# design 1

### src/rtl/univ_shift_pkg.sv
// Shared encodings for the universal shift register and its burst controller.
package univ_shift_pkg;

    typedef enum logic [1:0] {
        MODE_HOLD = 2'b00,
        MODE_SHR  = 2'b01,
        MODE_SHL  = 2'b10,
        MODE_LOAD = 2'b11
    } mode_e;

    typedef enum logic {
        ST_IDLE  = 1'b0,
        ST_BURST = 1'b1
    } state_e;

    localparam logic DIR_R = 1'b0;
    localparam logic DIR_L = 1'b1;

endpackage

### src/rtl/univ_shift_reg_burst_ctrl.sv
// Burst engine: counts shifts, latches direction, and produces busy/done.
// Handshake: start is a one-cycle request taken whenever busy=0; done pulses for one cycle at completion.
module shift_burst_ctrl
    import univ_shift_pkg::*;
#(
    parameter  int WIDTH = 4,
    localparam int CNT_W = $clog2(WIDTH + 1)
) (
    input  logic             clk,
    input  logic             rst_n,
    input  logic             start,
    input  logic [CNT_W-1:0] len,
    input  logic             dir,
    output state_e           state,
    output logic             shift_dir,
    output logic             busy,
    output logic             done
);

    localparam logic [CNT_W-1:0] MAX_LEN = CNT_W'(WIDTH);

    logic [CNT_W-1:0] cnt;
    logic [CNT_W-1:0] eff_len;

    // Requests longer than the register are clamped to one full pass.
    assign eff_len = (len > MAX_LEN) ? MAX_LEN : len;

    always_ff @(posedge clk or negedge rst_n) begin
        if (!rst_n) begin
            state     <= ST_IDLE;
            cnt       <= '0;
            shift_dir <= DIR_R;
            busy      <= 1'b0;
            done      <= 1'b0;
        end else begin
            case (state)
                ST_IDLE: begin
                    done <= 1'b0;
                    if (start) begin
                        if (eff_len != '0) begin
                            cnt       <= eff_len;
                            shift_dir <= dir;
                            state     <= ST_BURST;
                            busy      <= 1'b1;
                        end else begin
                            done <= 1'b1;
                        end
                    end
                end
                ST_BURST: begin
                    cnt <= cnt - 1'b1;
                    if (cnt == CNT_W'(1)) begin
                        state <= ST_IDLE;
                        busy  <= 1'b0;
                        done  <= 1'b1;
                    end
                end
                default: state <= ST_IDLE;
            endcase
        end
    end

endmodule

### src/rtl/univ_shift_reg.sv
// Universal shift register with hold/shift/load modes and an autonomous burst-shift engine.
// Define UNIV_SHIFT_ROTATE_EN to make burst shifts rotate instead of taking the serial inputs.
module univ_shift_reg
    import univ_shift_pkg::*;
#(
    parameter  int WIDTH = 4,
    localparam int CNT_W = $clog2(WIDTH + 1)
) (
    input  logic             clk,
    input  logic             rst_n,
    input  logic [1:0]       mode,
    input  logic [WIDTH-1:0] d,
    input  logic             sin_msb,
    input  logic             sin_lsb,
    input  logic             start,
    input  logic [CNT_W-1:0] len,
    input  logic             dir,
    output logic [WIDTH-1:0] q,
    output logic             sout_msb,
    output logic             sout_lsb,
    output logic             busy,
    output logic             done
);

    state_e state;
    logic   shift_dir;
    logic   burst_msb;
    logic   burst_lsb;

    shift_burst_ctrl #(.WIDTH(WIDTH)) u_ctrl (
        .clk       (clk),
        .rst_n     (rst_n),
        .start     (start),
        .len       (len),
        .dir       (dir),
        .state     (state),
        .shift_dir (shift_dir),
        .busy      (busy),
        .done      (done)
    );

`ifdef UNIV_SHIFT_ROTATE_EN
    assign burst_msb = q[0];
    assign burst_lsb = q[WIDTH-1];
`else
    assign burst_msb = sin_msb;
    assign burst_lsb = sin_lsb;
`endif

    // In IDLE a start request wins over mode, so q holds on that edge.
    always_ff @(posedge clk or negedge rst_n) begin
        if (!rst_n) begin
            q <= '0;
        end else if (state == ST_BURST) begin
            if (shift_dir == DIR_L) q <= {q[WIDTH-2:0], burst_lsb};
            else                    q <= {burst_msb, q[WIDTH-1:1]};
        end else if (!start) begin
            case (mode)
                MODE_HOLD: q <= q;
                MODE_SHR:  q <= {sin_msb, q[WIDTH-1:1]};
                MODE_SHL:  q <= {q[WIDTH-2:0], sin_lsb};
                MODE_LOAD: q <= d;
                default:   q <= q;
            endcase
        end
    end

    assign sout_msb = q[WIDTH-1];
    assign sout_lsb = q[0];

endmodule

### config.mk
export PLATFORM = sky130hd
export DESIGN_NAME = univ_shift_reg
export DESIGN_NICKNAME = d
export VERILOG_FILES = /design/src/rtl/univ_shift_pkg.sv /design/src/rtl/univ_shift_reg_burst_ctrl.sv /design/src/rtl/univ_shift_reg.sv
export SDC_FILE = /design/constraint.sdc
export NUM_CORES = 1
export LEC_CHECK = 0
export CAP_MARGIN = 15
export CORE_MARGIN = 2
export CORE_UTILIZATION = 39
export CTS_CLUSTER_SIZE = 14
export DETAILED_ROUTE_END_ITERATION = 12
export PLACE_DENSITY = 0.73
export SLEW_MARGIN = 20
export SYNTH_ARGS = -nofsm -noshare
export SYNTH_HDL_FRONTEND = slang
export SYNTH_SLANG_ARGS = --single-unit
### constraint.sdc
create_clock -name clk -period 1.33 [get_ports clk]
set_clock_uncertainty 0.1 [all_clocks]
set_input_delay 0.1995 -clock clk [delete_from_list [all_inputs] [get_ports clk]]
set_output_delay 0.1995 -clock clk [all_outputs]
set_load 0.02 [all_outputs]
==> design_1/logic_types.png <==
Scale: 8 px per um.
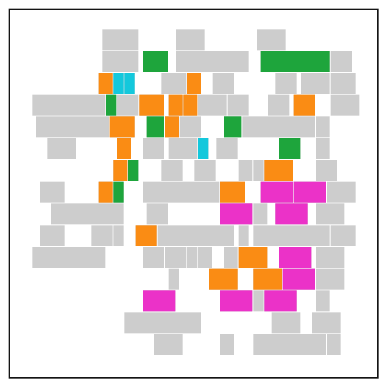
Key: orange = aoi and oai cells [cells 17]; magenta = mux cells [cells 9]; cyan = inv cells [cells 3]; green = nor cells [cells 8]

==> summary.txt <==
The synthesis and place-and-route flow finished, so here is a summary.

The run finished with clean final reports. The tally of unique sky130hd cells used after synthesis came out at 22. The number of nets at floorplan is 83.

The flow reports that the clock network draws 12.4% of the design power. Per the timing report, the biggest fanout along the worst path comes to 6. Yosys reported a register bit count of 11. In the final layout, the multi-input gates occupy 377 um2. For this design the top-level I/O count stands at 23. The group drawing the most power is combinational logic. Per the detail_route log, met3 wirelength is 125 um. The fill cell total of the finished layout came out at 156. Synthesis produced a netlist whose cell count is 66. Routability-driven placement finished with a final weighted congestion of 0.838. The post-synthesis xor/xnor area fraction is 1.28%. The maximum clock frequency is 767 MHz. The end of the worst register-to-register path is q[2]. Combinational logic is responsible for 51.3% of the overall power.

The number of nets at the end of the flow came out at 118. The final wirelength came out at 1680 um. Before placement the cells fill 40.5% of the core. The sequential cell area is 280 um2.

The flop share of the area is 28.1%. Per the post-place timing report, worst setup slack is -0.424 ns.
==> design_1/placement.png <==
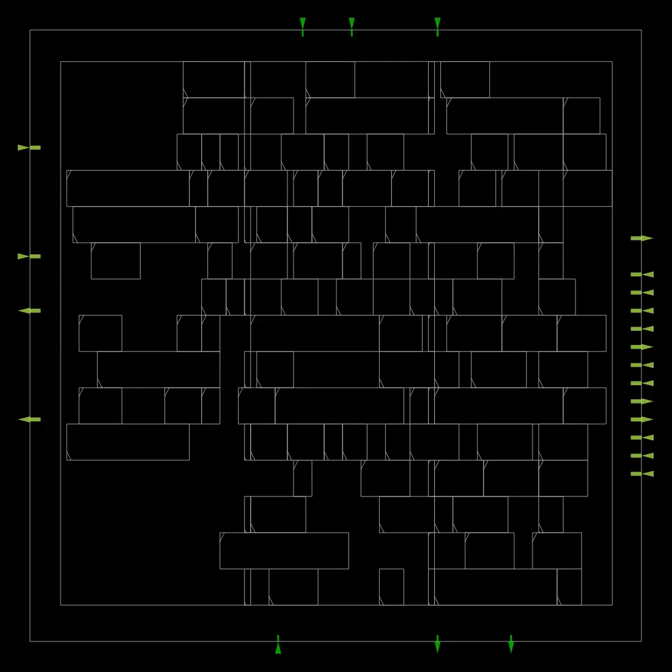
Tap Count: 17
core region area: 1690 um2
final core occ: 59.0%

[cells in the mapped netlist]
cell / count
sky130_fd_sc_hd__clkbuf_2: 1
sky130_fd_sc_hd__o2bb2ai_1: 1
sky130_fd_sc_hd__nand2_1: 5
sky130_fd_sc_hd__o21ai_0: 3
sky130_fd_sc_hd__a21o_1: 1
sky130_fd_sc_hd__buf_4: 2
sky130_fd_sc_hd__nor4b_4: 1
sky130_fd_sc_hd__nand3_1: 4
sky130_fd_sc_hd__mux2_2: 9
sky130_fd_sc_hd__o311a_1: 1
sky130_fd_sc_hd__ha_1: 2
sky130_fd_sc_hd__a21oi_1: 5
sky130_fd_sc_hd__xnor2_1: 1
sky130_fd_sc_hd__inv_1: 3
sky130_fd_sc_hd__nor2_1: 3
sky130_fd_sc_hd__buf_1: 1
sky130_fd_sc_hd__nor3b_1: 1
sky130_fd_sc_hd__dfrtp_1: 11
sky130_fd_sc_hd__a222oi_1: 4
sky130_fd_sc_hd__o21bai_1: 2
sky130_fd_sc_hd__nor2b_1: 3
sky130_fd_sc_hd__a221oi_1: 2

# design 2

[src/rtl/display_pkg.sv]
// Shared constants for the hex 7-segment display controller.
// All segment and anode values are active-low (common-anode display).
package display_pkg;

    // Segment patterns for hex digits 0..F, bit0=a ... bit6=g, active-low.
    localparam logic [6:0] SEG7_LUT [16] = '{
        7'h40, 7'h79, 7'h24, 7'h30,
        7'h19, 7'h12, 7'h02, 7'h78,
        7'h00, 7'h10, 7'h08, 7'h03,
        7'h46, 7'h21, 7'h06, 7'h0E
    };

    // All segments dark.
    localparam logic [6:0] SEG_OFF = 7'h7F;

    // All anodes disabled.
    localparam logic [7:0] AN_OFF = 8'hFF;

endpackage

[src/rtl/hex_to_seg7.sv]
// Combinational hex nibble to active-low 7-segment pattern decoder.
module hex_to_seg7
    import display_pkg::*;
(
    input  logic [3:0] nibble,
    output logic [6:0] seg
);

    // Table lookup; every nibble value has an entry so no default is needed.
    assign seg = SEG7_LUT[nibble];

endmodule

[src/rtl/hex_display_ctrl.sv]
// Latches a 32-bit value and scans it as 8 hex digits onto a common-anode
// 7-segment display, with per-slot dead time and optional leading-zero
// blanking. All outputs are registered and active-low.
//
// Capture interface: load_i is a plain strobe with no back-pressure; data_i
// is taken on every rising edge where load_i=1 (rst_i wins over load_i).
module hex_display_ctrl
    import display_pkg::*;
#(
    parameter int DIGITS       = 8,
    parameter int REFRESH_DIV  = 100000,
    parameter int BLANK_CYCLES = 2
) (
    input  logic        clk_i,
    input  logic        rst_i,
    input  logic [31:0] data_i,
    input  logic        load_i,
    input  logic        blank_lz_i,
    input  logic [7:0]  dp_mask_i,
    output logic [7:0]  an_o,
    output logic [6:0]  seg_o,
    output logic        dp_o
);

    localparam int SW = $clog2(REFRESH_DIV);

    logic [31:0]   value_q;
    logic [SW-1:0] slot_cnt;
    logic [2:0]    digit_idx;

    logic [4:0]    nib_shift;
    logic [3:0]    cur_nibble;
    logic [31:0]   upper_bits;
    logic          lz_blank;
    logic [6:0]    dec_seg;
    logic [7:0]    an_d;
    logic [6:0]    seg_d;
    logic          dp_d;

    // Capture register: holds the displayed value between load strobes.
    always_ff @(posedge clk_i) begin
        if (rst_i) begin
            value_q <= '0;
        end else if (load_i) begin
            value_q <= data_i;
        end
    end

    // Slot counter and digit index: one digit slot every REFRESH_DIV cycles,
    // digits visited 0..7 in order, blanked digits still take their slot.
    always_ff @(posedge clk_i) begin
        if (rst_i) begin
            slot_cnt  <= '0;
            digit_idx <= '0;
        end else if (slot_cnt == SW'(REFRESH_DIV - 1)) begin
            slot_cnt <= '0;
            if (digit_idx == 3'(DIGITS - 1)) begin
                digit_idx <= '0;
            end else begin
                digit_idx <= digit_idx + 3'd1;
            end
        end else begin
            slot_cnt <= slot_cnt + SW'(1);
        end
    end

    // Nibble select and leading-zero detect: a digit is a leading zero when
    // it and every more significant nibble are zero; digit 0 always shows.
    assign nib_shift  = {digit_idx, 2'b00};
    assign cur_nibble = value_q[nib_shift +: 4];
    assign upper_bits = value_q >> nib_shift;
    assign lz_blank   = blank_lz_i && (digit_idx != 3'd0) && (upper_bits == 32'd0);

    hex_to_seg7 u_dec (
        .nibble (cur_nibble),
        .seg    (dec_seg)
    );

    // Next output values: segments follow the new digit straight away, while
    // the anode stays off for the first BLANK_CYCLES of the slot so the
    // previous digit's pattern never lights the new anode.
    always_comb begin
        an_d  = AN_OFF;
        seg_d = SEG_OFF;
        dp_d  = 1'b1;
        if (!lz_blank) begin
            seg_d = dec_seg;
            dp_d  = ~dp_mask_i[digit_idx];
            if (slot_cnt >= SW'(BLANK_CYCLES)) begin
                an_d = ~(8'h01 << digit_idx);
            end
        end
    end

    // Output flops: glitch-free drive of the display pins.
    always_ff @(posedge clk_i) begin
        if (rst_i) begin
            an_o  <= AN_OFF;
            seg_o <= SEG_OFF;
            dp_o  <= 1'b1;
        end else begin
            an_o  <= an_d;
            seg_o <= seg_d;
            dp_o  <= dp_d;
        end
    end

endmodule

[config.mk]
export PLATFORM = sky130hd
export DESIGN_NAME = hex_display_ctrl
export DESIGN_NICKNAME = d
export VERILOG_FILES = /design/src/rtl/display_pkg.sv /design/src/rtl/hex_to_seg7.sv /design/src/rtl/hex_display_ctrl.sv
export SDC_FILE = /design/constraint.sdc
export NUM_CORES = 1
export LEC_CHECK = 0
export ABC_AREA = 1
export CAP_MARGIN = 20
export CELL_PAD_IN_SITES_DETAIL_PLACEMENT = 0
export CELL_PAD_IN_SITES_GLOBAL_PLACEMENT = 2
export CORE_MARGIN = 4
export CORE_UTILIZATION = 26
export CTS_CLUSTER_DIAMETER = 30
export CTS_CLUSTER_SIZE = 10
export DETAILED_ROUTE_END_ITERATION = 10
export GPL_TIMING_DRIVEN = 0
export PLACE_DENSITY = 0.71
export SLEW_MARGIN = 10
export SYNTH_ARGS = -nofsm -noshare
export SYNTH_HDL_FRONTEND = slang
export SYNTH_SLANG_ARGS = --single-unit
[constraint.sdc]
create_clock -name clk_i -period 2.11 [get_ports clk_i]
set_input_delay 0.211 -clock clk_i [delete_from_list [all_inputs] [get_ports clk_i]]
set_output_delay 0.211 -clock clk_i [all_outputs]
set_load 0.01 [all_outputs]
==> design_2/detail.png <==
Region (48, 48) to (78, 78) um. Cells in grey, sequential cells in the stronger grey; small squares are vias.
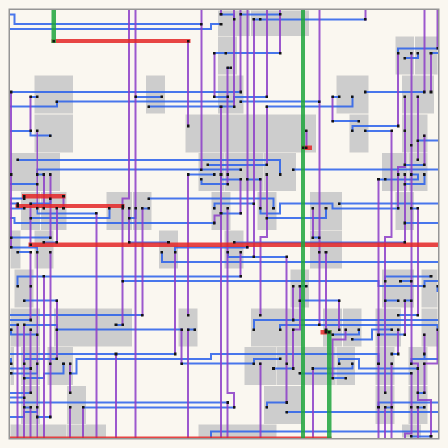
Key: red = metal 3; purple = metal 2; green = metal 4; blue = metal 1
Most frequent: nand2_1 (23), nand3_1 (7), nand2_2 (6). Sequential cells in the window: 0. 56 logic cells have their middle in the window.

==> design_2/logic_types.png <==
Scale: 3 px per um.
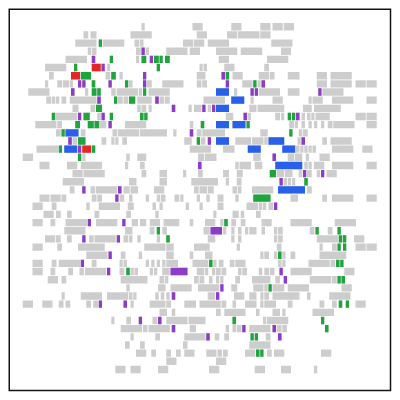
Key: red = xor and xnor cells [cells 3]; green = nor cells [cells 68, where spread over the die]; purple = inv cells [cells 63]; blue = fa/ha/maj cells [cells 13]

==> summary.txt <==
The synthesis and place-and-route flow finished, so here is a summary.

The post-route worst setup slack is -0.0561 ns. TritonCTS built the clock tree. Note that the worst hold path type here is primary input to flip-flop.

The biggest fanout along the worst timing path came out at 5. The clock slew seen by the registers of the worst setup and hold paths came out at 0.05 ns. The final reports fail on negative setup slack. The worst reg2reg path depth came out at 16. The synthesis-stage register bit count is 68. From synthesis to final layout, the design area changed by 42.2%. The fraction of synthesis flops using an asynchronous set or reset pin is 0%. By count the netlist is led by sky130_fd_sc_hd__nand2_1, sky130_fd_sc_hd__dfxtp_1, sky130_fd_sc_hd__inv_1. The sum of overflow across all layers after global routing is 0. The number of failing setup endpoints in the final timing report came out at 16. Counting distinct cell types in the post-synthesis netlist gives 34. Per the power-grid run, VDD falls by no more than 0.000328 V.

Setup total negative slack on the finished layout was measured at -0.770 ns. The number of global-route vias before repair is 3838. Registers are responsible for 43.0% of the overall power. The via count normalized by instance count came out at 4.50. In this run, placement finished with an instance count of 785. Counting every instance in the synthesized netlist gives 547. For this design, the CTS-stage hold fixing added 0 buffers. Per the cell usage report, the commonest logic cell in the layout is sky130_fd_sc_hd__nand2_1. In the power breakdown, the internal column shows 2.42 mW. The synthesized area divided by synthesized cell count is 6.69 um2. In the global route stage, overall resource usage came out at 14.6%.

The wire length per cell after detailed routing is 13.5 um. By area the synthesized netlist is led by sky130_fd_sc_hd__dfxtp_1, sky130_fd_sc_hd__nand2_1, sky130_fd_sc_hd__nand3_1, sky130_fd_sc_hd__inv_1, sky130_fd_sc_hd__o21ai_0. The flow ran to the end, but the final reports show violations. The simple-gate area share of the yosys netlist came out at 34.6%.
==> design_2/placement.png <==
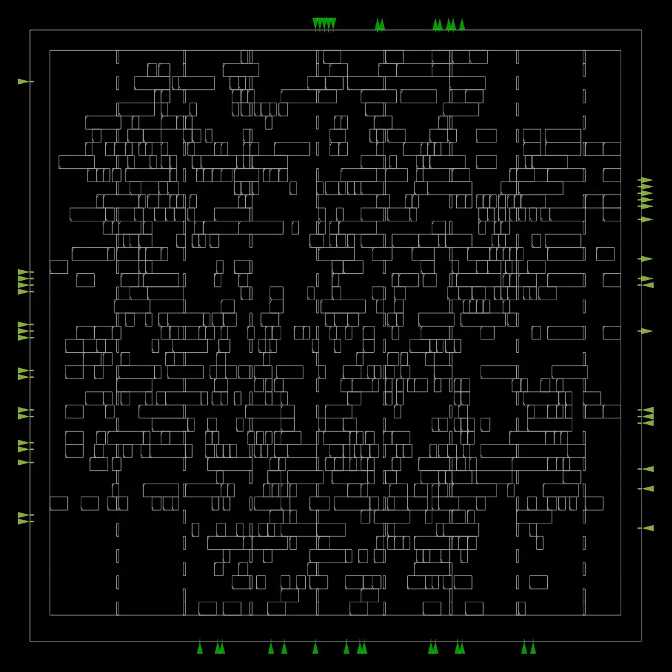
filler-free cell count of the finished design: 826
# fillers: 1487
FFs & Latches: 68
Site Rows: 43
core region area: 13800 um2

[critical path: cells and delay by family (launching register included)]
family / cells / cell delay [ns]
AND/OR/NAND/NOR: 6 / 0.52
AND-OR/OR-AND: 1 / 0.18
adder cells (fa/ha/maj): 1 / 0.15
buffers and inverters: 8 / 0.83
flip-flops: 1 / 0.33
[worst min-delay path by stage]
| stage | end | slack [ns] | cells past startpoint |
|---|---|---|---|
| detailed placement | slot_cnt[0] | 0.45 | 1 |
| global placement | slot_cnt[0] | 0.45 | 1 |
| global route | value_q[30] | 0.40 | 3 |
| CTS | value_q[2] | 0.35 | 3 |
| finish | value_q[2] | 0.34 | 3 |
| floorplan | digit_idx[2] | 0.29 | 1 |
[metrics by stage]
step | power (mW) | utilization, %
floorplan | 1.64 | -
global placement | 1.84 | 32.4
detailed placement | 1.84 | 32.4
CTS | 3.27 | 36.4
global route | 3.39 | 37.6
finish | 3.23 | 37.6
[layout make-up]
class	count	area share [%]
clock buffers	13	5.00
clock inverters	2	0.192
well taps	180	4.33
flip-flops and latches	68	26.2
repair buffers	84	15.2
multi-input cells	393	40.4
plain buffers	23	3.75
inverters	63	4.93

# design 3

==> design_3/wires.png <==
Scale: 3 px per um. Two of the layers only.
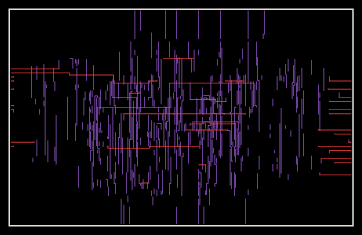
==> design_3/metal_density.png <==
Scale: 2 px per um. 23 x 14 tiles, from dark purple (low) to yellow (high), scaled to the fullest tile. Values are wire area over tile area, all layers added.
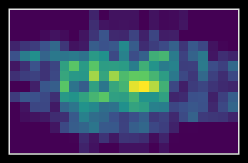
--- src/rtl/successive_approximation_control_if.sv ---
// Analog front-end / consumer bundle for the SAR controller.
// master: the controller side; slave: comparator model and conversion consumer.
interface successive_approximation_control_if #(
    parameter int WIDTH = 16
);
    logic             go;
    logic             cmp;
    logic [WIDTH-1:0] value;
    logic [WIDTH-1:0] result;
    logic             valid;
    logic             sample;

    modport master (
        input  go,
        input  cmp,
        output value,
        output result,
        output valid,
        output sample
    );

    modport slave (
        output go,
        output cmp,
        input  value,
        input  result,
        input  valid,
        input  sample
    );
endinterface

--- src/rtl/successive_approximation_control.sv ---
// Successive-approximation ADC controller: S/H strobe, then one bit per clock MSB first.
// All outputs come straight from registers.
module successive_approximation_control #(
    parameter int WIDTH         = 16,
    parameter int SAMPLE_CYCLES = 1
) (
    input logic clk,
    input logic reset,
    successive_approximation_control_if.master bus
);
    localparam int IW = (WIDTH > 1) ? $clog2(WIDTH) : 1;
    localparam int CW = (SAMPLE_CYCLES > 1) ? $clog2(SAMPLE_CYCLES) : 1;

    typedef enum logic [1:0] {IDLE, SAMPLE, CONVERT, DONE} state_t;

    state_t           state, state_n;
    logic [WIDTH-1:0] value_r, value_n;
    logic [WIDTH-1:0] result_r, result_n;
    logic             valid_r, valid_n;
    logic             sample_r, sample_n;
    logic [IW-1:0]    idx, idx_n;
    logic [CW-1:0]    scnt, scnt_n;
    logic [WIDTH-1:0] trial;

    always_ff @(posedge clk or negedge reset) begin
        if (!reset) begin
            state    <= IDLE;
            value_r  <= '0;
            result_r <= '0;
            valid_r  <= 1'b0;
            sample_r <= 1'b0;
            idx      <= IW'(WIDTH - 1);
            scnt     <= '0;
        end else begin
            state    <= state_n;
            value_r  <= value_n;
            result_r <= result_n;
            valid_r  <= valid_n;
            sample_r <= sample_n;
            idx      <= idx_n;
            scnt     <= scnt_n;
        end
    end

    always_comb begin
        state_n  = state;
        value_n  = value_r;
        result_n = result_r;
        valid_n  = valid_r;
        sample_n = sample_r;
        idx_n    = idx;
        scnt_n   = scnt;
        trial    = value_r;
        case (state)
            IDLE, DONE: begin
                if (bus.go) begin
                    state_n  = SAMPLE;
                    sample_n = 1'b1;
                    scnt_n   = CW'(SAMPLE_CYCLES - 1);
                end
            end
            SAMPLE: begin
                if (scnt == '0) begin
                    sample_n            = 1'b0;
                    value_n             = '0;
                    value_n[WIDTH-1]    = 1'b1;
                    idx_n               = IW'(WIDTH - 1);
                    valid_n             = 1'b0;
                    state_n             = CONVERT;
                end else begin
                    scnt_n = scnt - 1'b1;
                end
            end
            CONVERT: begin
                // cmp judges the trial bit presented during the cycle just ending
                if (bus.cmp)
                    trial[idx] = 1'b0;
                if (idx != '0) begin
                    trial[idx - 1'b1] = 1'b1;
                    idx_n             = idx - 1'b1;
                end else begin
                    result_n = trial;
                    valid_n  = 1'b1;
                    state_n  = DONE;
                end
                value_n = trial;
            end
            default: state_n = IDLE;
        endcase
    end

    assign bus.value  = value_r;
    assign bus.result = result_r;
    assign bus.valid  = valid_r;
    assign bus.sample = sample_r;
endmodule

--- src/flat_wrapper.sv ---
// flat-port wrapper written by rule: the top's interface ports become plain ports
module successive_approximation_control_flat 
#(
    parameter int WIDTH         = 16,
    parameter int SAMPLE_CYCLES = 1
)
  (clk, reset, bus_go, bus_cmp, bus_value, bus_result, bus_valid, bus_sample);
  successive_approximation_control_if #(.WIDTH(WIDTH)) bus_i ();
  input logic clk;
  input logic reset;
  input wire logic [$bits(bus_i.go)-1:0] bus_go;
  input wire logic [$bits(bus_i.cmp)-1:0] bus_cmp;
  output wire logic [$bits(bus_i.value)-1:0] bus_value;
  output wire logic [$bits(bus_i.result)-1:0] bus_result;
  output wire logic [$bits(bus_i.valid)-1:0] bus_valid;
  output wire logic [$bits(bus_i.sample)-1:0] bus_sample;
  assign bus_i.go = bus_go;
  assign bus_i.cmp = bus_cmp;
  assign bus_value = bus_i.value;
  assign bus_result = bus_i.result;
  assign bus_valid = bus_i.valid;
  assign bus_sample = bus_i.sample;
  successive_approximation_control #(.WIDTH(WIDTH), .SAMPLE_CYCLES(SAMPLE_CYCLES)) u_core (.clk(clk), .reset(reset), .bus(bus_i));
endmodule
--- config.mk ---
export PLATFORM = sky130hd
export DESIGN_NAME = successive_approximation_control_flat
export DESIGN_NICKNAME = d
export VERILOG_FILES = /design/src/rtl/successive_approximation_control_if.sv /design/src/rtl/successive_approximation_control.sv /design/src/flat_wrapper.sv
export SDC_FILE = /design/constraint.sdc
export NUM_CORES = 1
export LEC_CHECK = 0
export CAP_MARGIN = 20
export CORE_ASPECT_RATIO = 0.6
export CORE_MARGIN = 4
export CORE_UTILIZATION = 30
export DETAILED_ROUTE_END_ITERATION = 6
export GPL_ROUTABILITY_DRIVEN = 0
export PLACE_DENSITY = 0.56
export REMOVE_ABC_BUFFERS = 1
export SLEW_MARGIN = 20
export SYNTH_ARGS = -nofsm -noshare
export SYNTH_HDL_FRONTEND = slang
export SYNTH_SLANG_ARGS = --single-unit
--- constraint.sdc ---
create_clock -name clk -period 2.3 [get_ports clk]
set_clock_uncertainty 0.2 [all_clocks]
set_input_delay 0.23 -clock clk [delete_from_list [all_inputs] [get_ports clk]]
set_output_delay 0.23 -clock clk [all_outputs]
set_load 0.01 [all_outputs]
==> summary.txt <==
The synthesis and place-and-route flow finished, so here is a summary.

The amount of wire on met3 after detailed routing is 389 um. The number of global-route vias before repair came to 1858. The maximum clock frequency is 474 MHz.

The synthesized netlist devotes 23.7% of its cell area to compound gates. The script computed a power per unit cell area of 967 nW/um2. The met2 track utilization from global routing came out at 20.0%. The critical path required time came out at 2.30 ns. Using the TritonRoute via totals, the vias-per-cell ratio works out to 5.08. Looking at the max-slew report, the worst-margin pin has a slew of 0.394 ns. The number of setup buffers added after CTS came out at 0. The largest buffer count on any clock path came out at 2. The sequential fraction of the synthesis area came out at 49.7%. The synthesis run shows multiplexers occupying 3.15% of the cell area.

The number of cells after detailed placement is 336. The run finished with clean final reports. After layout the clock buffers and inverters come to 7.77% of cell area. The highest metal layer with signal wires is met4. The iteration tally of the first detailed-router pass came out at 4. Across all setup checks in the final design, the least slack found is 0.192 ns. The worst register-to-register path depth is 6. The pin count of the biggest net entering global routing is 27. The routed metal-1 wire length is 2890 um. The proportion of netlist area held by the largest area contributor came out at 44.5%. The final instance area came out at 2770 um2.

The antenna diode instance count came out at 0. The tally of OpenROAD warnings is 30. The critical path's slowest stage uses the library cell sky130_fd_sc_hd__dfrtp_1. The synthesis-stage register bit count came out at 40.

In the final layout, the clock buffer count is 5. Synthesis produced a netlist whose cell count is 215. The sum of overflow across all layers after global routing came out at 0. Ranked by instance count, the synthesized netlist is headed by sky130_fd_sc_hd__dfrtp_1, sky130_fd_sc_hd__nand2_1, sky130_fd_sc_hd__o21ai_1.

The summed standard-cell area reported by yosys came out at 2020 um2. The met1 layer usage reported by global route came out at 22.1%. The fraction of synthesis flops using an asynchronous set or reset pin came out at 100%. OpenROAD reports that the post-layout worst path occupies 91.6% of the period. The main area contributors are sky130_fd_sc_hd__dfrtp_1, sky130_fd_sc_hd__o21ai_1, sky130_fd_sc_hd__nand2_1, sky130_fd_sc_hd__dfstp_2, sky130_fd_sc_hd__ha_1. The critical path in this run is classified as flip-flop to flip-flop. The layout has 14 inverters outside the clock class. The final wirelength came out at 5460 um. The fill cell total of the finished layout came out at 645.

The launching element of the worst setup path is u_core.state[0]. The tightest slew margin relative to the limit came out at 73.7%. The clock slew seen by the registers of the worst setup and hold paths is 0.06 ns. Looking at the cell usage after synthesis, the top flip-flop cell is sky130_fd_sc_hd__dfrtp_1.
Notes on design_3/wires.png above:
Key: red = metal 3 [wire length 390 um]; purple = metal 2 [wire length 2160 um]

Notes on design_3/metal_density.png above:
14% of the tiles are over half the peak. The densest ninth of the die: centre. The fullest tile reaches 0.50. 27% of the tiles are nearly empty. The mean over all tiles is 0.11.

==> worst max-delay path by stage <==
stage / end / slack [ns] / cells after the start
2_1_floorplan: u_core.bus.result[11] / -0.09 / 4
3_3_place_gp: u_core.bus.value[12] / 0.23 / 6
3_5_place_dp: u_core.bus.value[13] / 0.22 / 6
4_1_cts: u_core.bus.value[13] / 0.19 / 6
5_1_grt: u_core.bus.value[13] / 0.04 / 6
6_report: u_core.bus.value[13] / 0.19 / 6
==> cell usage in the layout (no fill, tap or decap), drive strengths merged, types with 6 or more instances in the layout <==
cell	synthesis	routed
clkdlybuf4s50	0	36
ha	7	7
nand3	10	10
dfrtp	36	36
buf	5	13
o21ai	32	32
a21oi	11	11
a22oi	6	6
nand2	34	34
inv	14	14
==> state kept, by name, summed over array words and instances (netlist names) <==
| signal | flops |
|---|---|
| u_core.bus.valid | 1 |
| u_core.bus.value | 16 |
| u_core.idx | 4 |
| u_core.state | 2 |
| u_core.bus.result | 16 |
| u_core.bus.sample | 1 |
==> power breakdown <==
part / switching, mW / leakage (nW) / internal (mW)
combinational: 0.505 / 0.632 / 0.326
clock: 0.279 / 0.104 / 0.731
sequential: 0.0593 / 0.474 / 0.779

# design 4

==> design_4/logic_types.png <==
Scale: 3 px per um.
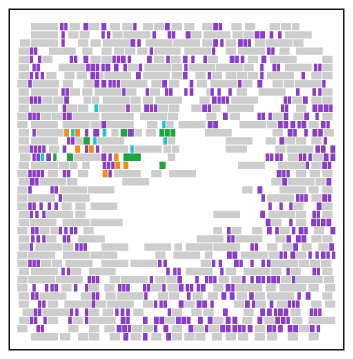
## src/rtl/ahb2apb_bridge_if.sv

```systemverilog
// Bus bundle between an AHB-Lite master and the AHB-to-APB bridge, plus the
// APB side facing the peripherals. The bridge sits on the "slave" modport.
//
// Handshake: an AHB address phase is taken at a PCLK edge when
// HSEL & HTRANS[1] & HREADY are all 1. The bridge stretches the data phase by
// holding HREADYOUT low and ends it in the cycle HREADYOUT returns to 1. HRESP
// and HRDATA are meaningful in that cycle. APB runs SETUP (PSEL only), then
// ACCESS (PSEL & PENABLE), for exactly one cycle each. There is no PREADY.
interface ahb2apb_bridge_if #(
  parameter int NSLV = 3
);
  logic                   HSEL;
  logic [1:0]             HTRANS;
  logic                   HWRITE;
  logic [31:0]            HADDR;
  logic [31:0]            HWDATA;
  logic                   HREADY;
  logic                   HREADYOUT;
  logic                   HRESP;
  logic [31:0]            HRDATA;
  logic [NSLV-1:0]        PSEL;
  logic                   PENABLE;
  logic                   PWRITE;
  logic [31:0]            PADDR;
  logic [31:0]            PWDATA;
  logic [32*NSLV-1:0]     PRDATA_BUS;

  modport slave (
    input  HSEL, HTRANS, HWRITE, HADDR, HWDATA, HREADY, PRDATA_BUS,
    output HREADYOUT, HRESP, HRDATA, PSEL, PENABLE, PWRITE, PADDR, PWDATA
  );

  modport master (
    output HSEL, HTRANS, HWRITE, HADDR, HWDATA, HREADY, PRDATA_BUS,
    input  HREADYOUT, HRESP, HRDATA, PSEL, PENABLE, PWRITE, PADDR, PWDATA
  );
endinterface

```

## src/rtl/ahb2apb_bridge.sv

```systemverilog
// AHB-Lite slave to APB2 initiator bridge. Each accepted AHB transfer becomes
// one APB SETUP/ACCESS pair for the peripheral chosen by an HADDR index field;
// an unmapped index gets a two-cycle AHB ERROR response and no APB cycle.
module ahb2apb_bridge #(
  parameter int NSLV    = 3,
  parameter int IDXW    = 2,
  parameter int SEL_LSB = 12
) (
  input  logic                 PCLK,
  input  logic                 PRST_N,
  ahb2apb_bridge_if.slave      bus,
  output logic [2:0]           state_o
);

  typedef enum logic [2:0] {
    S_IDLE   = 3'd0,
    S_WDATA  = 3'd1,
    S_SETUP  = 3'd2,
    S_ACCESS = 3'd3,
    S_DONE   = 3'd4,
    S_ERR1   = 3'd5,
    S_ERR2   = 3'd6
  } state_t;

  localparam logic [IDXW:0] NSLV_W = (IDXW+1)'(NSLV);

  state_t            state_q, state_d;
  logic [31:0]       paddr_q, paddr_d;
  logic              pwrite_q, pwrite_d;
  logic [IDXW-1:0]   idx_q, idx_d;
  logic [31:0]       pwdata_q, pwdata_d;
  logic [31:0]       hrdata_q, hrdata_d;

  logic              accept;
  logic [IDXW-1:0]   haddr_idx;
  logic              unmapped;
  logic [31:0]       rd_slice;
  logic              hreadyout;
  logic              hresp;
  logic              penable;
  logic              sel_on;
  logic [NSLV-1:0]   psel;
  logic              unused_htrans0;

  assign haddr_idx      = bus.HADDR[SEL_LSB +: IDXW];
  assign unmapped       = ({1'b0, haddr_idx} >= NSLV_W);
  assign accept         = bus.HSEL & bus.HTRANS[1] & bus.HREADY;
  assign unused_htrans0 = bus.HTRANS[0];

  // Pick the read bus slice of the currently addressed peripheral.
  always_comb begin
    rd_slice = '0;
    for (int k = 0; k < NSLV; k++) begin
      if (idx_q == IDXW'(k)) rd_slice = bus.PRDATA_BUS[32*k +: 32];
    end
  end

  // Next-state and per-state bus outputs; outputs depend only on state so
  // an asynchronous reset clears them immediately.
  always_comb begin
    state_d   = state_q;
    paddr_d   = paddr_q;
    pwrite_d  = pwrite_q;
    idx_d     = idx_q;
    pwdata_d  = pwdata_q;
    hrdata_d  = hrdata_q;
    hreadyout = 1'b1;
    hresp     = 1'b0;
    penable   = 1'b0;
    sel_on    = 1'b0;
    case (state_q)
      S_IDLE, S_DONE: begin
        if (accept) begin
          paddr_d  = bus.HADDR;
          pwrite_d = bus.HWRITE;
          idx_d    = haddr_idx;
          if (unmapped)        state_d = S_ERR1;
          else if (bus.HWRITE) state_d = S_WDATA;
          else                 state_d = S_SETUP;
        end else begin
          state_d = S_IDLE;
        end
      end
      S_WDATA: begin
        hreadyout = 1'b0;
        pwdata_d  = bus.HWDATA;
        state_d   = S_SETUP;
      end
      S_SETUP: begin
        hreadyout = 1'b0;
        sel_on    = 1'b1;
        state_d   = S_ACCESS;
      end
      S_ACCESS: begin
        hreadyout = 1'b0;
        sel_on    = 1'b1;
        penable   = 1'b1;
        if (!pwrite_q) hrdata_d = rd_slice;
        state_d   = S_DONE;
      end
      S_ERR1: begin
        hreadyout = 1'b0;
        hresp     = 1'b1;
        state_d   = S_ERR2;
      end
      S_ERR2: begin
        // A transfer presented alongside the second ERROR cycle is dropped.
        hresp   = 1'b1;
        state_d = S_IDLE;
      end
      default: state_d = S_IDLE;
    endcase
  end

  // One-hot peripheral select during the SETUP and ACCESS cycles only.
  always_comb begin
    psel = '0;
    for (int k = 0; k < NSLV; k++) begin
      psel[k] = sel_on && (idx_q == IDXW'(k));
    end
  end

  // State and latched transfer attributes, cleared asynchronously.
  always_ff @(posedge PCLK or negedge PRST_N) begin
    if (!PRST_N) begin
      state_q  <= S_IDLE;
      paddr_q  <= '0;
      pwrite_q <= 1'b0;
      idx_q    <= '0;
      pwdata_q <= '0;
      hrdata_q <= '0;
    end else begin
      state_q  <= state_d;
      paddr_q  <= paddr_d;
      pwrite_q <= pwrite_d;
      idx_q    <= idx_d;
      pwdata_q <= pwdata_d;
      hrdata_q <= hrdata_d;
    end
  end

  assign bus.HREADYOUT = hreadyout;
  assign bus.HRESP     = hresp;
  assign bus.HRDATA    = hrdata_q;
  assign bus.PSEL      = psel;
  assign bus.PENABLE   = penable;
  assign bus.PWRITE    = pwrite_q;
  assign bus.PADDR     = paddr_q;
  assign bus.PWDATA    = pwdata_q;
  assign state_o       = state_q;

endmodule

```

## src/flat_wrapper.sv

```systemverilog
// flat-port wrapper written by rule: the top's interface ports become plain ports
module ahb2apb_bridge_flat 
#(
  parameter int NSLV    = 3,
  parameter int IDXW    = 2,
  parameter int SEL_LSB = 12
)
  (PCLK, PRST_N, state_o, bus_HSEL, bus_HTRANS, bus_HWRITE, bus_HADDR, bus_HWDATA, bus_HREADY, bus_PRDATA_BUS, bus_HREADYOUT, bus_HRESP, bus_HRDATA, bus_PSEL, bus_PENABLE, bus_PWRITE, bus_PADDR, bus_PWDATA);
  ahb2apb_bridge_if #(.NSLV(NSLV)) bus_i ();
  input  logic PCLK;
  input  logic PRST_N;
  output logic [2:0] state_o;
  input wire logic [$bits(bus_i.HSEL)-1:0] bus_HSEL;
  input wire logic [$bits(bus_i.HTRANS)-1:0] bus_HTRANS;
  input wire logic [$bits(bus_i.HWRITE)-1:0] bus_HWRITE;
  input wire logic [$bits(bus_i.HADDR)-1:0] bus_HADDR;
  input wire logic [$bits(bus_i.HWDATA)-1:0] bus_HWDATA;
  input wire logic [$bits(bus_i.HREADY)-1:0] bus_HREADY;
  input wire logic [$bits(bus_i.PRDATA_BUS)-1:0] bus_PRDATA_BUS;
  output wire logic [$bits(bus_i.HREADYOUT)-1:0] bus_HREADYOUT;
  output wire logic [$bits(bus_i.HRESP)-1:0] bus_HRESP;
  output wire logic [$bits(bus_i.HRDATA)-1:0] bus_HRDATA;
  output wire logic [$bits(bus_i.PSEL)-1:0] bus_PSEL;
  output wire logic [$bits(bus_i.PENABLE)-1:0] bus_PENABLE;
  output wire logic [$bits(bus_i.PWRITE)-1:0] bus_PWRITE;
  output wire logic [$bits(bus_i.PADDR)-1:0] bus_PADDR;
  output wire logic [$bits(bus_i.PWDATA)-1:0] bus_PWDATA;
  assign bus_i.HSEL = bus_HSEL;
  assign bus_i.HTRANS = bus_HTRANS;
  assign bus_i.HWRITE = bus_HWRITE;
  assign bus_i.HADDR = bus_HADDR;
  assign bus_i.HWDATA = bus_HWDATA;
  assign bus_i.HREADY = bus_HREADY;
  assign bus_i.PRDATA_BUS = bus_PRDATA_BUS;
  assign bus_HREADYOUT = bus_i.HREADYOUT;
  assign bus_HRESP = bus_i.HRESP;
  assign bus_HRDATA = bus_i.HRDATA;
  assign bus_PSEL = bus_i.PSEL;
  assign bus_PENABLE = bus_i.PENABLE;
  assign bus_PWRITE = bus_i.PWRITE;
  assign bus_PADDR = bus_i.PADDR;
  assign bus_PWDATA = bus_i.PWDATA;
  ahb2apb_bridge #(.NSLV(NSLV), .IDXW(IDXW), .SEL_LSB(SEL_LSB)) u_core (.PCLK(PCLK), .PRST_N(PRST_N), .bus(bus_i), .state_o(state_o));
endmodule
```

## config.mk

```make
export PLATFORM = sky130hd
export DESIGN_NAME = ahb2apb_bridge_flat
export DESIGN_NICKNAME = d
export VERILOG_FILES = /design/src/rtl/ahb2apb_bridge_if.sv /design/src/rtl/ahb2apb_bridge.sv /design/src/flat_wrapper.sv
export SDC_FILE = /design/constraint.sdc
export NUM_CORES = 1
export LEC_CHECK = 0
export ABC_AREA = 1
export CORE_AREA = 2 2 109 111
export CTS_BUF_LIST = sky130_fd_sc_hd__clkbuf_16
export DETAILED_ROUTE_END_ITERATION = 10
export DIE_AREA = 0 0 111 113
export HOLD_SLACK_MARGIN = 0.1
export PLACE_DENSITY = 0.91
export SETUP_SLACK_MARGIN = 0.02
export SYNTH_ARGS = -nofsm -noshare
export SYNTH_HDL_FRONTEND = slang
export SYNTH_SLANG_ARGS = --single-unit
```

## constraint.sdc

```tcl
create_clock -name PCLK -period 2.7 [get_ports PCLK]
set_input_delay 0.27 -clock PCLK [delete_from_list [all_inputs] [get_ports PCLK]]
set_output_delay 0.27 -clock PCLK [all_outputs]
set_load 0.02 [all_outputs]
```

==> summary.txt <==
The synthesis and place-and-route flow finished, so here is a summary.

Counting the clock-network buffers in the layout gives 9. The site row count came out at 39. The final wirelength came out at 15700 um. The final timing report counts setup violations totalling 0. The number of setup buffers added after CTS is 0. In the global route stage, met1 resource usage came out at 28.8%.

The post-layout utilization of the core is 68.7%. The number of nets at floorplan came out at 759. The post-synthesis to final-layout area growth is 68.2%.

The simple-gate area share of the yosys netlist came out at 39.7%. The library cells used most frequently in the layout, excluding fill and tap cells, are sky130_fd_sc_hd__nand2_1, sky130_fd_sc_hd__clkdlybuf4s50_1, sky130_fd_sc_hd__nand3_1. The endpoint arrival time on the critical path is 1.99 ns. The peak supply drop is 0.000693 V. The dominant logic cell type in the layout is sky130_fd_sc_hd__nand2_1. The CTS H-tree depth is 3. CTS saw 100 sinks. The clock period could shrink to 2.26 ns. The top logic cell family in the synthesized netlist is simple AND/OR/NAND/NOR gates. The area of the core is 11300 um2. Yosys attributes the largest share of cell area to sky130_fd_sc_hd__dfrtp_1, sky130_fd_sc_hd__nand2_1, sky130_fd_sc_hd__nand3_1, sky130_fd_sc_hd__buf_2, sky130_fd_sc_hd__o21ai_0. The iteration tally of the first detailed-router pass is 5. The number of enable-type register cells in the synthesized netlist is 0.

The final setup skew came out at 0.00902 ns. The final cell count without fillers is 997. Global routing used 6.70% of the available met3 tracks.

The flop share of the area is 32.3%. The count of non-CTS inverters in the layout is 8. The final HPWL from detailed placement came out at 11400 um. The largest cell class by area is non-clock buffers. The number of DRC violations after detailed-routing iteration 0 came out at 282. The number of global-route vias before repair is 5059. The well tap count is 143. The total vias in the final route came out at 5007. Post-synthesis, Yosys gives the total cell area as 4600 um2. The sum of met2 wire segment lengths after detailed routing is 8050 um. The non-clock buffering overhead in the final layout came out at 36.6%. Warnings raised by the tools during the run amount to 27. The flow ran to the end, and the final reports show no timing, DRC or antenna violations.

In this build the clock could be raised as far as 443 MHz.
Notes on design_4/logic_types.png above:
Key: cyan = inv cells [cells 8]; purple = nand cells [cells 426, where spread over the die]; green = nor cells [cells 9]; orange = aoi and oai cells [cells 8, where middle left]

## power by group
part / internal (mW) / switching [mW] / leakage [nW]
Sequential: 2.24 / 0.443 / 1.24
Combinational: 2.15 / 2.86 / 2.25
Clock: 0.811 / 0.568 / 0.159
Total: 5.20 / 3.87 / 3.65
## flip-flops by register name, indices dropped and copies added, names as in the netlist
register and flops:
u_core.state_o 3, u_core.bus.PWRITE 1, u_core.idx_q 1, u_core.bus.HRDATA 32, u_core.bus.PWDATA 32, u_core.bus.PADDR 31
## worst paths after layout
kind | start | endpoint | slack (ns) | cells after the start
max | u_core.idx_q[0] | bus_PSEL[1] | 0.44 | 4
min | PRST_N | u_core.bus.PWDATA[24] | 0.46 | 2
max reg2reg | u_core.state_o[2] | u_core.bus.HRDATA[14] | 1.08 | 6
min reg2reg | u_core.bus.PADDR[9] | u_core.bus.PADDR[9] | 0.47 | 2
max in group asynchronous | PRST_N | u_core.bus.PADDR[24] | 1.52 | 3
min in group PCLK | bus_HADDR[25] | u_core.bus.PADDR[25] | 0.46 | 3
## repair_timing
item	in CTS	in global routing
endpoints found under the hold margin	43	0
setup endpoints to repair	0	0
gates resized	0	0
hold buffers	1	0

# design 5

<file path="src/rtl/cacheline_mem_adapter_if.sv">
// Bundle of cache-side and memory-side signals around the line/burst adapter.
// The slave modport is the adapter's view; master is the cache+memory side.
interface cacheline_mem_adapter_if #(
  parameter int LINE_W  = 256,
  parameter int BURST_W = 64,
  parameter int ADDR_W  = 32
);
  // cache side
  logic [LINE_W-1:0]  line_i;
  logic [ADDR_W-1:0]  address_i;
  logic               read_i;
  logic               write_i;
  logic [LINE_W-1:0]  line_o;
  logic               resp_o;
  // memory side
  logic [BURST_W-1:0] burst_i;
  logic               resp_i;
  logic [BURST_W-1:0] burst_o;
  logic [ADDR_W-1:0]  address_o;
  logic               read_o;
  logic               write_o;

  modport slave (
    input  line_i, address_i, read_i, write_i, burst_i, resp_i,
    output line_o, resp_o, burst_o, address_o, read_o, write_o
  );

  modport master (
    output line_i, address_i, read_i, write_i, burst_i, resp_i,
    input  line_o, resp_o, burst_o, address_o, read_o, write_o
  );
endinterface

</file>
<file path="src/rtl/cacheline_mem_adapter.sv">
// Converts one cache-line read/write into a BEATS-beat burst on the memory
// port, assembles read beats into a line and pulses a one-cycle completion.
module cacheline_mem_adapter #(
  parameter int LINE_W  = 256,
  parameter int BURST_W = 64,
  parameter int ADDR_W  = 32
) (
  input  logic                   clk,
  input  logic                   rst,
  cacheline_mem_adapter_if.slave bus
);
  localparam int BEATS = LINE_W / BURST_W;
  localparam int CNT_W = $clog2(BEATS);
  localparam logic [ADDR_W-1:0] OFF_MASK = ADDR_W'(LINE_W / 8 - 1);
  localparam logic [CNT_W-1:0]  LAST_CNT = CNT_W'(BEATS - 1);

  typedef enum logic [1:0] {IDLE, RD, WR, DONE} state_t;

  state_t                          state_reg, state_next;
  logic [CNT_W-1:0]                cnt_reg;
  logic [ADDR_W-1:0]               addr_reg;
  logic [BEATS-1:0][BURST_W-1:0]   wr_buf_reg;
  logic [BEATS-2:0][BURST_W-1:0]   rd_buf_reg;
  logic [BEATS-1:0][BURST_W-1:0]   line_reg;

  logic rd_req, wr_req, done_pulse;
  logic accept, last_beat, rd_last;

  // Beat counter reaching its final value with a strobe ends the burst.
  assign last_beat = bus.resp_i && (cnt_reg == LAST_CNT);
  assign rd_last   = (state_reg == RD) && last_beat;

  // Next-state and request/response outputs; write wins when both requests are high.
  always_comb begin
    state_next = state_reg;
    rd_req     = 1'b0;
    wr_req     = 1'b0;
    done_pulse = 1'b0;
    accept     = 1'b0;
    case (state_reg)
      IDLE: begin
        if (bus.write_i) begin
          accept     = 1'b1;
          state_next = WR;
        end else if (bus.read_i) begin
          accept     = 1'b1;
          state_next = RD;
        end
      end
      RD: begin
        rd_req = 1'b1;
        if (last_beat) state_next = DONE;
      end
      WR: begin
        wr_req = 1'b1;
        if (last_beat) state_next = DONE;
      end
      DONE: begin
        done_pulse = 1'b1;
        state_next = IDLE;
      end
      default: state_next = IDLE;
    endcase
  end

  // State register.
  always_ff @(posedge clk) begin
    if (rst) state_reg <= IDLE;
    else     state_reg <= state_next;
  end

  // Request capture and beat counting; the counter parks on the last beat so
  // burst_o keeps showing the final write beat once the burst is over.
  always_ff @(posedge clk) begin
    if (rst) begin
      cnt_reg    <= '0;
      addr_reg   <= '0;
      wr_buf_reg <= '0;
    end else if (accept) begin
      cnt_reg    <= '0;
      addr_reg   <= bus.address_i & ~OFF_MASK;
      wr_buf_reg <= bus.line_i;
    end else if ((state_reg == RD || state_reg == WR) && bus.resp_i && !last_beat) begin
      cnt_reg <= cnt_reg + 1'b1;
    end
  end

  // Per-beat read assembly; line_o is only updated when a read completes so
  // the cache sees a stable line between reads.
  for (genvar gi = 0; gi < BEATS - 1; gi++) begin : g_rd_beat
    // Capture beat gi of an in-flight read.
    always_ff @(posedge clk) begin
      if (rst)
        rd_buf_reg[gi] <= '0;
      else if (state_reg == RD && bus.resp_i && cnt_reg == CNT_W'(gi))
        rd_buf_reg[gi] <= bus.burst_i;
    end

    // Publish beat gi into the output line on read completion.
    always_ff @(posedge clk) begin
      if (rst)          line_reg[gi] <= '0;
      else if (rd_last) line_reg[gi] <= rd_buf_reg[gi];
    end
  end

  // The final beat goes straight from the memory bus into the output line.
  always_ff @(posedge clk) begin
    if (rst)          line_reg[BEATS-1] <= '0;
    else if (rd_last) line_reg[BEATS-1] <= bus.burst_i;
  end

  assign bus.read_o    = rd_req;
  assign bus.write_o   = wr_req;
  assign bus.resp_o    = done_pulse;
  assign bus.address_o = addr_reg;
  assign bus.burst_o   = wr_buf_reg[cnt_reg];
  assign bus.line_o    = line_reg;
endmodule

</file>
<file path="src/flat_wrapper.sv">
// flat-port wrapper written by rule: the top's interface ports become plain ports
module cacheline_mem_adapter_flat 
#(
  parameter int LINE_W  = 256,
  parameter int BURST_W = 64,
  parameter int ADDR_W  = 32
)
  (clk, rst, bus_line_i, bus_address_i, bus_read_i, bus_write_i, bus_burst_i, bus_resp_i, bus_line_o, bus_resp_o, bus_burst_o, bus_address_o, bus_read_o, bus_write_o);
  cacheline_mem_adapter_if #(.LINE_W(LINE_W), .BURST_W(BURST_W), .ADDR_W(ADDR_W)) bus_i ();
  input  logic clk;
  input  logic rst;
  input wire logic [$bits(bus_i.line_i)-1:0] bus_line_i;
  input wire logic [$bits(bus_i.address_i)-1:0] bus_address_i;
  input wire logic [$bits(bus_i.read_i)-1:0] bus_read_i;
  input wire logic [$bits(bus_i.write_i)-1:0] bus_write_i;
  input wire logic [$bits(bus_i.burst_i)-1:0] bus_burst_i;
  input wire logic [$bits(bus_i.resp_i)-1:0] bus_resp_i;
  output wire logic [$bits(bus_i.line_o)-1:0] bus_line_o;
  output wire logic [$bits(bus_i.resp_o)-1:0] bus_resp_o;
  output wire logic [$bits(bus_i.burst_o)-1:0] bus_burst_o;
  output wire logic [$bits(bus_i.address_o)-1:0] bus_address_o;
  output wire logic [$bits(bus_i.read_o)-1:0] bus_read_o;
  output wire logic [$bits(bus_i.write_o)-1:0] bus_write_o;
  assign bus_i.line_i = bus_line_i;
  assign bus_i.address_i = bus_address_i;
  assign bus_i.read_i = bus_read_i;
  assign bus_i.write_i = bus_write_i;
  assign bus_i.burst_i = bus_burst_i;
  assign bus_i.resp_i = bus_resp_i;
  assign bus_line_o = bus_i.line_o;
  assign bus_resp_o = bus_i.resp_o;
  assign bus_burst_o = bus_i.burst_o;
  assign bus_address_o = bus_i.address_o;
  assign bus_read_o = bus_i.read_o;
  assign bus_write_o = bus_i.write_o;
  cacheline_mem_adapter #(.LINE_W(LINE_W), .BURST_W(BURST_W), .ADDR_W(ADDR_W)) u_core (.clk(clk), .rst(rst), .bus(bus_i));
endmodule
</file>
<file path="config.mk">
export PLATFORM = sky130hd
export DESIGN_NAME = cacheline_mem_adapter_flat
export DESIGN_NICKNAME = d
export VERILOG_FILES = /design/src/rtl/cacheline_mem_adapter_if.sv /design/src/rtl/cacheline_mem_adapter.sv /design/src/flat_wrapper.sv
export SDC_FILE = /design/constraint.sdc
export NUM_CORES = 2
export LEC_CHECK = 0
export CAP_MARGIN = 40
export CORE_AREA = 10 10 270 272
export CTS_BUF_LIST = sky130_fd_sc_hd__clkbuf_2 sky130_fd_sc_hd__clkbuf_4 sky130_fd_sc_hd__clkbuf_8
export DETAILED_ROUTE_END_ITERATION = 6
export DIE_AREA = 0 0 280 282
export MAX_ROUTING_LAYER = met4
export PLACE_DENSITY = 0.67
export SLEW_MARGIN = 20
export SYNTH_ARGS = -nofsm -noshare
export SYNTH_HDL_FRONTEND = slang
export SYNTH_SLANG_ARGS = --single-unit
</file>
<file path="constraint.sdc">
create_clock -name clk -period 3.55 [get_ports clk]
set_input_delay 0.5325 -clock clk [delete_from_list [all_inputs] [get_ports clk]]
set_output_delay 0.5325 -clock clk [all_outputs]
set_load 0.05 [all_outputs]
</file>
==> design_5/placement.png <==
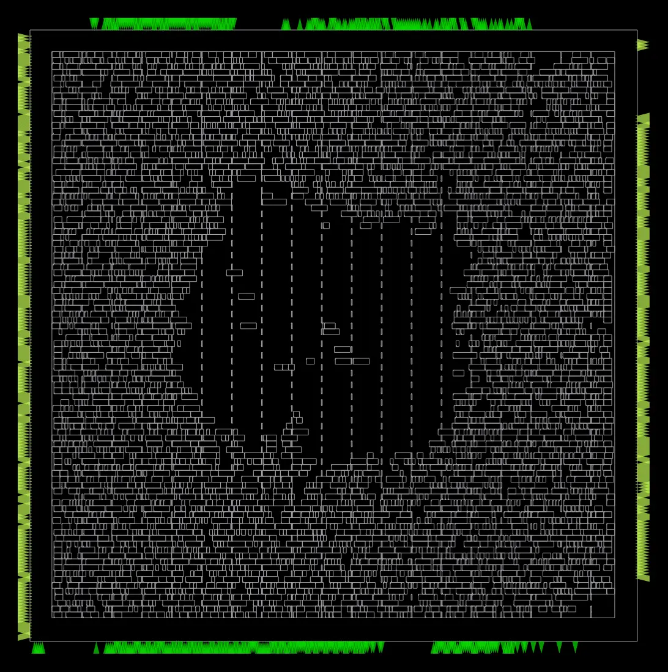
Site Rows: 96
# fillers: 6462
final core occ: 55.1%
Tap Count: 882
fraction of area in registers: 39.4%

==> summary.txt <==
The synthesis and place-and-route flow finished, so here is a summary.

The run finished with clean final reports. sky130_fd_sc_hd__dfxtp_1 takes more of the synthesized area than any other cell. The max capacitance violation total came out at 0. TritonCTS built the clock tree. The dominant logic cell type in the layout is sky130_fd_sc_hd__nand2_1. The floorplan step set the die width to 280 um. The proportion of netlist area held by the largest area contributor came out at 54.6%.

Per the OpenROAD floorplan log, the area of the core is 67700 um2. The maximum clock frequency came out at 292 MHz. The yosys stat cell total is 3294. The synthesis run shows multiplexers occupying 5.51% of the cell area. The slowest library cell on the worst path is sky130_fd_sc_hd__clkdlybuf4s50_1.

The CTS H-tree depth is 3. The final wirelength is 90600 um. The flip-flop and latch power is 9.52 mW. The number of cells after detailed placement came out at 4677. Looking at the setup timing report, the critical path kind is flip-flop to primary output. The tally of unique sky130hd cells used after synthesis is 25. The largest buffer count on any clock path came out at 3. The final HPWL from detailed placement is 62700 um.

Internal power comes to 15.7 mW. The share of power burned in combinational logic is 23.9%. In this run the power spent charging and discharging nets is 7.41 mW. The cell leakage power came out at 13.2 nW. The sequential fraction of the synthesis area came out at 54.6%. The via count normalized by instance count is 4.89. After layout, the worst path uses 96.3% of the clock period. The wire length of the first global-routing pass came out at 136000 um. Ranked by instance count, the synthesized netlist is headed by sky130_fd_sc_hd__nand2_1, sky130_fd_sc_hd__dfxtp_1, sky130_fd_sc_hd__a21oi_1. After synthesis, the largest family of logic cells by area is simple AND/OR/NAND/NOR gates. At the later pin of the worst-skew pair, clock insertion delay measures 0.74 ns. The tally of OpenROAD warnings is 48. The report lists the power per cell area as 620 nW/um2.

The chip height is 282 um. The clock network fraction of total power came out at 35.0%. The starting density of the core came out at 39.7%. The post-placement setup slack came out at 0.724 ns.

The clock network consumes a total of 8.10 mW. The synthesized instance count came out at 3294. The total negative slack for setup checks is 0 ns.
==> design_5/detail.png <==
Region (125, 126) to (155, 156) um. Cells in grey, sequential cells in the stronger grey; small squares are vias.
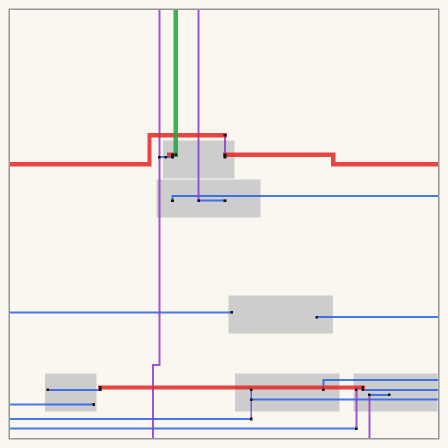
Key: blue = metal 1; purple = metal 2; green = metal 4; red = metal 3
Most frequent: buf_12 (4), clkbuf_8 (1), clkdlybuf4s50_1 (1). 6 logic cells have their middle in the window. Sequential cells in the window: 0.

## cell families after synthesis
| kind of cell | Yosys count |
|---|---|
| compound gates | 735 |
| xor+xnor | 1 |
| fa+ha+maj | 10 |
| buf+inv | 265 |
| flops | 735 |
| mux | 68 |
| other cells | 1 |
| simple gates | 1479 |
## what timing repair did
action	in CTS	in global routing
hold endpoints to repair	0	0
setup endpoints to repair	10	3
setup buffers	0	0
gates resized	10	3
## cell type report
cell class | count | area (um2)
Timing Repair Buffer | 758 | 7760
Fill cell | 6462 | 30400
Tap cell | 882 | 1100
Antenna cell | 25 | 62.6
Inverter | 4 | 15.0
Multi-Input combinational cell | 2298 | 11000
Sequential cell | 735 | 14700
Clock buffer | 203 | 2500
Clock inverter | 16 | 218
## layer usage
metal / routed length [um] / global-route usage [%]
met1: 36400 / 25.5
met2: 43500 / 36.4
met3: 8540 / 8.13
met4: 2150 / 7.53
met5: 0 / -
## path summary, 6_finish.rpt
kind	start	end	cells past startpoint
max	u_core.cnt_reg[1]	bus_burst_o[10]	3
min	rst	u_core.bus.address_o[6]	2
max reg2reg	u_core.cnt_reg[0]	u_core.bus.line_o[193]	6
min reg2reg	u_core.rd_buf_reg[60]	u_core.bus.line_o[60]	2

# design 6

**src/rtl/exec_stage_pipe.sv**
```systemverilog
// Execution stage: single-cycle ALU with registered result/store data/flags behind a valid/ready handshake.
// Define EXEC_MUL_EN to include the iterative shift-add multiplier (MUL); otherwise MUL decodes as illegal.
module exec_stage_pipe #(
    parameter int WIDTH = 8,
    parameter int SHW   = $clog2(WIDTH)
) (
    input  logic             clk,
    input  logic             reset,
    input  logic             in_valid,
    output logic             in_ready,
    input  logic [4:0]       op_dec,
    input  logic [WIDTH-1:0] a,
    input  logic [WIDTH-1:0] b,
    output logic             out_valid,
    input  logic             out_ready,
    output logic [WIDTH-1:0] ans_ex,
    output logic [WIDTH-1:0] dm_data,
    output logic [3:0]       flag_ex,
    output logic             illegal,
    output logic             busy
);

    localparam int MSB = WIDTH - 1;

    localparam logic [4:0] OP_ADD   = 5'b00000;
    localparam logic [4:0] OP_SUB   = 5'b00001;
    localparam logic [4:0] OP_AND   = 5'b00010;
    localparam logic [4:0] OP_OR    = 5'b00011;
    localparam logic [4:0] OP_XOR   = 5'b00100;
    localparam logic [4:0] OP_NOT   = 5'b00101;
    localparam logic [4:0] OP_SHL   = 5'b00110;
    localparam logic [4:0] OP_SHR   = 5'b00111;
    localparam logic [4:0] OP_SRA   = 5'b01000;
    localparam logic [4:0] OP_ADC   = 5'b01001;
    localparam logic [4:0] OP_PASS  = 5'b01010;
    localparam logic [4:0] OP_STORE = 5'b01011;
`ifdef EXEC_MUL_EN
    localparam logic [4:0] OP_MUL   = 5'b01100;
`endif

    typedef enum logic {S_IDLE, S_MULT} state_t;

    state_t state_q, state_d;

    logic             out_valid_q, out_valid_d;
    logic [WIDTH-1:0] ans_q, ans_d;
    logic [WIDTH-1:0] dm_q, dm_d;
    logic [3:0]       flag_q, flag_d;
    logic             ill_q, ill_d;

    logic             accept;
    logic             is_mul_op;
    logic             mul_done;
    logic [WIDTH-1:0] mul_res;
    logic [3:0]       mul_flags;

    assign in_ready = (state_q == S_IDLE) && (!out_valid_q || out_ready);
    assign accept   = in_valid && in_ready;

    assign out_valid = out_valid_q;
    assign ans_ex    = ans_q;
    assign dm_data   = dm_q;
    assign flag_ex   = flag_q;
    assign illegal   = ill_q;

    // ---------------- single-cycle ALU ----------------
    logic [SHW-1:0]   amt;
    logic [WIDTH:0]   shl_ext, shr_ext, sra_ext;
    logic [WIDTH:0]   sum;
    logic [WIDTH-1:0] alu_res;
    logic             alu_c, alu_v, alu_upd, alu_ill;
    logic [3:0]       alu_flags;

    // One extra bit on the shift operands catches the last bit shifted out (0 when amt is 0).
    assign amt     = b[SHW-1:0];
    assign shl_ext = {1'b0, a} << amt;
    assign shr_ext = {a, 1'b0} >> amt;
    assign sra_ext = $signed({a, 1'b0}) >>> amt;

    always_comb begin
        sum     = '0;
        alu_res = '0;
        alu_c   = 1'b0;
        alu_v   = 1'b0;
        alu_upd = 1'b1;
        alu_ill = 1'b0;
        case (op_dec)
            OP_ADD: begin
                sum     = {1'b0, a} + {1'b0, b};
                alu_res = sum[WIDTH-1:0];
                alu_c   = sum[WIDTH];
                alu_v   = (a[MSB] == b[MSB]) && (alu_res[MSB] != a[MSB]);
            end
            OP_ADC: begin
                sum     = {1'b0, a} + {1'b0, b} + {{WIDTH{1'b0}}, flag_q[1]};
                alu_res = sum[WIDTH-1:0];
                alu_c   = sum[WIDTH];
                alu_v   = (a[MSB] == b[MSB]) && (alu_res[MSB] != a[MSB]);
            end
            OP_SUB: begin
                alu_res = a - b;
                alu_c   = (a >= b);
                alu_v   = (a[MSB] != b[MSB]) && (alu_res[MSB] != a[MSB]);
            end
            OP_AND:  alu_res = a & b;
            OP_OR:   alu_res = a | b;
            OP_XOR:  alu_res = a ^ b;
            OP_NOT:  alu_res = ~a;
            OP_PASS: alu_res = b;
            OP_SHL: begin
                alu_res = shl_ext[WIDTH-1:0];
                alu_c   = shl_ext[WIDTH];
            end
            OP_SHR: begin
                alu_res = shr_ext[WIDTH:1];
                alu_c   = shr_ext[0];
            end
            OP_SRA: begin
                alu_res = sra_ext[WIDTH:1];
                alu_c   = sra_ext[0];
            end
            OP_STORE: begin
                alu_res = a;
                alu_upd = 1'b0;
            end
            default: begin
                alu_upd = 1'b0;
                alu_ill = 1'b1;
            end
        endcase
        alu_flags = alu_upd ? {alu_res == '0, alu_res[MSB], alu_c, alu_v} : flag_q;
    end

    // ---------------- iterative multiplier ----------------
`ifdef EXEC_MUL_EN
    localparam int CW = $clog2(WIDTH + 1);

    logic [2*WIDTH-1:0] mcand_q, acc_q, acc_step;
    logic [WIDTH-1:0]   mplier_q;
    logic [CW-1:0]      cnt_q;
    logic               mul_hi;

    assign is_mul_op = (op_dec == OP_MUL);
    assign acc_step  = acc_q + (mplier_q[0] ? mcand_q : '0);
    // The last step's sum is forwarded straight to the output registers.
    assign mul_done  = (state_q == S_MULT) && (cnt_q == CW'(1));
    assign mul_res   = acc_step[WIDTH-1:0];
    assign mul_hi    = |acc_step[2*WIDTH-1:WIDTH];
    assign mul_flags = {mul_res == '0, mul_res[MSB], mul_hi, mul_hi};

    always_ff @(posedge clk or posedge reset) begin
        if (reset) begin
            mcand_q  <= '0;
            acc_q    <= '0;
            mplier_q <= '0;
            cnt_q    <= '0;
        end else if (accept && is_mul_op) begin
            mcand_q  <= {{WIDTH{1'b0}}, a};
            acc_q    <= '0;
            mplier_q <= b;
            cnt_q    <= CW'(WIDTH);
        end else if (state_q == S_MULT) begin
            acc_q    <= acc_step;
            mcand_q  <= mcand_q << 1;
            mplier_q <= mplier_q >> 1;
            cnt_q    <= cnt_q - CW'(1);
        end
    end
`else
    assign is_mul_op = 1'b0;
    assign mul_done  = 1'b0;
    assign mul_res   = '0;
    assign mul_flags = '0;
`endif

    // ---------------- FSM ----------------
    always_ff @(posedge clk or posedge reset) begin
        if (reset) state_q <= S_IDLE;
        else       state_q <= state_d;
    end

    always_comb begin
        state_d = state_q;
        case (state_q)
            S_IDLE: if (accept && is_mul_op) state_d = S_MULT;
            S_MULT: if (mul_done)            state_d = S_IDLE;
        endcase
    end

`ifdef EXEC_MUL_EN
    always_comb busy = (state_q == S_MULT);
`else
    assign busy = 1'b0;
`endif

    // ---------------- output registers ----------------
    // A new accept or MUL completion can only happen when the held result is free.
    always_comb begin
        out_valid_d = out_valid_q;
        ans_d       = ans_q;
        dm_d        = dm_q;
        flag_d      = flag_q;
        ill_d       = ill_q;
        if (accept) dm_d = b;
        if (accept && !is_mul_op) begin
            out_valid_d = 1'b1;
            ans_d       = alu_res;
            flag_d      = alu_flags;
            ill_d       = alu_ill;
        end else if (mul_done) begin
            out_valid_d = 1'b1;
            ans_d       = mul_res;
            flag_d      = mul_flags;
            ill_d       = 1'b0;
        end else if (out_ready) begin
            out_valid_d = 1'b0;
        end
    end

    always_ff @(posedge clk or posedge reset) begin
        if (reset) begin
            out_valid_q <= 1'b0;
            ans_q       <= '0;
            dm_q        <= '0;
            flag_q      <= '0;
            ill_q       <= 1'b0;
        end else begin
            out_valid_q <= out_valid_d;
            ans_q       <= ans_d;
            dm_q        <= dm_d;
            flag_q      <= flag_d;
            ill_q       <= ill_d;
        end
    end

endmodule

```
**config.mk**
```make
export PLATFORM = sky130hd
export DESIGN_NAME = exec_stage_pipe
export DESIGN_NICKNAME = d
export VERILOG_FILES = /design/src/rtl/exec_stage_pipe.sv
export SDC_FILE = /design/constraint.sdc
export NUM_CORES = 1
export LEC_CHECK = 0
export CORE_MARGIN = 4
export CORE_UTILIZATION = 60
export DETAILED_ROUTE_END_ITERATION = 7
export HOLD_SLACK_MARGIN = 0.08
export PLACE_DENSITY = 0.87
export SLEW_MARGIN = 25
export SYNTH_ARGS = -nofsm -noshare
export SYNTH_HDL_FRONTEND = slang
export SYNTH_SLANG_ARGS = --single-unit
```
**constraint.sdc**
```tcl
create_clock -name clk -period 2.95 [get_ports clk]
set_input_delay 0.4425 -clock clk [delete_from_list [all_inputs] [get_ports clk]]
set_output_delay 0.4425 -clock clk [all_outputs]
set_load 0.005 [all_outputs]
```
==> design_6/placement.png <==
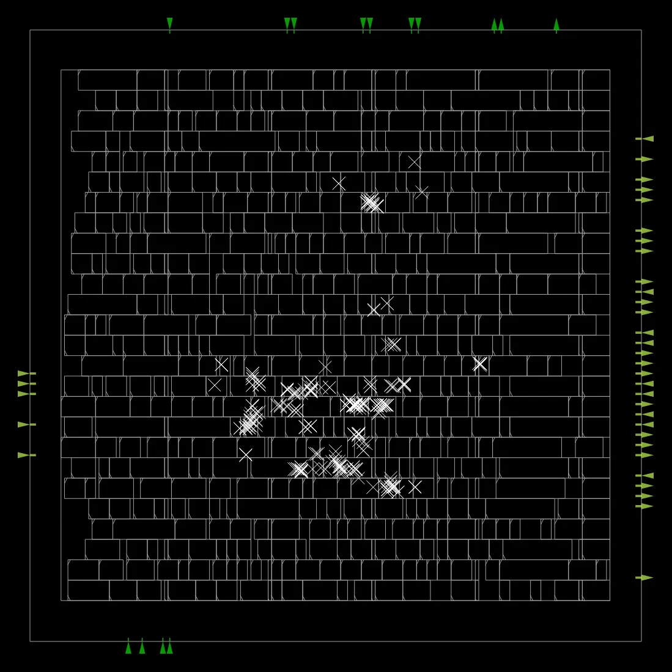
Tap Count: 70
# fillers: 221
FFs & Latches: 22
filler-free cell count of the finished design: 633
Site Rows: 26

==> design_6/logic_types.png <==
Scale: 4 px per um.
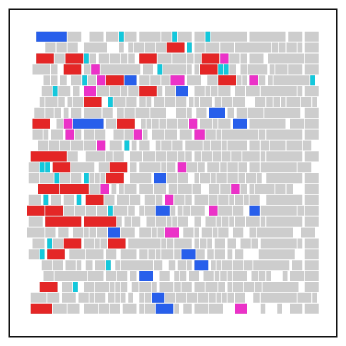
Key: cyan = inv cells [cells 24]; blue = non-inverting ao/oa cells [cells 15]; red = fa/ha/maj cells [cells 29]; magenta = and/or cells [cells 19]

==> summary.txt <==
The synthesis and place-and-route flow finished, so here is a summary.

The flow ran to the end, but the final reports show violations. The final reports fail on design-rule violations, negative setup slack. The synthesized area divided by synthesized cell count is 7.60 um2. The switching power share of the total came out at 38.9%.

In this run the horizontal extent of the chip is 81.5 um. The data required time reported for the critical path is 3.14 ns. The fraction of area in multi-input gates is 54.9%. For reference, the final report shows the max-slew violation count at 0. The simple-gate area share of the yosys netlist came out at 24.1%. The starting density of the core is 62.6%. The worst reg-to-reg setup slack is 0.60 ns. The quantity of I/O buffers inserted on ports is 47. The number of failing setup endpoints in the final timing report came out at 4.

The count of non-CTS inverters in the layout is 24. The finished cells cover 4680 um2. The largest buffer count on any clock path is 2. The sequential cell area came out at 551 um2. Per the layout report, the design carries 3 clock buffers. The proportion of synthesized area in mux cells is 7.26%. Max fanout on the critical path was recorded as 9. Grouping non-sequential cells by family puts the most area in AND-OR/OR-AND gates.

The final timing report gives a worst setup slack of -0.145 ns. For this design the total switching power over the nets is 0.534 mW. The library cells used most frequently in the layout, excluding fill and tap cells, are sky130_fd_sc_hd__buf_4, sky130_fd_sc_hd__nand2_1, sky130_fd_sc_hd__nor2_1. The register share of total power is 26.9%.

The number of remaining DRC errors is 303. Per the GRT congestion report, total overflow comes to 0. Per the synth stats, the proportion of register bits with asynchronous set or reset is 100%. At the end of the flow the core is filled with cells to 90.5%. The final hold violation count is 0. The maximum clock frequency came out at 323 MHz.
[layer usage]
metal / vias to the layer above / GRT usage [%] / wire length, um
met5: - / 0 / 0
met4: 0 / 34.0 / 1800
met3: 227 / 8.22 / 2170
met2: 494 / 67.3 / 6360
met1: 1971 / 46.1 / 4830
li1: 1808 / - / -
[critical path, cell delays in order]
cell                              delay (ns)
sky130_fd_sc_hd__clkdlybuf4s50_1        0.58
sky130_fd_sc_hd__or3b_1                 0.51
sky130_fd_sc_hd__nor2_1                 0.59
sky130_fd_sc_hd__a22oi_1                0.25
sky130_fd_sc_hd__o211ai_1               0.24
sky130_fd_sc_hd__nor4_2                 0.09
sky130_fd_sc_hd__o2111ai_1              0.24
sky130_fd_sc_hd__buf_4                  0.19
sky130_fd_sc_hd__mux2_2                 0.14
[power groups by stage]
stage	Clock [mW]	Sequential [mW]	Combinational (mW)
after floorplan	0	0.371	0.361
after global placement	0	0.367	0.693
after detailed placement	0	0.374	0.728
after CTS	0.173	0.368	0.742
after global routing	0.185	0.372	0.864
final	0.175	0.369	0.829
[what timing repair did]
item	CTS	global route
buffers inserted	1	3
hold endpoints to repair	0	0
pin swaps	6	14
gates resized	15	17
hold buffers	0	0
setup endpoints to repair	7	9

# design 7

==> design_7/placement.png <==
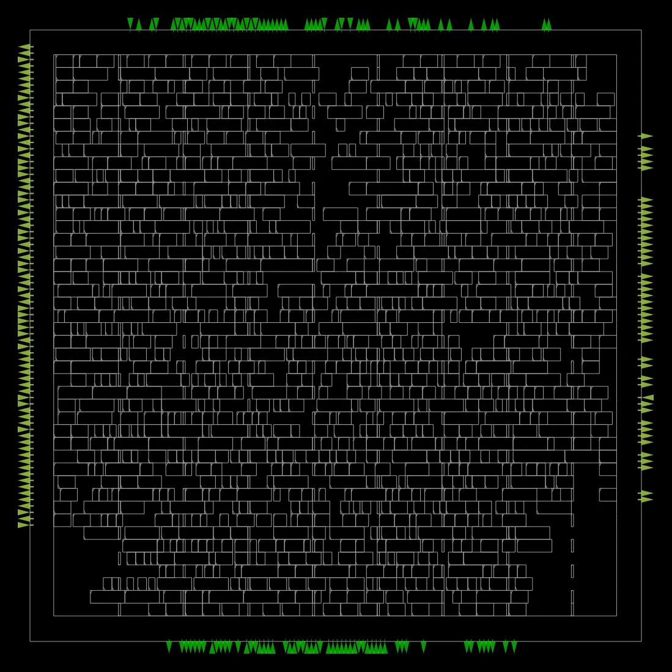
==> design_7/metal_density.png <==
Scale: 2 px per um. 26 x 26 tiles, from dark purple (low) to yellow (high), scaled to the fullest tile. Values are wire area over tile area, all layers added.
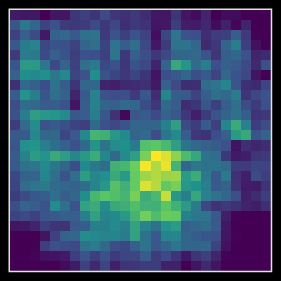
==> design_7/wires.png <==
Scale: 3 px per um. Two of the layers only.
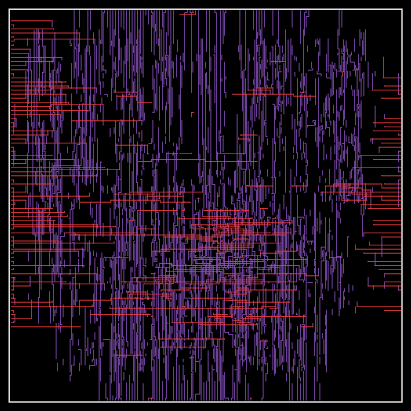
File: config.mk
export PLATFORM = sky130hd
export DESIGN_NAME = if_fetch_unit_flat
export DESIGN_NICKNAME = d
export VERILOG_FILES = /design/src/rtl/if_fetch_unit_if.sv /design/src/rtl/if_fetch_unit.sv /design/src/flat_wrapper.sv
export SDC_FILE = /design/constraint.sdc
export NUM_CORES = 1
export LEC_CHECK = 0
export CAP_MARGIN = 25
export CORE_MARGIN = 5
export CORE_UTILIZATION = 52
export CTS_BUF_LIST = sky130_fd_sc_hd__clkbuf_2 sky130_fd_sc_hd__clkbuf_4 sky130_fd_sc_hd__clkbuf_8
export DETAILED_ROUTE_END_ITERATION = 8
export PLACE_DENSITY = 0.85
export SLEW_MARGIN = 10
export SYNTH_ARGS = -nofsm -noshare
export SYNTH_HDL_FRONTEND = slang
export SYNTH_SLANG_ARGS = --single-unit
File: constraint.sdc
create_clock -name clk -period 6.9 [get_ports clk]
set_clock_uncertainty 0.15 [all_clocks]
set_input_delay 1.38 -clock clk [delete_from_list [all_inputs] [get_ports clk]]
set_output_delay 1.38 -clock clk [all_outputs]
set_load 0.05 [all_outputs]
File: src/rtl/if_fetch_unit_if.sv
// Fetch-unit bundle: instruction-memory address/data port, ID-stage control
// inputs and the IF/ID pipeline register outputs.
interface if_fetch_unit_if;
    logic [31:0] im_pc;
    logic [31:0] im_instr;
    logic        stall;
    logic        redirect_valid;
    logic [31:0] redirect_pc;
    logic        flush;
    logic        id_valid;
    logic [31:0] id_instr;
    logic [31:0] id_pc;
    logic [31:0] id_pc8;
    logic        id_addr_err;
    logic [31:0] fetch_count;

    // The fetch unit drives the memory address and the IF/ID register.
    modport master (
        input  im_instr, stall, redirect_valid, redirect_pc, flush,
        output im_pc, id_valid, id_instr, id_pc, id_pc8, id_addr_err, fetch_count
    );

    modport slave (
        output im_instr, stall, redirect_valid, redirect_pc, flush,
        input  im_pc, id_valid, id_instr, id_pc, id_pc8, id_addr_err, fetch_count
    );
endinterface

File: src/rtl/if_fetch_unit.sv
// Instruction-fetch stage: owns the PC, fetches from instruction memory and
// loads the IF/ID register, with stall, delay-slot redirect and flush.
module if_fetch_unit #(
    parameter logic [31:0] PC_RESET = 32'h0000_3000,
    parameter int unsigned IM_WORDS = 4096,
    parameter logic [31:0] NOP_WORD = 32'h0000_0000
) (
    input logic             clk,
    input logic             reset,
    if_fetch_unit_if.master bus
);
    localparam logic [31:0] PC_LAST = PC_RESET + 32'(IM_WORDS * 4) - 32'd4;

    logic [31:0] pc;
    logic [31:0] next_pc;
    logic        addr_bad;
    logic [31:0] fetched_word;
    logic        id_valid;
    logic [31:0] id_instr;
    logic [31:0] id_pc;
    logic [31:0] id_pc8;
    logic        id_addr_err;
    logic [31:0] fetch_count;

    // A redirect only changes the next PC; the word in IF is still captured as the delay slot.
    assign next_pc      = bus.redirect_valid ? bus.redirect_pc : pc + 32'd4;
    assign addr_bad     = (pc[1:0] != 2'b00) || (pc < PC_RESET) || (pc > PC_LAST);
    assign fetched_word = addr_bad ? NOP_WORD : bus.im_instr;

    always_ff @(posedge clk) begin
        if (!reset) begin
            pc          <= PC_RESET;
            id_valid    <= 1'b0;
            id_instr    <= NOP_WORD;
            id_pc       <= 32'd0;
            id_pc8      <= 32'd0;
            id_addr_err <= 1'b0;
            fetch_count <= 32'd0;
        end else if (bus.flush) begin
            pc          <= next_pc;
            id_valid    <= 1'b0;
            id_instr    <= NOP_WORD;
            id_addr_err <= 1'b0;
        end else if (!bus.stall) begin
            pc          <= next_pc;
            id_valid    <= 1'b1;
            id_instr    <= fetched_word;
            id_pc       <= pc;
            id_pc8      <= pc + 32'd8;
            id_addr_err <= addr_bad;
            fetch_count <= fetch_count + 32'd1;
        end
    end

    assign bus.im_pc       = pc;
    assign bus.id_valid    = id_valid;
    assign bus.id_instr    = id_instr;
    assign bus.id_pc       = id_pc;
    assign bus.id_pc8      = id_pc8;
    assign bus.id_addr_err = id_addr_err;
    assign bus.fetch_count = fetch_count;
endmodule

File: src/flat_wrapper.sv
// flat-port wrapper written by rule: the top's interface ports become plain ports
module if_fetch_unit_flat 
#(
    parameter logic [31:0] PC_RESET = 32'h0000_3000,
    parameter int unsigned IM_WORDS = 4096,
    parameter logic [31:0] NOP_WORD = 32'h0000_0000
)
  (clk, reset, bus_im_instr, bus_stall, bus_redirect_valid, bus_redirect_pc, bus_flush, bus_im_pc, bus_id_valid, bus_id_instr, bus_id_pc, bus_id_pc8, bus_id_addr_err, bus_fetch_count);
  if_fetch_unit_if bus_i ();
  input logic clk;
  input logic reset;
  input wire logic [$bits(bus_i.im_instr)-1:0] bus_im_instr;
  input wire logic [$bits(bus_i.stall)-1:0] bus_stall;
  input wire logic [$bits(bus_i.redirect_valid)-1:0] bus_redirect_valid;
  input wire logic [$bits(bus_i.redirect_pc)-1:0] bus_redirect_pc;
  input wire logic [$bits(bus_i.flush)-1:0] bus_flush;
  output wire logic [$bits(bus_i.im_pc)-1:0] bus_im_pc;
  output wire logic [$bits(bus_i.id_valid)-1:0] bus_id_valid;
  output wire logic [$bits(bus_i.id_instr)-1:0] bus_id_instr;
  output wire logic [$bits(bus_i.id_pc)-1:0] bus_id_pc;
  output wire logic [$bits(bus_i.id_pc8)-1:0] bus_id_pc8;
  output wire logic [$bits(bus_i.id_addr_err)-1:0] bus_id_addr_err;
  output wire logic [$bits(bus_i.fetch_count)-1:0] bus_fetch_count;
  assign bus_i.im_instr = bus_im_instr;
  assign bus_i.stall = bus_stall;
  assign bus_i.redirect_valid = bus_redirect_valid;
  assign bus_i.redirect_pc = bus_redirect_pc;
  assign bus_i.flush = bus_flush;
  assign bus_im_pc = bus_i.im_pc;
  assign bus_id_valid = bus_i.id_valid;
  assign bus_id_instr = bus_i.id_instr;
  assign bus_id_pc = bus_i.id_pc;
  assign bus_id_pc8 = bus_i.id_pc8;
  assign bus_id_addr_err = bus_i.id_addr_err;
  assign bus_fetch_count = bus_i.fetch_count;
  if_fetch_unit #(.PC_RESET(PC_RESET), .IM_WORDS(IM_WORDS), .NOP_WORD(NOP_WORD)) u_core (.clk(clk), .reset(reset), .bus(bus_i));
endmodule
==> summary.txt <==
The synthesis and place-and-route flow finished, so here is a summary.

The last timing report of the flow puts the setup violation total at 0. The post-cts sizing count came out at 0. The clock tree synthesis step divided the H-tree into 4 levels. The flow ran to the end, and the final reports show no timing, DRC or antenna violations. The peak supply drop is 0.000179 V. The synthesized instance count is 925. CTS added clock buffers totalling 17. The pin count of the biggest net entering global routing is 67.

Looking at the post-CTS report, the setup buffer insertion count equals 0. The flow reported a cell area power density of 208 nW/um2. The most critical min-delay path falls under flip-flop to flip-flop. For this run, the share of the core covered by cells in the final layout is 70.9%. By count the netlist is led by sky130_fd_sc_hd__dfxtp_1, sky130_fd_sc_hd__nand2_1, sky130_fd_sc_hd__nor2_1. The launch point of the worst register-to-register path is recorded as u_core.bus.im_pc[20].

The number of nets at floorplan is 997.
## Picture notes: design_7/placement.png
fraction of area in registers: 31.2%
filler-free cell count of the finished design: 1286

## Picture notes: design_7/metal_density.png
7.8% of the tiles are nearly empty. The mean over all tiles is 0.25. The fullest tile reaches 0.86. The emptiest ninth of the die: lower right. 14% of the tiles are over half the peak.

## Picture notes: design_7/wires.png
Key: red = metal 3 [wire length 2820 um]; purple = metal 2 [wire length 11400 um]

flip-flops by register name (all words and copies together) (netlist names):
register / cells
u_core.bus.id_pc: 29
u_core.bus.fetch_count: 32
u_core.bus.id_valid: 1
u_core.bus.im_pc: 32
u_core.bus.id_instr: 32
u_core.bus.id_pc8: 32
u_core.bus.id_addr_err: 1
metal layers:
| layer | global-route usage [%] | wire length (um) | vias to the layer above |
|---|---|---|---|
| li1 | - | - | 3755 |
| met1 | 38.2 | 10200 | 3706 |
| met2 | 43.2 | 11400 | 415 |
| met3 | 9.43 | 2820 | 69 |
| met4 | 10.5 | 789 | 0 |
| met5 | 0 | 0 | - |
power by group through the flow:
stage	Clock (mW)	Sequential (mW)	Combinational [mW]
after floorplan	0	1.09	0.131
after global placement	0	1.02	0.345
after detailed placement	0	1.02	0.347
after CTS	0.771	0.998	0.349
after global routing	0.807	1.00	0.372
final	0.765	1.00	0.353
cell type report:
class	instances	area, um2
clock buffer	22	272
fill	1141	4180
sequential	159	3180
multi-input combinational	654	3870
inverter	14	52.6
timing repair buffer	243	2420
clock inverter	10	160
tap	184	230

# design 8

==> design_8/detail.png <==
Region (110, 110) to (140, 140) um. Cells in grey, sequential cells in the stronger grey; small squares are vias.
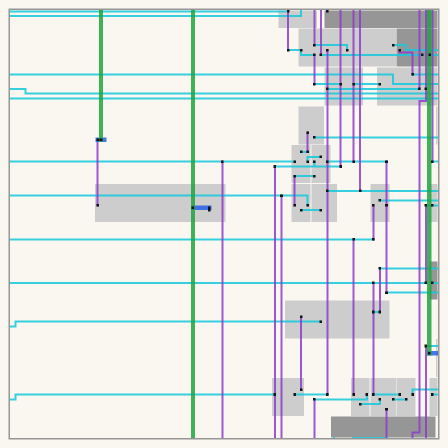
==> design_8/metal_density.png <==
Scale: 1 px per um. 25 x 25 tiles, from dark purple (low) to yellow (high), scaled to the fullest tile. Values are wire area over tile area, all layers added.
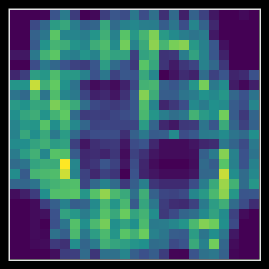
--- config.mk ---
export PLATFORM = sky130hd
export DESIGN_NAME = axi_lite_regfile_slave
export DESIGN_NICKNAME = d
export VERILOG_FILES = /design/src/rtl/axi_lite_pkg.sv /design/src/rtl/axi_lite_regfile_slave.sv
export SDC_FILE = /design/constraint.sdc
export NUM_CORES = 1
export LEC_CHECK = 0
export CAP_MARGIN = 10
export CORE_MARGIN = 5
export CORE_UTILIZATION = 25
export DETAILED_ROUTE_END_ITERATION = 16
export PLACE_DENSITY = 0.54
export RECOVER_POWER = 100
export SLEW_MARGIN = 30
export SYNTH_ARGS = -nofsm -noshare
export SYNTH_HDL_FRONTEND = slang
export SYNTH_SLANG_ARGS = --single-unit
--- constraint.sdc ---
create_clock -name S_AXI_ACLK -period 2.8 [get_ports S_AXI_ACLK]
set_input_delay 0.84 -clock S_AXI_ACLK [delete_from_list [all_inputs] [get_ports S_AXI_ACLK]]
set_output_delay 0.84 -clock S_AXI_ACLK [all_outputs]
set_load 0.01 [all_outputs]
--- src/rtl/axi_lite_pkg.sv ---
`default_nettype none
// ============================================================================
//  Module   : axi_lite_pkg
//  Purpose  : Shared AXI4-Lite response codes, address layout and the
//             byte-strobe merge helper used by register-file slaves.
//  Revision : 1.0  initial release
// ============================================================================
package axi_lite_pkg;

  typedef logic [1:0] resp_t;

  localparam resp_t RESP_OKAY   = 2'b00;
  localparam resp_t RESP_SLVERR = 2'b10;
  localparam resp_t RESP_DECERR = 2'b11;

  // Registers are 32-bit words, so the byte offset within a word is dropped.
  localparam int ADDR_LSB = 2;

  // Replace only the bytes whose strobe bit is set; keep the rest of old_word.
  function automatic logic [31:0] wstrb_merge(input logic [31:0] old_word,
                                              input logic [31:0] new_word,
                                              input logic [3:0]  strb);
    logic [31:0] merged;
    merged = old_word;
    for (int b = 0; b < 4; b++) begin
      if (strb[b]) merged[8*b +: 8] = new_word[8*b +: 8];
    end
    return merged;
  endfunction

endpackage
`default_nettype wire

--- src/rtl/axi_lite_regfile_slave.sv ---
`default_nettype none
// ============================================================================
//  Module   : axi_lite_regfile_slave
//  Purpose  : AXI4-Lite slave holding NUM_REGS read/write 32-bit registers
//             with byte-strobe writes, SLVERR on out-of-range accesses, and
//             flattened register contents plus per-register write pulses.
//  Revision : 1.0  initial release
// ============================================================================
module axi_lite_regfile_slave
  import axi_lite_pkg::*;
#(
  parameter int AXI_ADDR_WIDTH = 32,
  parameter int AXI_DATA_WIDTH = 32,
  parameter int NUM_REGS       = 8
) (
  input  logic                               S_AXI_ACLK,
  input  logic                               S_AXI_ARESET,
  input  logic [AXI_ADDR_WIDTH-1:0]          S_AXI_AWADDR,
  input  logic [2:0]                         S_AXI_AWPROT,
  input  logic                               S_AXI_AWVALID,
  output logic                               S_AXI_AWREADY,
  input  logic [AXI_DATA_WIDTH-1:0]          S_AXI_WDATA,
  input  logic [AXI_DATA_WIDTH/8-1:0]        S_AXI_WSTRB,
  input  logic                               S_AXI_WVALID,
  output logic                               S_AXI_WREADY,
  output logic [1:0]                         S_AXI_BRESP,
  output logic                               S_AXI_BVALID,
  input  logic                               S_AXI_BREADY,
  input  logic [AXI_ADDR_WIDTH-1:0]          S_AXI_ARADDR,
  input  logic [2:0]                         S_AXI_ARPROT,
  input  logic                               S_AXI_ARVALID,
  output logic                               S_AXI_ARREADY,
  output logic [AXI_DATA_WIDTH-1:0]          S_AXI_RDATA,
  output logic [1:0]                         S_AXI_RRESP,
  output logic                               S_AXI_RVALID,
  input  logic                               S_AXI_RREADY,
  output logic [NUM_REGS*AXI_DATA_WIDTH-1:0] reg_out,
  output logic [NUM_REGS-1:0]                reg_wr_pulse
);

  localparam int IDX_W  = (NUM_REGS > 1) ? $clog2(NUM_REGS) : 1;
  localparam int STRB_W = AXI_DATA_WIDTH / 8;

  logic [AXI_DATA_WIDTH-1:0] r_regs [NUM_REGS];

  // Write-side holding state: address and data are captured independently.
  logic                      r_aw_full;
  logic                      r_w_full;
  logic [IDX_W-1:0]          r_aw_idx;
  logic [AXI_DATA_WIDTH-1:0] r_w_data;
  logic [STRB_W-1:0]         r_w_strb;

  logic                      r_bvalid;
  resp_t                     r_bresp;
  logic                      r_rvalid;
  resp_t                     r_rresp;
  logic [AXI_DATA_WIDTH-1:0] r_rdata;
  logic [NUM_REGS-1:0]       r_wr_pulse;

  logic                      w_aw_hs;
  logic                      w_w_hs;
  logic                      w_ar_hs;
  logic                      w_commit;
  logic                      w_aw_in_range;
  logic                      w_ar_in_range;
  logic [IDX_W-1:0]          w_ar_idx;
  logic [AXI_DATA_WIDTH-1:0] w_ar_word;
  logic [NUM_REGS-1:0]       w_reg_we;
  logic                      w_unused_ok;

  // Readies come from registered state only and are held low in reset.
  assign S_AXI_AWREADY = ~S_AXI_ARESET & ~r_aw_full & ~r_bvalid;
  assign S_AXI_WREADY  = ~S_AXI_ARESET & ~r_w_full  & ~r_bvalid;
  assign S_AXI_ARREADY = ~S_AXI_ARESET & ~r_rvalid;

  assign w_aw_hs  = S_AXI_AWVALID & S_AXI_AWREADY;
  assign w_w_hs   = S_AXI_WVALID  & S_AXI_WREADY;
  assign w_ar_hs  = S_AXI_ARVALID & S_AXI_ARREADY;
  assign w_commit = r_aw_full & r_w_full & ~r_bvalid;

  assign w_ar_idx      = S_AXI_ARADDR[ADDR_LSB +: IDX_W];
  assign w_aw_in_range = ({1'b0, r_aw_idx} < (IDX_W+1)'(NUM_REGS));
  assign w_ar_in_range = ({1'b0, w_ar_idx} < (IDX_W+1)'(NUM_REGS));

  // Protection bits and address bits outside the index field carry no meaning here.
  assign w_unused_ok = ^{S_AXI_AWPROT, S_AXI_ARPROT, S_AXI_AWADDR, S_AXI_ARADDR, RESP_DECERR};

  // Read-data mux and per-register write enables; an unmatched index yields 0 / no enable.
  always_comb begin
    w_ar_word = '0;
    w_reg_we  = '0;
    for (int i = 0; i < NUM_REGS; i++) begin
      if (w_ar_idx == IDX_W'(i)) w_ar_word = r_regs[i];
      if (w_commit && (r_aw_idx == IDX_W'(i))) w_reg_we[i] = 1'b1;
    end
  end

  // Capture AW and W into their holding slots; a commit empties both.
  always_ff @(posedge S_AXI_ACLK) begin
    if (S_AXI_ARESET) begin
      r_aw_full <= 1'b0;
      r_w_full  <= 1'b0;
      r_aw_idx  <= '0;
      r_w_data  <= '0;
      r_w_strb  <= '0;
    end else if (w_commit) begin
      r_aw_full <= 1'b0;
      r_w_full  <= 1'b0;
    end else begin
      if (w_aw_hs) begin
        r_aw_full <= 1'b1;
        r_aw_idx  <= S_AXI_AWADDR[ADDR_LSB +: IDX_W];
      end
      if (w_w_hs) begin
        r_w_full <= 1'b1;
        r_w_data <= S_AXI_WDATA;
        r_w_strb <= S_AXI_WSTRB;
      end
    end
  end

  // Register storage: byte-merged update of the addressed register at commit.
  always_ff @(posedge S_AXI_ACLK) begin
    if (S_AXI_ARESET) begin
      for (int i = 0; i < NUM_REGS; i++) r_regs[i] <= '0;
    end else begin
      for (int i = 0; i < NUM_REGS; i++) begin
        if (w_reg_we[i]) r_regs[i] <= wstrb_merge(r_regs[i], r_w_data, r_w_strb);
      end
    end
  end

  // Write response and the one-cycle write pulse that follows a successful commit.
  always_ff @(posedge S_AXI_ACLK) begin
    if (S_AXI_ARESET) begin
      r_bvalid   <= 1'b0;
      r_bresp    <= RESP_OKAY;
      r_wr_pulse <= '0;
    end else begin
      r_wr_pulse <= w_reg_we;
      if (w_commit) begin
        r_bvalid <= 1'b1;
        r_bresp  <= w_aw_in_range ? RESP_OKAY : RESP_SLVERR;
      end else if (r_bvalid && S_AXI_BREADY) begin
        r_bvalid <= 1'b0;
      end
    end
  end

  // Read response: sampled at the AR handshake and held until RREADY.
  always_ff @(posedge S_AXI_ACLK) begin
    if (S_AXI_ARESET) begin
      r_rvalid <= 1'b0;
      r_rdata  <= '0;
      r_rresp  <= RESP_OKAY;
    end else if (w_ar_hs) begin
      r_rvalid <= 1'b1;
      r_rdata  <= w_ar_in_range ? w_ar_word : '0;
      r_rresp  <= w_ar_in_range ? RESP_OKAY : RESP_SLVERR;
    end else if (r_rvalid && S_AXI_RREADY) begin
      r_rvalid <= 1'b0;
    end
  end

  generate
    for (genvar gi = 0; gi < NUM_REGS; gi++) begin : g_reg_out
      assign reg_out[gi*AXI_DATA_WIDTH +: AXI_DATA_WIDTH] = r_regs[gi];
    end
  endgenerate

  assign S_AXI_BVALID = r_bvalid;
  assign S_AXI_BRESP  = r_bresp;
  assign S_AXI_RVALID = r_rvalid;
  assign S_AXI_RDATA  = r_rdata;
  assign S_AXI_RRESP  = r_rresp;
  assign reg_wr_pulse = r_wr_pulse;

endmodule
`default_nettype wire

==> summary.txt <==
The synthesis and place-and-route flow finished, so here is a summary.

The number of warnings reported in the stage logs is 90. By area the synthesized netlist is led by sky130_fd_sc_hd__edfxtp_1, sky130_fd_sc_hd__dfxtp_1, sky130_fd_sc_hd__and2_1, sky130_fd_sc_hd__o21ai_0, sky130_fd_sc_hd__mux2_2. The slowest library cell on the worst path is sky130_fd_sc_hd__clkdlybuf4s50_1. The post-synthesis to final-layout area growth came out at 41.4%. The pin count of the biggest net entering global routing is 47. The sequential fraction of the synthesis area came out at 65.3%.

Max-slew check failures listed in the final report amount to 41. The flow ran to the end, but the final reports show violations. After detailed routing, the average wire length per cell comes to 24.8 um. The post-placement setup slack is 0.103 ns.

The proportion of netlist area held by the largest area contributor is 53.7%. The summed standard-cell area reported by yosys is 14300 um2. The max capacitance violation total is 1. The checks that failed: max-capacitance violations, max-slew violations.

Per the detail_route log, met2 wirelength is 26300 um. Setup repair after global routing left no endpoint under its margin. The final wirelength came out at 56900 um.
About design_8/detail.png:
Key: green = metal 4; cyan = metal 1; purple = metal 2; blue = metal 3
16 logic cells have their middle in the window. Sequential cells in the window: 1. Netlist names of flops here include r_w_strb (1). Most frequent: nor2_1 (3), nand2_1 (3).

About design_8/metal_density.png:
The mean over all tiles is 0.15. The densest ninth of the die: middle left. The fullest tile reaches 0.43. 26% of the tiles are over half the peak.

-- sequential cells by signal, summed over array words and instances (netlist names) --
| signal | count |
|---|---|
| r_regs | 256 |
| S_AXI_RDATA | 32 |
| r_w_data | 32 |
| reg_wr_pulse | 8 |
| r_w_strb | 4 |
| r_aw_idx | 3 |
| S_AXI_BVALID | 1 |
| S_AXI_RVALID | 1 |
| r_aw_full | 1 |
| r_w_full | 1 |
-- report_power, final --
part	internal (mW)	leakage (nW)	switching [mW]
Sequential	5.65	3.29	0.205
Clock	2.96	0.623	2.08
Combinational	0.547	3.86	0.683
Total	9.15	7.77	2.97
-- cell families (layout without fill, tap and decap cells) --
group | count (synthesis) | after routing | synth area share (%)
other | 1 | 7 | 0.0262
and+or+nand+nor | 388 | 388 | 16.2
AOI/OAI and AO/OA | 237 | 237 | 11.1
buffers and inverters | 90 | 508 | 2.88
DFF | 339 | 339 | 65.3
muxes | 61 | 61 | 4.54
-- area by class of cell --
class / instances / area [um2]
clock inverters: 13 / 109
well taps: 756 / 946
clock buffers: 59 / 1150
diodes: 3 / 7.51
flip-flops and latches: 339 / 9350
multi-input cells: 690 / 4560
fillers: 5585 / 36300
repair buffers: 432 / 4120
inverters: 4 / 15.0

# design 9

==> design_9/logic_types.png <==
Scale: 4 px per um.
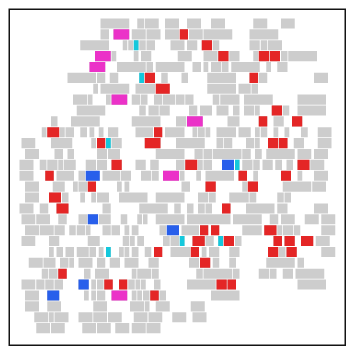
==> design_9/placement.png <==
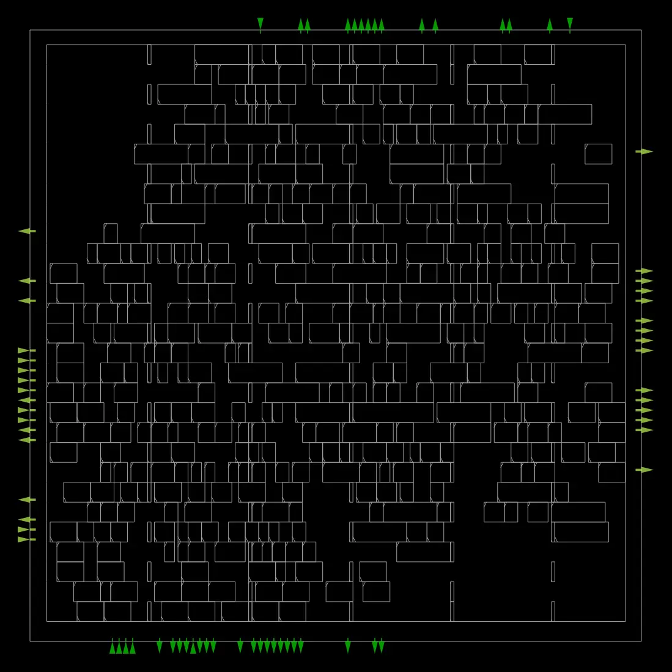
==> design_9/wires.png <==
Scale: 4 px per um. Two of the layers only.
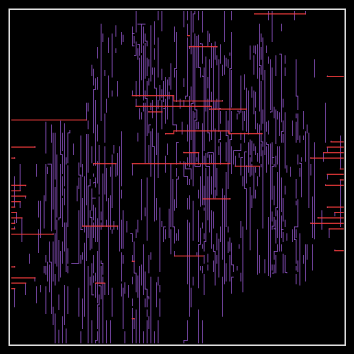
--- src/rtl/multi_cycle_cu.sv ---
// Multi-cycle MIPS control unit: Moore FSM that sequences fetch, decode, execute, memory and
// write-back over a shared memory and ALU, with a wait-state handshake, a trap and a retire counter.
module multi_cycle_cu #(
   parameter bit          MEM_WAIT_EN = 1'b1,
   parameter int unsigned CNT_W       = 32
) (
   input  logic             clk,
   input  logic             rst,
   input  logic [5:0]       opc,
   input  logic [5:0]       func,
   input  logic             zero,
   input  logic             mem_ready,
   output logic             mem_read,
   output logic             mem_write,
   output logic             IorD,
   output logic             IR_write,
   output logic             RegDst,
   output logic             RegWrite,
   output logic             MemToReg,
   output logic             selR31,
   output logic             Jal,
   output logic             ALUSrcA,
   output logic [1:0]       ALUSrcB,
   output logic [2:0]       ALU_control,
   output logic [1:0]       PCSrc,
   output logic             pc_en,
   output logic             illegal,
   output logic [3:0]       state,
   output logic [CNT_W-1:0] retired
);

   typedef enum logic [3:0] {
      StFetch   = 4'd0,
      StDecode  = 4'd1,
      StExR     = 4'd2,
      StWbR     = 4'd3,
      StExI     = 4'd4,
      StWbI     = 4'd5,
      StMemAddr = 4'd6,
      StMemRd   = 4'd7,
      StMemWb   = 4'd8,
      StMemWr   = 4'd9,
      StBranch  = 4'd10,
      StJump    = 4'd11,
      StJal     = 4'd12,
      StJr      = 4'd13,
      StTrap    = 4'd14
   } state_e;

   localparam logic [5:0] OpcR    = 6'b000000;
   localparam logic [5:0] OpcAddi = 6'b001000;
   localparam logic [5:0] OpcSlti = 6'b001010;
   localparam logic [5:0] OpcLw   = 6'b100011;
   localparam logic [5:0] OpcSw   = 6'b101011;
   localparam logic [5:0] OpcJ    = 6'b000010;
   localparam logic [5:0] OpcJal  = 6'b000011;
   localparam logic [5:0] OpcJr   = 6'b000111;
   localparam logic [5:0] OpcBeq  = 6'b000100;

   localparam logic [2:0] AluAnd = 3'b000;
   localparam logic [2:0] AluOr  = 3'b001;
   localparam logic [2:0] AluAdd = 3'b010;
   localparam logic [2:0] AluSub = 3'b110;
   localparam logic [2:0] AluSlt = 3'b111;

   state_e           state_q, state_d;
   logic [CNT_W-1:0] retired_q;
   logic             rdy;
   logic             r_legal;
   logic [2:0]       r_alu;
   logic             pc_write, pc_write_cond;

   // Without wait states every memory access is assumed to complete in its first cycle.
   assign rdy = MEM_WAIT_EN ? mem_ready : 1'b1;

   always_comb begin
      r_legal = 1'b1;
      r_alu   = AluAnd;
      case (func)
         6'b100000: r_alu = AluAdd;
         6'b100010: r_alu = AluSub;
         6'b100100: r_alu = AluAnd;
         6'b100101: r_alu = AluOr;
         6'b101010: r_alu = AluSlt;
         default:   r_legal = 1'b0;
      endcase
   end

   always_comb begin
      state_d       = state_q;
      mem_read      = 1'b0;
      mem_write     = 1'b0;
      IorD          = 1'b0;
      IR_write      = 1'b0;
      RegDst        = 1'b0;
      RegWrite      = 1'b0;
      MemToReg      = 1'b0;
      selR31        = 1'b0;
      Jal           = 1'b0;
      ALUSrcA       = 1'b0;
      ALUSrcB       = 2'b00;
      ALU_control   = AluAnd;
      PCSrc         = 2'b00;
      pc_write      = 1'b0;
      pc_write_cond = 1'b0;
      illegal       = 1'b0;
      unique case (state_q)
         StFetch: begin
            mem_read    = 1'b1;
            ALUSrcB     = 2'b01;
            ALU_control = AluAdd;
            IR_write    = rdy;
            pc_write    = rdy;
            if (rdy) state_d = StDecode;
         end
         StDecode: begin
            // Branch target is computed here so BRANCH can compare while ALUOut holds it.
            ALUSrcB     = 2'b11;
            ALU_control = AluAdd;
            case (opc)
               OpcR:             state_d = r_legal ? StExR : StTrap;
               OpcAddi, OpcSlti: state_d = StExI;
               OpcLw, OpcSw:     state_d = StMemAddr;
               OpcBeq:           state_d = StBranch;
               OpcJ:             state_d = StJump;
               OpcJal:           state_d = StJal;
               OpcJr:            state_d = StJr;
               default:          state_d = StTrap;
            endcase
         end
         StExR: begin
            ALUSrcA     = 1'b1;
            ALU_control = r_alu;
            state_d     = StWbR;
         end
         StWbR: begin
            RegDst   = 1'b1;
            RegWrite = 1'b1;
            state_d  = StFetch;
         end
         StExI: begin
            ALUSrcA     = 1'b1;
            ALUSrcB     = 2'b10;
            ALU_control = (opc == OpcSlti) ? AluSlt : AluAdd;
            state_d     = StWbI;
         end
         StWbI: begin
            RegWrite = 1'b1;
            state_d  = StFetch;
         end
         StMemAddr: begin
            ALUSrcA     = 1'b1;
            ALUSrcB     = 2'b10;
            ALU_control = AluAdd;
            state_d     = (opc == OpcLw) ? StMemRd : StMemWr;
         end
         StMemRd: begin
            mem_read = 1'b1;
            IorD     = 1'b1;
            if (rdy) state_d = StMemWb;
         end
         StMemWb: begin
            MemToReg = 1'b1;
            RegWrite = 1'b1;
            state_d  = StFetch;
         end
         StMemWr: begin
            mem_write = 1'b1;
            IorD      = 1'b1;
            if (rdy) state_d = StFetch;
         end
         StBranch: begin
            ALUSrcA       = 1'b1;
            ALU_control   = AluSub;
            pc_write_cond = 1'b1;
            PCSrc         = 2'b01;
            state_d       = StFetch;
         end
         StJump: begin
            pc_write = 1'b1;
            PCSrc    = 2'b10;
            state_d  = StFetch;
         end
         StJal: begin
            // PC already points past this instruction, so writing PC yields the return address.
            pc_write = 1'b1;
            PCSrc    = 2'b10;
            RegWrite = 1'b1;
            selR31   = 1'b1;
            Jal      = 1'b1;
            state_d  = StFetch;
         end
         StJr: begin
            pc_write = 1'b1;
            PCSrc    = 2'b11;
            state_d  = StFetch;
         end
         StTrap: begin
            illegal = 1'b1;
         end
         default: state_d = StTrap;
      endcase
   end

   assign pc_en = pc_write | (pc_write_cond & zero);

   always_ff @(posedge clk) begin
      if (rst) begin
         state_q   <= StFetch;
         retired_q <= '0;
      end else begin
         state_q <= state_d;
         if (state_q != StFetch && state_d == StFetch) retired_q <= retired_q + CNT_W'(1);
      end
   end

   assign state   = state_q;
   assign retired = retired_q;

endmodule

--- config.mk ---
export PLATFORM = sky130hd
export DESIGN_NAME = multi_cycle_cu
export DESIGN_NICKNAME = d
export VERILOG_FILES = /design/src/rtl/multi_cycle_cu.sv
export SDC_FILE = /design/constraint.sdc
export NUM_CORES = 1
export LEC_CHECK = 0
export CORE_MARGIN = 2
export CORE_UTILIZATION = 40
export DETAILED_ROUTE_END_ITERATION = 10
export PLACE_DENSITY = 0.69
export SLEW_MARGIN = 20
export SYNTH_ARGS = -nofsm -noshare
export SYNTH_HDL_FRONTEND = slang
export SYNTH_SLANG_ARGS = --single-unit
--- constraint.sdc ---
create_clock -name clk -period 3.24 [get_ports clk]
set_input_delay 0.324 -clock clk [delete_from_list [all_inputs] [get_ports clk]]
set_output_delay 0.324 -clock clk [all_outputs]
set_load 0.02 [all_outputs]
==> summary.txt <==
The synthesis and place-and-route flow finished, so here is a summary.

The run finished with clean final reports. The final setup skew is 0.00675 ns. The launching element of the worst setup path is opc[0]. Ranked by total cell area, the synthesized netlist is headed by sky130_fd_sc_hd__dfxtp_1, sky130_fd_sc_hd__a21oi_1, sky130_fd_sc_hd__o31ai_1, sky130_fd_sc_hd__or4_1, sky130_fd_sc_hd__nor2_1. The biggest fanout along the worst timing path is 46.

After routing, the total negative slack on setup checks comes to 0 ns. Per the timing report, the most critical flop-to-flop path finishes at retired[24]. Per the gpl log, the routability congestion estimate is 0.855.

The layout report gives the register share of total cell area as 21.1%. The number of remaining DRC errors came out at 0. Per the detail_route log, met3 wirelength is 287 um. The largest area contributor in the synthesized netlist is sky130_fd_sc_hd__dfxtp_1. The simple-gate area share of the yosys netlist is 40.1%.

The clock sink count came out at 36. The count of non-CTS inverters in the layout came out at 7. The final instance area came out at 3410 um2. The number of failing setup endpoints in the final timing report came out at 0. The wire length per cell after detailed routing is 14.9 um.

Per the hold report, the tightest min-delay path originates at retired[10]. Looking at the clock tree report, the root buffer type is sky130_fd_sc_hd__clkbuf_8. The number of antenna violations at the first check in global routing is 0. The final wirelength came out at 7100 um. The sum of met2 wire segment lengths after detailed routing is 3540 um. The peak supply drop came out at 0.000306 V. The chip width is 83.6 um. The total number of yosys warnings came out at 0.

Measured on the final layout, buffering overhead outside the clock network stands at 23.0%. The via count normalized by instance count is 5.90. The tally of OpenROAD warnings is 26. The busiest layer in global routing is met2. The tally of unique sky130hd cells used after synthesis came out at 55.
## Picture notes: design_9/logic_types.png
Key: red = and/or cells [cells 48, where spread over the die]; magenta = mux cells [cells 7]; cyan = inv cells [cells 7]; blue = non-inverting ao/oa cells [cells 6]

## Picture notes: design_9/placement.png
final core occ: 54.6%
Site Rows: 29

## Picture notes: design_9/wires.png
Key: purple = metal 2 [wire length 3540 um]; red = metal 3 [wire length 287 um]

through the flow:
| step | cells | hold slack [ns] | worst slack (ns) |
|---|---|---|---|
| 2_1_floorplan | 338 | 0.541 | 0.726 |
| 4_1_cts | 477 | 0.505 | 0.475 |
| 3_3_place_gp | 469 | 0.478 | 0.186 |
| 3_5_place_dp | 469 | 0.492 | 0.168 |
| 5_1_grt | 477 | 0.525 | 0.292 |
| 6_report | 477 | 0.498 | 0.486 |
critical path, stage by stage:
cell and delay, ns:
sky130_fd_sc_hd__clkdlybuf4s50_1 0.53, sky130_fd_sc_hd__nor3b_1 0.32, sky130_fd_sc_hd__o21ai_1 0.12, sky130_fd_sc_hd__o2bb2ai_1 0.17, sky130_fd_sc_hd__or4_1 0.51, sky130_fd_sc_hd__buf_4 0.26, sky130_fd_sc_hd__nor4_1 0.35, sky130_fd_sc_hd__mux2_1 0.35
state kept, by name (all words and copies together), names as in the netlist:
signal,count
retired,32
state,4
power breakdown:
group / switching (mW) / internal [mW] / leakage, nW
clock network: 0.166 / 0.272 / 0.0645
registers: 0.0326 / 0.463 / 0.291
logic: 0.562 / 0.328 / 0.735

# design 10

**src/rtl/hazard_pipe.sv**
```systemverilog
// Hazard unit for a 5-stage pipeline with memory-wait freeze,
// timeout fault detection and a saturating stall counter.
module hazard_pipe (
    input  logic        clk,
    input  logic        reset,
    input  logic [4:0]  rsD,
    input  logic [4:0]  rtD,
    input  logic [4:0]  rsE,
    input  logic [4:0]  rtE,
    input  logic [4:0]  writeregE,
    input  logic [4:0]  writeregM,
    input  logic [4:0]  writeregW,
    input  logic        branchD,
    input  logic        regwriteE,
    input  logic        memtoregE,
    input  logic        regwriteM,
    input  logic        memtoregM,
    input  logic        memwriteM,
    input  logic        regwriteW,
    input  logic        dmemreadyM,
    output logic        stallF,
    output logic        stallD,
    output logic        flushE,
    output logic        stallE,
    output logic        stallM,
    output logic        flushW,
    output logic        forwardAD,
    output logic        forwardBD,
    output logic [1:0]  forwardAE,
    output logic [1:0]  forwardBE,
    output logic        memfault,
    output logic [15:0] stallcount
);

    typedef enum logic [1:0] {
        IDLE  = 2'd0,
        WAIT  = 2'd1,
        FAULT = 2'd2
    } state_t;

    state_t      r_state;
    logic [7:0]  r_waitcnt;
    logic [15:0] r_stallcount;

    logic w_memacc;
    logic w_miss;
    logic w_freeze;
    logic w_lwstall;
    logic w_brstall;
    logic w_hazard;

    function automatic logic [1:0] fwd_e(input logic [4:0] r);
        if (r != 5'd0 && regwriteM && writeregM == r)
            return 2'b10;
        else if (r != 5'd0 && regwriteW && writeregW == r)
            return 2'b01;
        else
            return 2'b00;
    endfunction

    assign w_memacc  = memtoregM | memwriteM;
    assign w_miss    = w_memacc & ~dmemreadyM;
    assign w_freeze  = w_miss | (r_state == FAULT);
    assign w_lwstall = memtoregE & ((rtE == rsD) | (rtE == rtD));
    assign w_brstall = branchD &
        ((regwriteE & ((writeregE == rsD) | (writeregE == rtD))) |
         (memtoregM & ((writeregM == rsD) | (writeregM == rtD))));
    assign w_hazard  = w_lwstall | w_brstall;

    // A frozen pipe must not also squash D/E, or the held instruction is lost.
    always_comb begin
        stallF = 1'b0;
        stallD = 1'b0;
        flushE = 1'b0;
        stallE = 1'b0;
        stallM = 1'b0;
        flushW = 1'b0;
        if (w_freeze) begin
            stallF = 1'b1;
            stallD = 1'b1;
            stallE = 1'b1;
            stallM = 1'b1;
            flushW = 1'b1;
        end else begin
            stallF = w_hazard;
            stallD = w_hazard;
            flushE = w_hazard;
        end
    end

    assign forwardAE  = fwd_e(rsE);
    assign forwardBE  = fwd_e(rtE);
    assign forwardAD  = (rsD != 5'd0) & regwriteM & (writeregM == rsD);
    assign forwardBD  = (rtD != 5'd0) & regwriteM & (writeregM == rtD);
    assign memfault   = (r_state == FAULT);
    assign stallcount = r_stallcount;

    always_ff @(posedge clk) begin
        if (reset) begin
            r_state   <= IDLE;
            r_waitcnt <= 8'd0;
        end else begin
            unique case (r_state)
                IDLE: begin
                    r_waitcnt <= 8'd0;
                    if (w_miss)
                        r_state <= WAIT;
                end
                WAIT: begin
                    if (dmemreadyM) begin
                        r_state   <= IDLE;
                        r_waitcnt <= 8'd0;
                    end else if (r_waitcnt == 8'd255) begin
                        r_state <= FAULT;
                    end else begin
                        r_waitcnt <= r_waitcnt + 8'd1;
                    end
                end
                FAULT: r_state <= FAULT;
                default: begin
                    r_state   <= IDLE;
                    r_waitcnt <= 8'd0;
                end
            endcase
        end
    end

    always_ff @(posedge clk) begin
        if (reset)
            r_stallcount <= 16'd0;
        else if (stallF && r_stallcount != 16'hFFFF)
            r_stallcount <= r_stallcount + 16'd1;
    end

endmodule

```
**config.mk**
```make
export PLATFORM = sky130hd
export DESIGN_NAME = hazard_pipe
export DESIGN_NICKNAME = d
export VERILOG_FILES = /design/src/rtl/hazard_pipe.sv
export SDC_FILE = /design/constraint.sdc
export NUM_CORES = 1
export LEC_CHECK = 0
export ABC_AREA = 1
export CORE_UTILIZATION = 50
export DETAILED_ROUTE_END_ITERATION = 10
export GPL_TIMING_DRIVEN = 0
export PLACE_DENSITY = 0.87
export SYNTH_ARGS = -nofsm -noshare
export SYNTH_HDL_FRONTEND = slang
export SYNTH_SLANG_ARGS = --single-unit
```
**constraint.sdc**
```tcl
create_clock -name clk -period 5.9 [get_ports clk]
set_input_delay 1.77 -clock clk [delete_from_list [all_inputs] [get_ports clk]]
set_output_delay 1.77 -clock clk [all_outputs]
set_load 0.005 [all_outputs]
```
==> design_10/wires.png <==
Scale: 6 px per um. Two of the layers only.
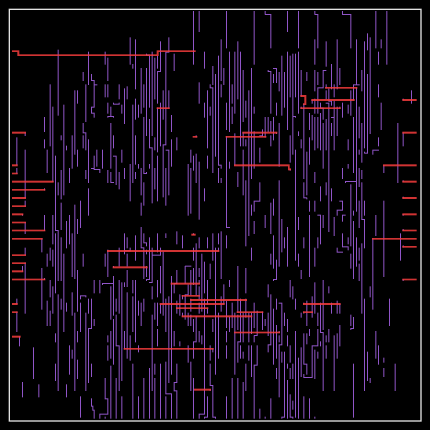
Key: purple = metal 2 [wire length 2690 um]; red = metal 3 [wire length 256 um]

==> design_10/logic_types.png <==
Scale: 6 px per um.
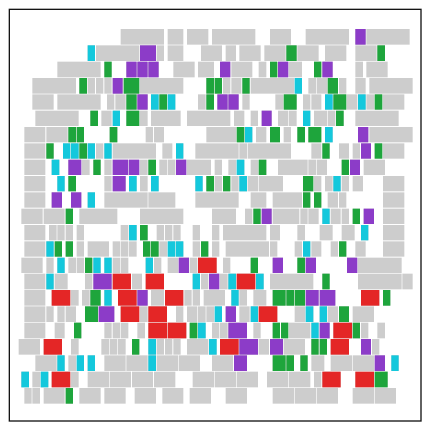
Key: cyan = inv cells [cells 56, where spread over the die]; green = nor cells [cells 75, where spread over the die]; purple = aoi and oai cells [cells 43, where spread over the die]; red = xor and xnor cells [cells 20]

==> summary.txt <==
The synthesis and place-and-route flow finished, so here is a summary.

The run finished with clean final reports. Of all cell types, the one taking the most synthesized area is sky130_fd_sc_hd__dfxtp_1. The wire length of the first global-routing pass came out at 9360 um. The cell leakage power came out at 1.38 nW. Per the detailed-route log, wirelength across all metal layers totals 5820 um. The highest metal layer with signal wires is met4. The yosys stat cell total came out at 382.

The number of enable-type register cells in the synthesized netlist came out at 0. For reference, simple AND, OR, NAND and NOR cells occupy 43.3% of the area reported after synthesis. The site row count came out at 23.

Across the VDD grid, the largest voltage drop is 0.000109 V. The final HPWL from detailed placement came out at 4690 um. The count of sequential standard cells is 26.

The via count normalized by instance count is 5.19. The CTS H-tree depth is 1. The clock network fraction of total power is 27.5%.

The number of nets at floorplan is 429. The post-layout utilization of the core came out at 73.7%. The switching power of the nets came out at 0.121 mW. The smallest clock period supported by the final layout is computed as 5.71 ns. The sequential cell area is 520 um2. The final hold violation count is 0.

In this run the worst setup path begins at writeregM[2]. Clock tree synthesis selected as its root buffer the cell sky130_fd_sc_hd__clkbuf_8. STA puts the critical path data arrival time at 3.94 ns. The total number of yosys warnings is 0. The total negative slack for setup checks is 0 ns.

The fraction of area in multi-input gates is 46.1%.
## state kept, by name, indices dropped and copies added, names as in the netlist
register,count
r_waitcnt,8
stallcount,16
r_state,2
## critical path, cell delays in order
cell and delay [ns]:
sky130_fd_sc_hd__clkdlybuf4s50_1 0.61, sky130_fd_sc_hd__inv_2 0.08, sky130_fd_sc_hd__nand2_1 0.06, sky130_fd_sc_hd__nand2_1 0.06, sky130_fd_sc_hd__nor2_1 0.10, sky130_fd_sc_hd__nand3_1 0.12
sky130_fd_sc_hd__nand2_1 0.09, sky130_fd_sc_hd__nand2_1 0.05, sky130_fd_sc_hd__nand2_1 0.07, sky130_fd_sc_hd__nand2_2 0.08, sky130_fd_sc_hd__nand3_4 0.10, sky130_fd_sc_hd__buf_6 0.16
sky130_fd_sc_hd__buf_4 0.11, sky130_fd_sc_hd__clkdlybuf4s50_1 0.48
## cells in the final DEF, fill, tap and decap left out, drive strengths merged, types with 8 or more instances in the layout
cell	instances
nor3	8
nand3	31
a21oi	24
nor4	8
xor2	9
nor2	58
xnor2	11
nand2	111
dfxtp	26
buf	9
inv	56
clkdlybuf4s50	71

# design 11

==> design_11/logic_types.png <==
Scale: 4 px per um.
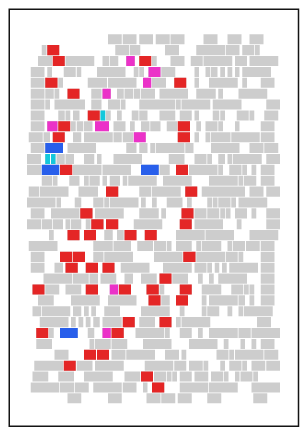
==> design_11/detail.png <==
Region (21, 37) to (51, 67) um. Cells in grey, sequential cells in the stronger grey; small squares are vias.
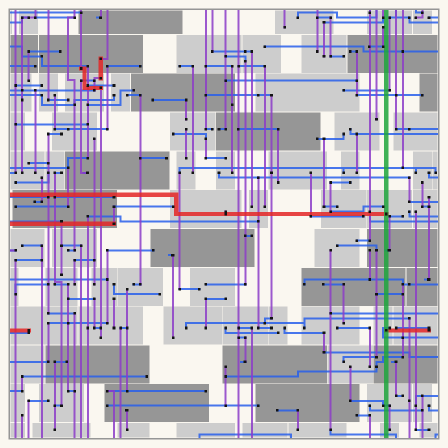
File: config.mk
export PLATFORM = sky130hd
export DESIGN_NAME = instr_loader
export DESIGN_NICKNAME = d
export VERILOG_FILES = /design/src/rtl/instr_loader_pkg.sv /design/src/rtl/byte_assembler.sv /design/src/rtl/instr_loader.sv
export SDC_FILE = /design/constraint.sdc
export NUM_CORES = 1
export LEC_CHECK = 0
export CORE_ASPECT_RATIO = 1.5
export CORE_MARGIN = 4
export CORE_UTILIZATION = 55
export DETAILED_ROUTE_END_ITERATION = 8
export PLACE_DENSITY_LB_ADDON = 0.05
export SYNTH_ARGS = -nofsm -noshare
export SYNTH_HDL_FRONTEND = slang
export SYNTH_SLANG_ARGS = --single-unit
File: constraint.sdc
create_clock -name clock -period 3.1 [get_ports clock]
set_clock_uncertainty 0.1 [all_clocks]
set_input_delay 0.62 -clock clock [delete_from_list [all_inputs] [get_ports clock]]
set_output_delay 0.62 -clock clock [all_outputs]
set_load 0.02 [all_outputs]
File: src/rtl/instr_loader_pkg.sv
// Shared definitions for the instruction loader: default memory width,
// FSM state encoding and the little-endian byte shift helper.
package instr_loader_pkg;

    localparam int ADDR_W_DEFAULT = 10;

    // Byte index of the most significant byte within a 32-bit word.
    localparam logic [1:0] LAST_BYTE_IDX = 2'd3;

    typedef enum logic [2:0] {
        ST_IDLE  = 3'd0,
        ST_RECV  = 3'd1,
        ST_CHECK = 3'd2,
        ST_DONE  = 3'd3,
        ST_ERR   = 3'd4
    } loader_state_t;

    // New bytes enter at the top, so after four shifts the first byte sits in bits 7:0.
    function automatic logic [31:0] shift_in_byte(input logic [31:0] word,
                                                  input logic [7:0]  data);
        return {data, word[31:8]};
    endfunction

endpackage

File: src/rtl/byte_assembler.sv
// Collects host bytes into little-endian 32-bit words and keeps a running
// XOR checksum of every data byte it accepts.
module byte_assembler
    import instr_loader_pkg::*;
(
    input  logic        clock,
    input  logic        reset_signal,
    input  logic        clear,
    input  logic        byte_en,
    input  logic [7:0]  byte_data,
    output logic [31:0] word,
    output logic        word_valid,
    output logic        last_byte,
    output logic [7:0]  checksum
);

    logic [1:0]  byte_idx_reg;
    logic [31:0] shift_reg;
    logic        word_valid_reg;
    logic [7:0]  checksum_reg;

    always_ff @(posedge clock) begin
        if (reset_signal || clear) begin
            byte_idx_reg   <= 2'd0;
            shift_reg      <= 32'd0;
            word_valid_reg <= 1'b0;
            checksum_reg   <= 8'd0;
        end else begin
            // Pulses in the cycle after the byte that completes a word.
            word_valid_reg <= byte_en && (byte_idx_reg == LAST_BYTE_IDX);
            if (byte_en) begin
                shift_reg    <= shift_in_byte(shift_reg, byte_data);
                byte_idx_reg <= byte_idx_reg + 2'd1;
                checksum_reg <= checksum_reg ^ byte_data;
            end
        end
    end

    assign word       = shift_reg;
    assign word_valid = word_valid_reg;
    assign last_byte  = (byte_idx_reg == LAST_BYTE_IDX);
    assign checksum   = checksum_reg;

endmodule

File: src/rtl/instr_loader.sv
// Boot loader: streams a host byte stream into instruction memory, verifies
// a trailing XOR checksum and releases the processor only on success.
module instr_loader
    import instr_loader_pkg::*;
#(
    parameter int ADDR_W = ADDR_W_DEFAULT
) (
    input  logic              clock,
    input  logic              reset_signal,
    input  logic              load_start,
    input  logic [ADDR_W:0]   load_len,
    input  logic              byte_valid,
    input  logic [7:0]        byte_data,
    output logic              byte_ready,
    output logic              imem_we,
    output logic [ADDR_W-1:0] imem_addr,
    output logic [31:0]       imem_wdata,
    output logic              cpu_run,
    output logic              load_busy,
    output logic              load_error
);

    localparam logic [ADDR_W:0] LEN_ONE = {{ADDR_W{1'b0}}, 1'b1};
    localparam logic [ADDR_W:0] LEN_MAX = {1'b1, {ADDR_W{1'b0}}};

    loader_state_t   state_reg;
    loader_state_t   state_next;
    logic [ADDR_W:0] word_cnt_reg;
    logic [ADDR_W:0] last_idx_reg;

    logic        handshake;
    logic        can_start;
    logic        len_ok;
    logic        start_accept;
    logic        data_byte_en;
    logic [31:0] asm_word;
    logic        asm_word_valid;
    logic        asm_last_byte;
    logic [7:0]  asm_checksum;

    assign byte_ready   = (state_reg == ST_RECV) || (state_reg == ST_CHECK);
    assign load_busy    = byte_ready;
    assign cpu_run      = (state_reg == ST_DONE);
    assign load_error   = (state_reg == ST_ERR);
    assign handshake    = byte_valid && byte_ready;
    assign can_start    = (state_reg == ST_IDLE) || (state_reg == ST_DONE) ||
                          (state_reg == ST_ERR);
    assign len_ok       = (load_len != '0) && (load_len <= LEN_MAX);
    assign start_accept = can_start && load_start && len_ok;
    // The checksum byte itself never reaches the assembler.
    assign data_byte_en = handshake && (state_reg == ST_RECV);

    byte_assembler u_byte_assembler (
        .clock        (clock),
        .reset_signal (reset_signal),
        .clear        (start_accept),
        .byte_en      (data_byte_en),
        .byte_data    (byte_data),
        .word         (asm_word),
        .word_valid   (asm_word_valid),
        .last_byte    (asm_last_byte),
        .checksum     (asm_checksum)
    );

    always_comb begin
        state_next = state_reg;
        case (state_reg)
            ST_IDLE, ST_DONE, ST_ERR: begin
                if (load_start) begin
                    state_next = len_ok ? ST_RECV : ST_ERR;
                end
            end
            ST_RECV: begin
                if (data_byte_en && asm_last_byte && (word_cnt_reg == last_idx_reg)) begin
                    state_next = ST_CHECK;
                end
            end
            ST_CHECK: begin
                if (handshake) begin
                    state_next = (byte_data == asm_checksum) ? ST_DONE : ST_ERR;
                end
            end
            default: state_next = ST_IDLE;
        endcase
    end

    // The counter advances after each write; the next word needs at least
    // four more handshakes, so it always reflects the word being assembled.
    always_ff @(posedge clock) begin
        if (reset_signal) begin
            state_reg    <= ST_IDLE;
            word_cnt_reg <= '0;
            last_idx_reg <= '0;
        end else begin
            state_reg <= state_next;
            if (start_accept) begin
                word_cnt_reg <= '0;
                last_idx_reg <= load_len - LEN_ONE;
            end else if (asm_word_valid) begin
                word_cnt_reg <= word_cnt_reg + LEN_ONE;
            end
        end
    end

    assign imem_we    = asm_word_valid;
    assign imem_addr  = word_cnt_reg[ADDR_W-1:0];
    assign imem_wdata = asm_word;

endmodule

==> summary.txt <==
The synthesis and place-and-route flow finished, so here is a summary.

The largest buffer count on any clock path came out at 2. The largest part of the power goes to registers. The cell leakage power came out at 1.30 nW. The register with the most flip-flops in the layout has 32 of them. The flow ran to the end, and the final reports show no timing, DRC or antenna violations. The final cell count without fillers is 499. The total global routing track utilization is 18.9%. The via count normalized by instance count came out at 5.21. Of all nets on the critical path, the largest fanout is 21. The floorplan report gives the top-level pin count as 70. The wire length of the first global-routing pass came out at 11300 um. In this run the power density over the cells is 434 nW/um2. The final timing report counts setup violations totalling 0. The switching power of the nets came out at 0.465 mW.

The max capacitance violation total came out at 0. The number of nets at floorplan is 393. The critical path is of the primary input to flip-flop type. The final HPWL from detailed placement came out at 4980 um. The tally of unique sky130hd cells used after synthesis came out at 41. The final instance area is 4200 um2. The min-delay analysis places its worst path in the category flip-flop to flip-flop. The sequential cell area is 1360 um2. The clock slew seen by the registers of the worst setup and hold paths is 0.07 ns. TritonCTS built the clock tree.

The power report attributes to the clock group a share of 38.2%. The part of the cycle the worst path needs is 79.2%.
About design_11/logic_types.png:
Key: red = xor and xnor cells [cells 47]; cyan = inv cells [cells 3]; blue = fa/ha/maj cells [cells 4]; magenta = and/or cells [cells 9]

About design_11/detail.png:
Key: red = metal 3; blue = metal 1; green = metal 4; purple = metal 2
Sequential cells in the window: 15. 62 logic cells have their middle in the window. Most frequent: dfxtp_1 (15), xnor2_1 (8), nand2_1 (8). Netlist names of flops here include u_byte_assembler.word (4), last_idx_reg (3), u_byte_assembler.checksum (3).

==> worst max-delay path, cell delays in order <==
cell	delay [ns]
sky130_fd_sc_hd__clkdlybuf4s50_1	0.47
sky130_fd_sc_hd__nor3_2	0.38
sky130_fd_sc_hd__a31oi_1	0.13
sky130_fd_sc_hd__and4b_1	0.28
sky130_fd_sc_hd__or2_4	0.35
sky130_fd_sc_hd__buf_12	0.29
sky130_fd_sc_hd__nor2_2	0.06
==> per-layer routing <==
layer	vias to the layer above	track usage, %	share of wire (%)
met5	-	0	0
met4	0	10.9	3.1
met3	19	2.90	4.0
met2	69	32.8	52
met1	1194	21.2	41
li1	1317	-	-
==> kinds of logic after synthesis <==
kind of cell / Yosys count / share of synthesized area [%]
compound gates: 53 / 12.3
xor+xnor: 47 / 12.2
fa+ha+maj: 4 / 1.48
buf+inv: 33 / 7.05
flops: 68 / 40.4
mux: 2 / 0.594
simple gates: 159 / 25.9
==> worst paths after layout <==
kind / to / cells after the start
worst min-delay path: u_byte_assembler.word[2] / 2
worst max-delay path: word_cnt_reg[10] / 7
worst min register to register: u_byte_assembler.word[2] / 2
worst max register to register: u_byte_assembler.word[31] / 6


==> gallery <==
Wiring by layer.
shot_01.png
Scale: 1.5 px per um. Two of the layers only.
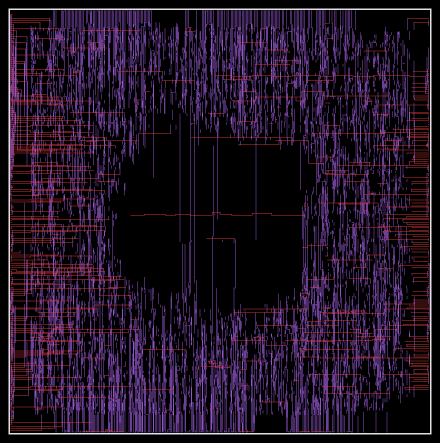
shot_02.png
Scale: 1.5 px per um. Two of the layers only.
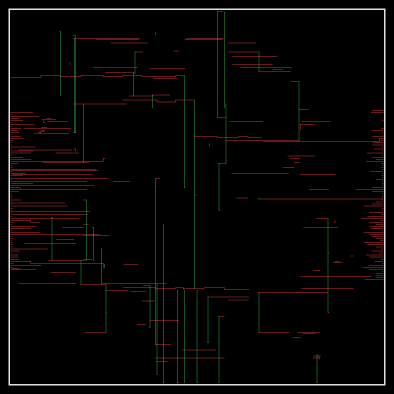
shot_03.png
Scale: 4 px per um. Two of the layers only.
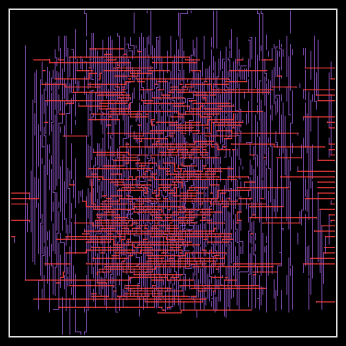
shot_04.png
Scale: 4 px per um. Two of the layers only.
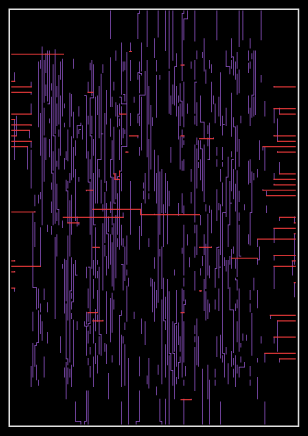
shot_05.png
Scale: 3 px per um. Two of the layers only.
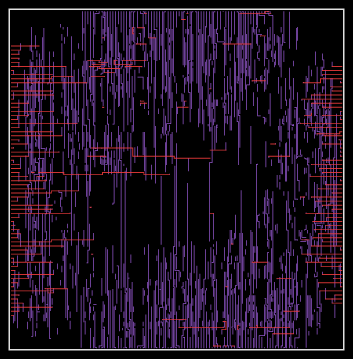
shot_06.png
Scale: 8 px per um. Two of the layers only.
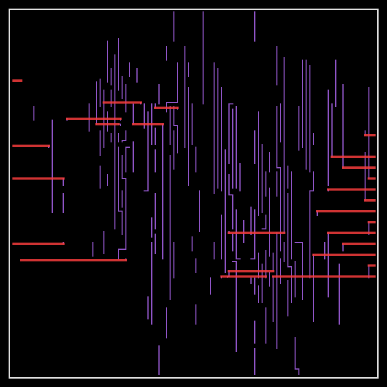
Design 1 is shot_06.png.
Design 5 is shot_01.png.
Design 8 is shot_02.png.
Design 4 is shot_05.png.
Design 6 is shot_03.png.
Design 11 is shot_04.png.


## Gallery

Signal metal coverage by tile.
(a)
Scale: 3 px per um. 16 x 16 tiles, from dark purple (low) to yellow (high), scaled to the fullest tile. Values are wire area over tile area, all layers added.
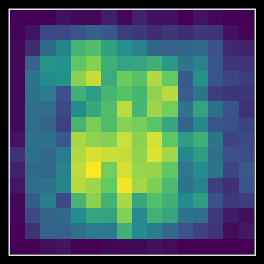
(b)
Scale: 1 px per um. 28 x 28 tiles, from dark purple (low) to yellow (high), scaled to the fullest tile. Values are wire area over tile area, all layers added.
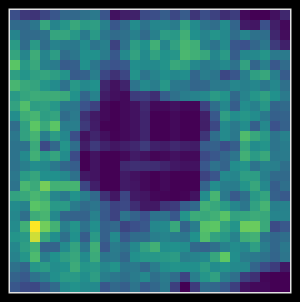
(c)
Scale: 3 px per um. 17 x 17 tiles, from dark purple (low) to yellow (high), scaled to the fullest tile. Values are wire area over tile area, all layers added.
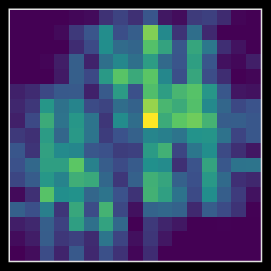
(d)
Scale: 2 px per um. 22 x 23 tiles, from dark purple (low) to yellow (high), scaled to the fullest tile. Values are wire area over tile area, all layers added.
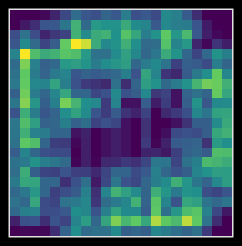
(e)
Scale: 2 px per um. 25 x 25 tiles, from dark purple (low) to yellow (high), scaled to the fullest tile. Values are wire area over tile area, all layers added.
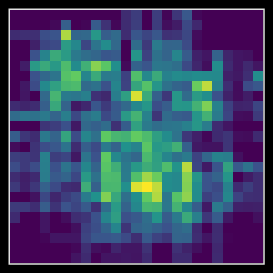
(f)
Scale: 6 px per um. 9 x 9 tiles, from dark purple (low) to yellow (high), scaled to the fullest tile. Values are wire area over tile area, all layers added.
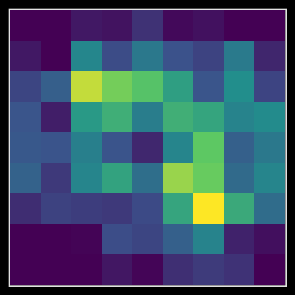
(f) is design 1.
(e) is design 2.
(d) is design 4.
(c) is design 9.
(b) is design 5.
(a) is design 6.
The one with the largest die is (b).
The one with the smallest die is (f).

Key to (f):
The mean over all tiles is 0.13. 16% of the tiles are nearly empty. The emptiest ninth of the die: lower left. The fullest tile reaches 0.44. 19% of the tiles are over half the peak.

Power and IR drop assume default switching activity.
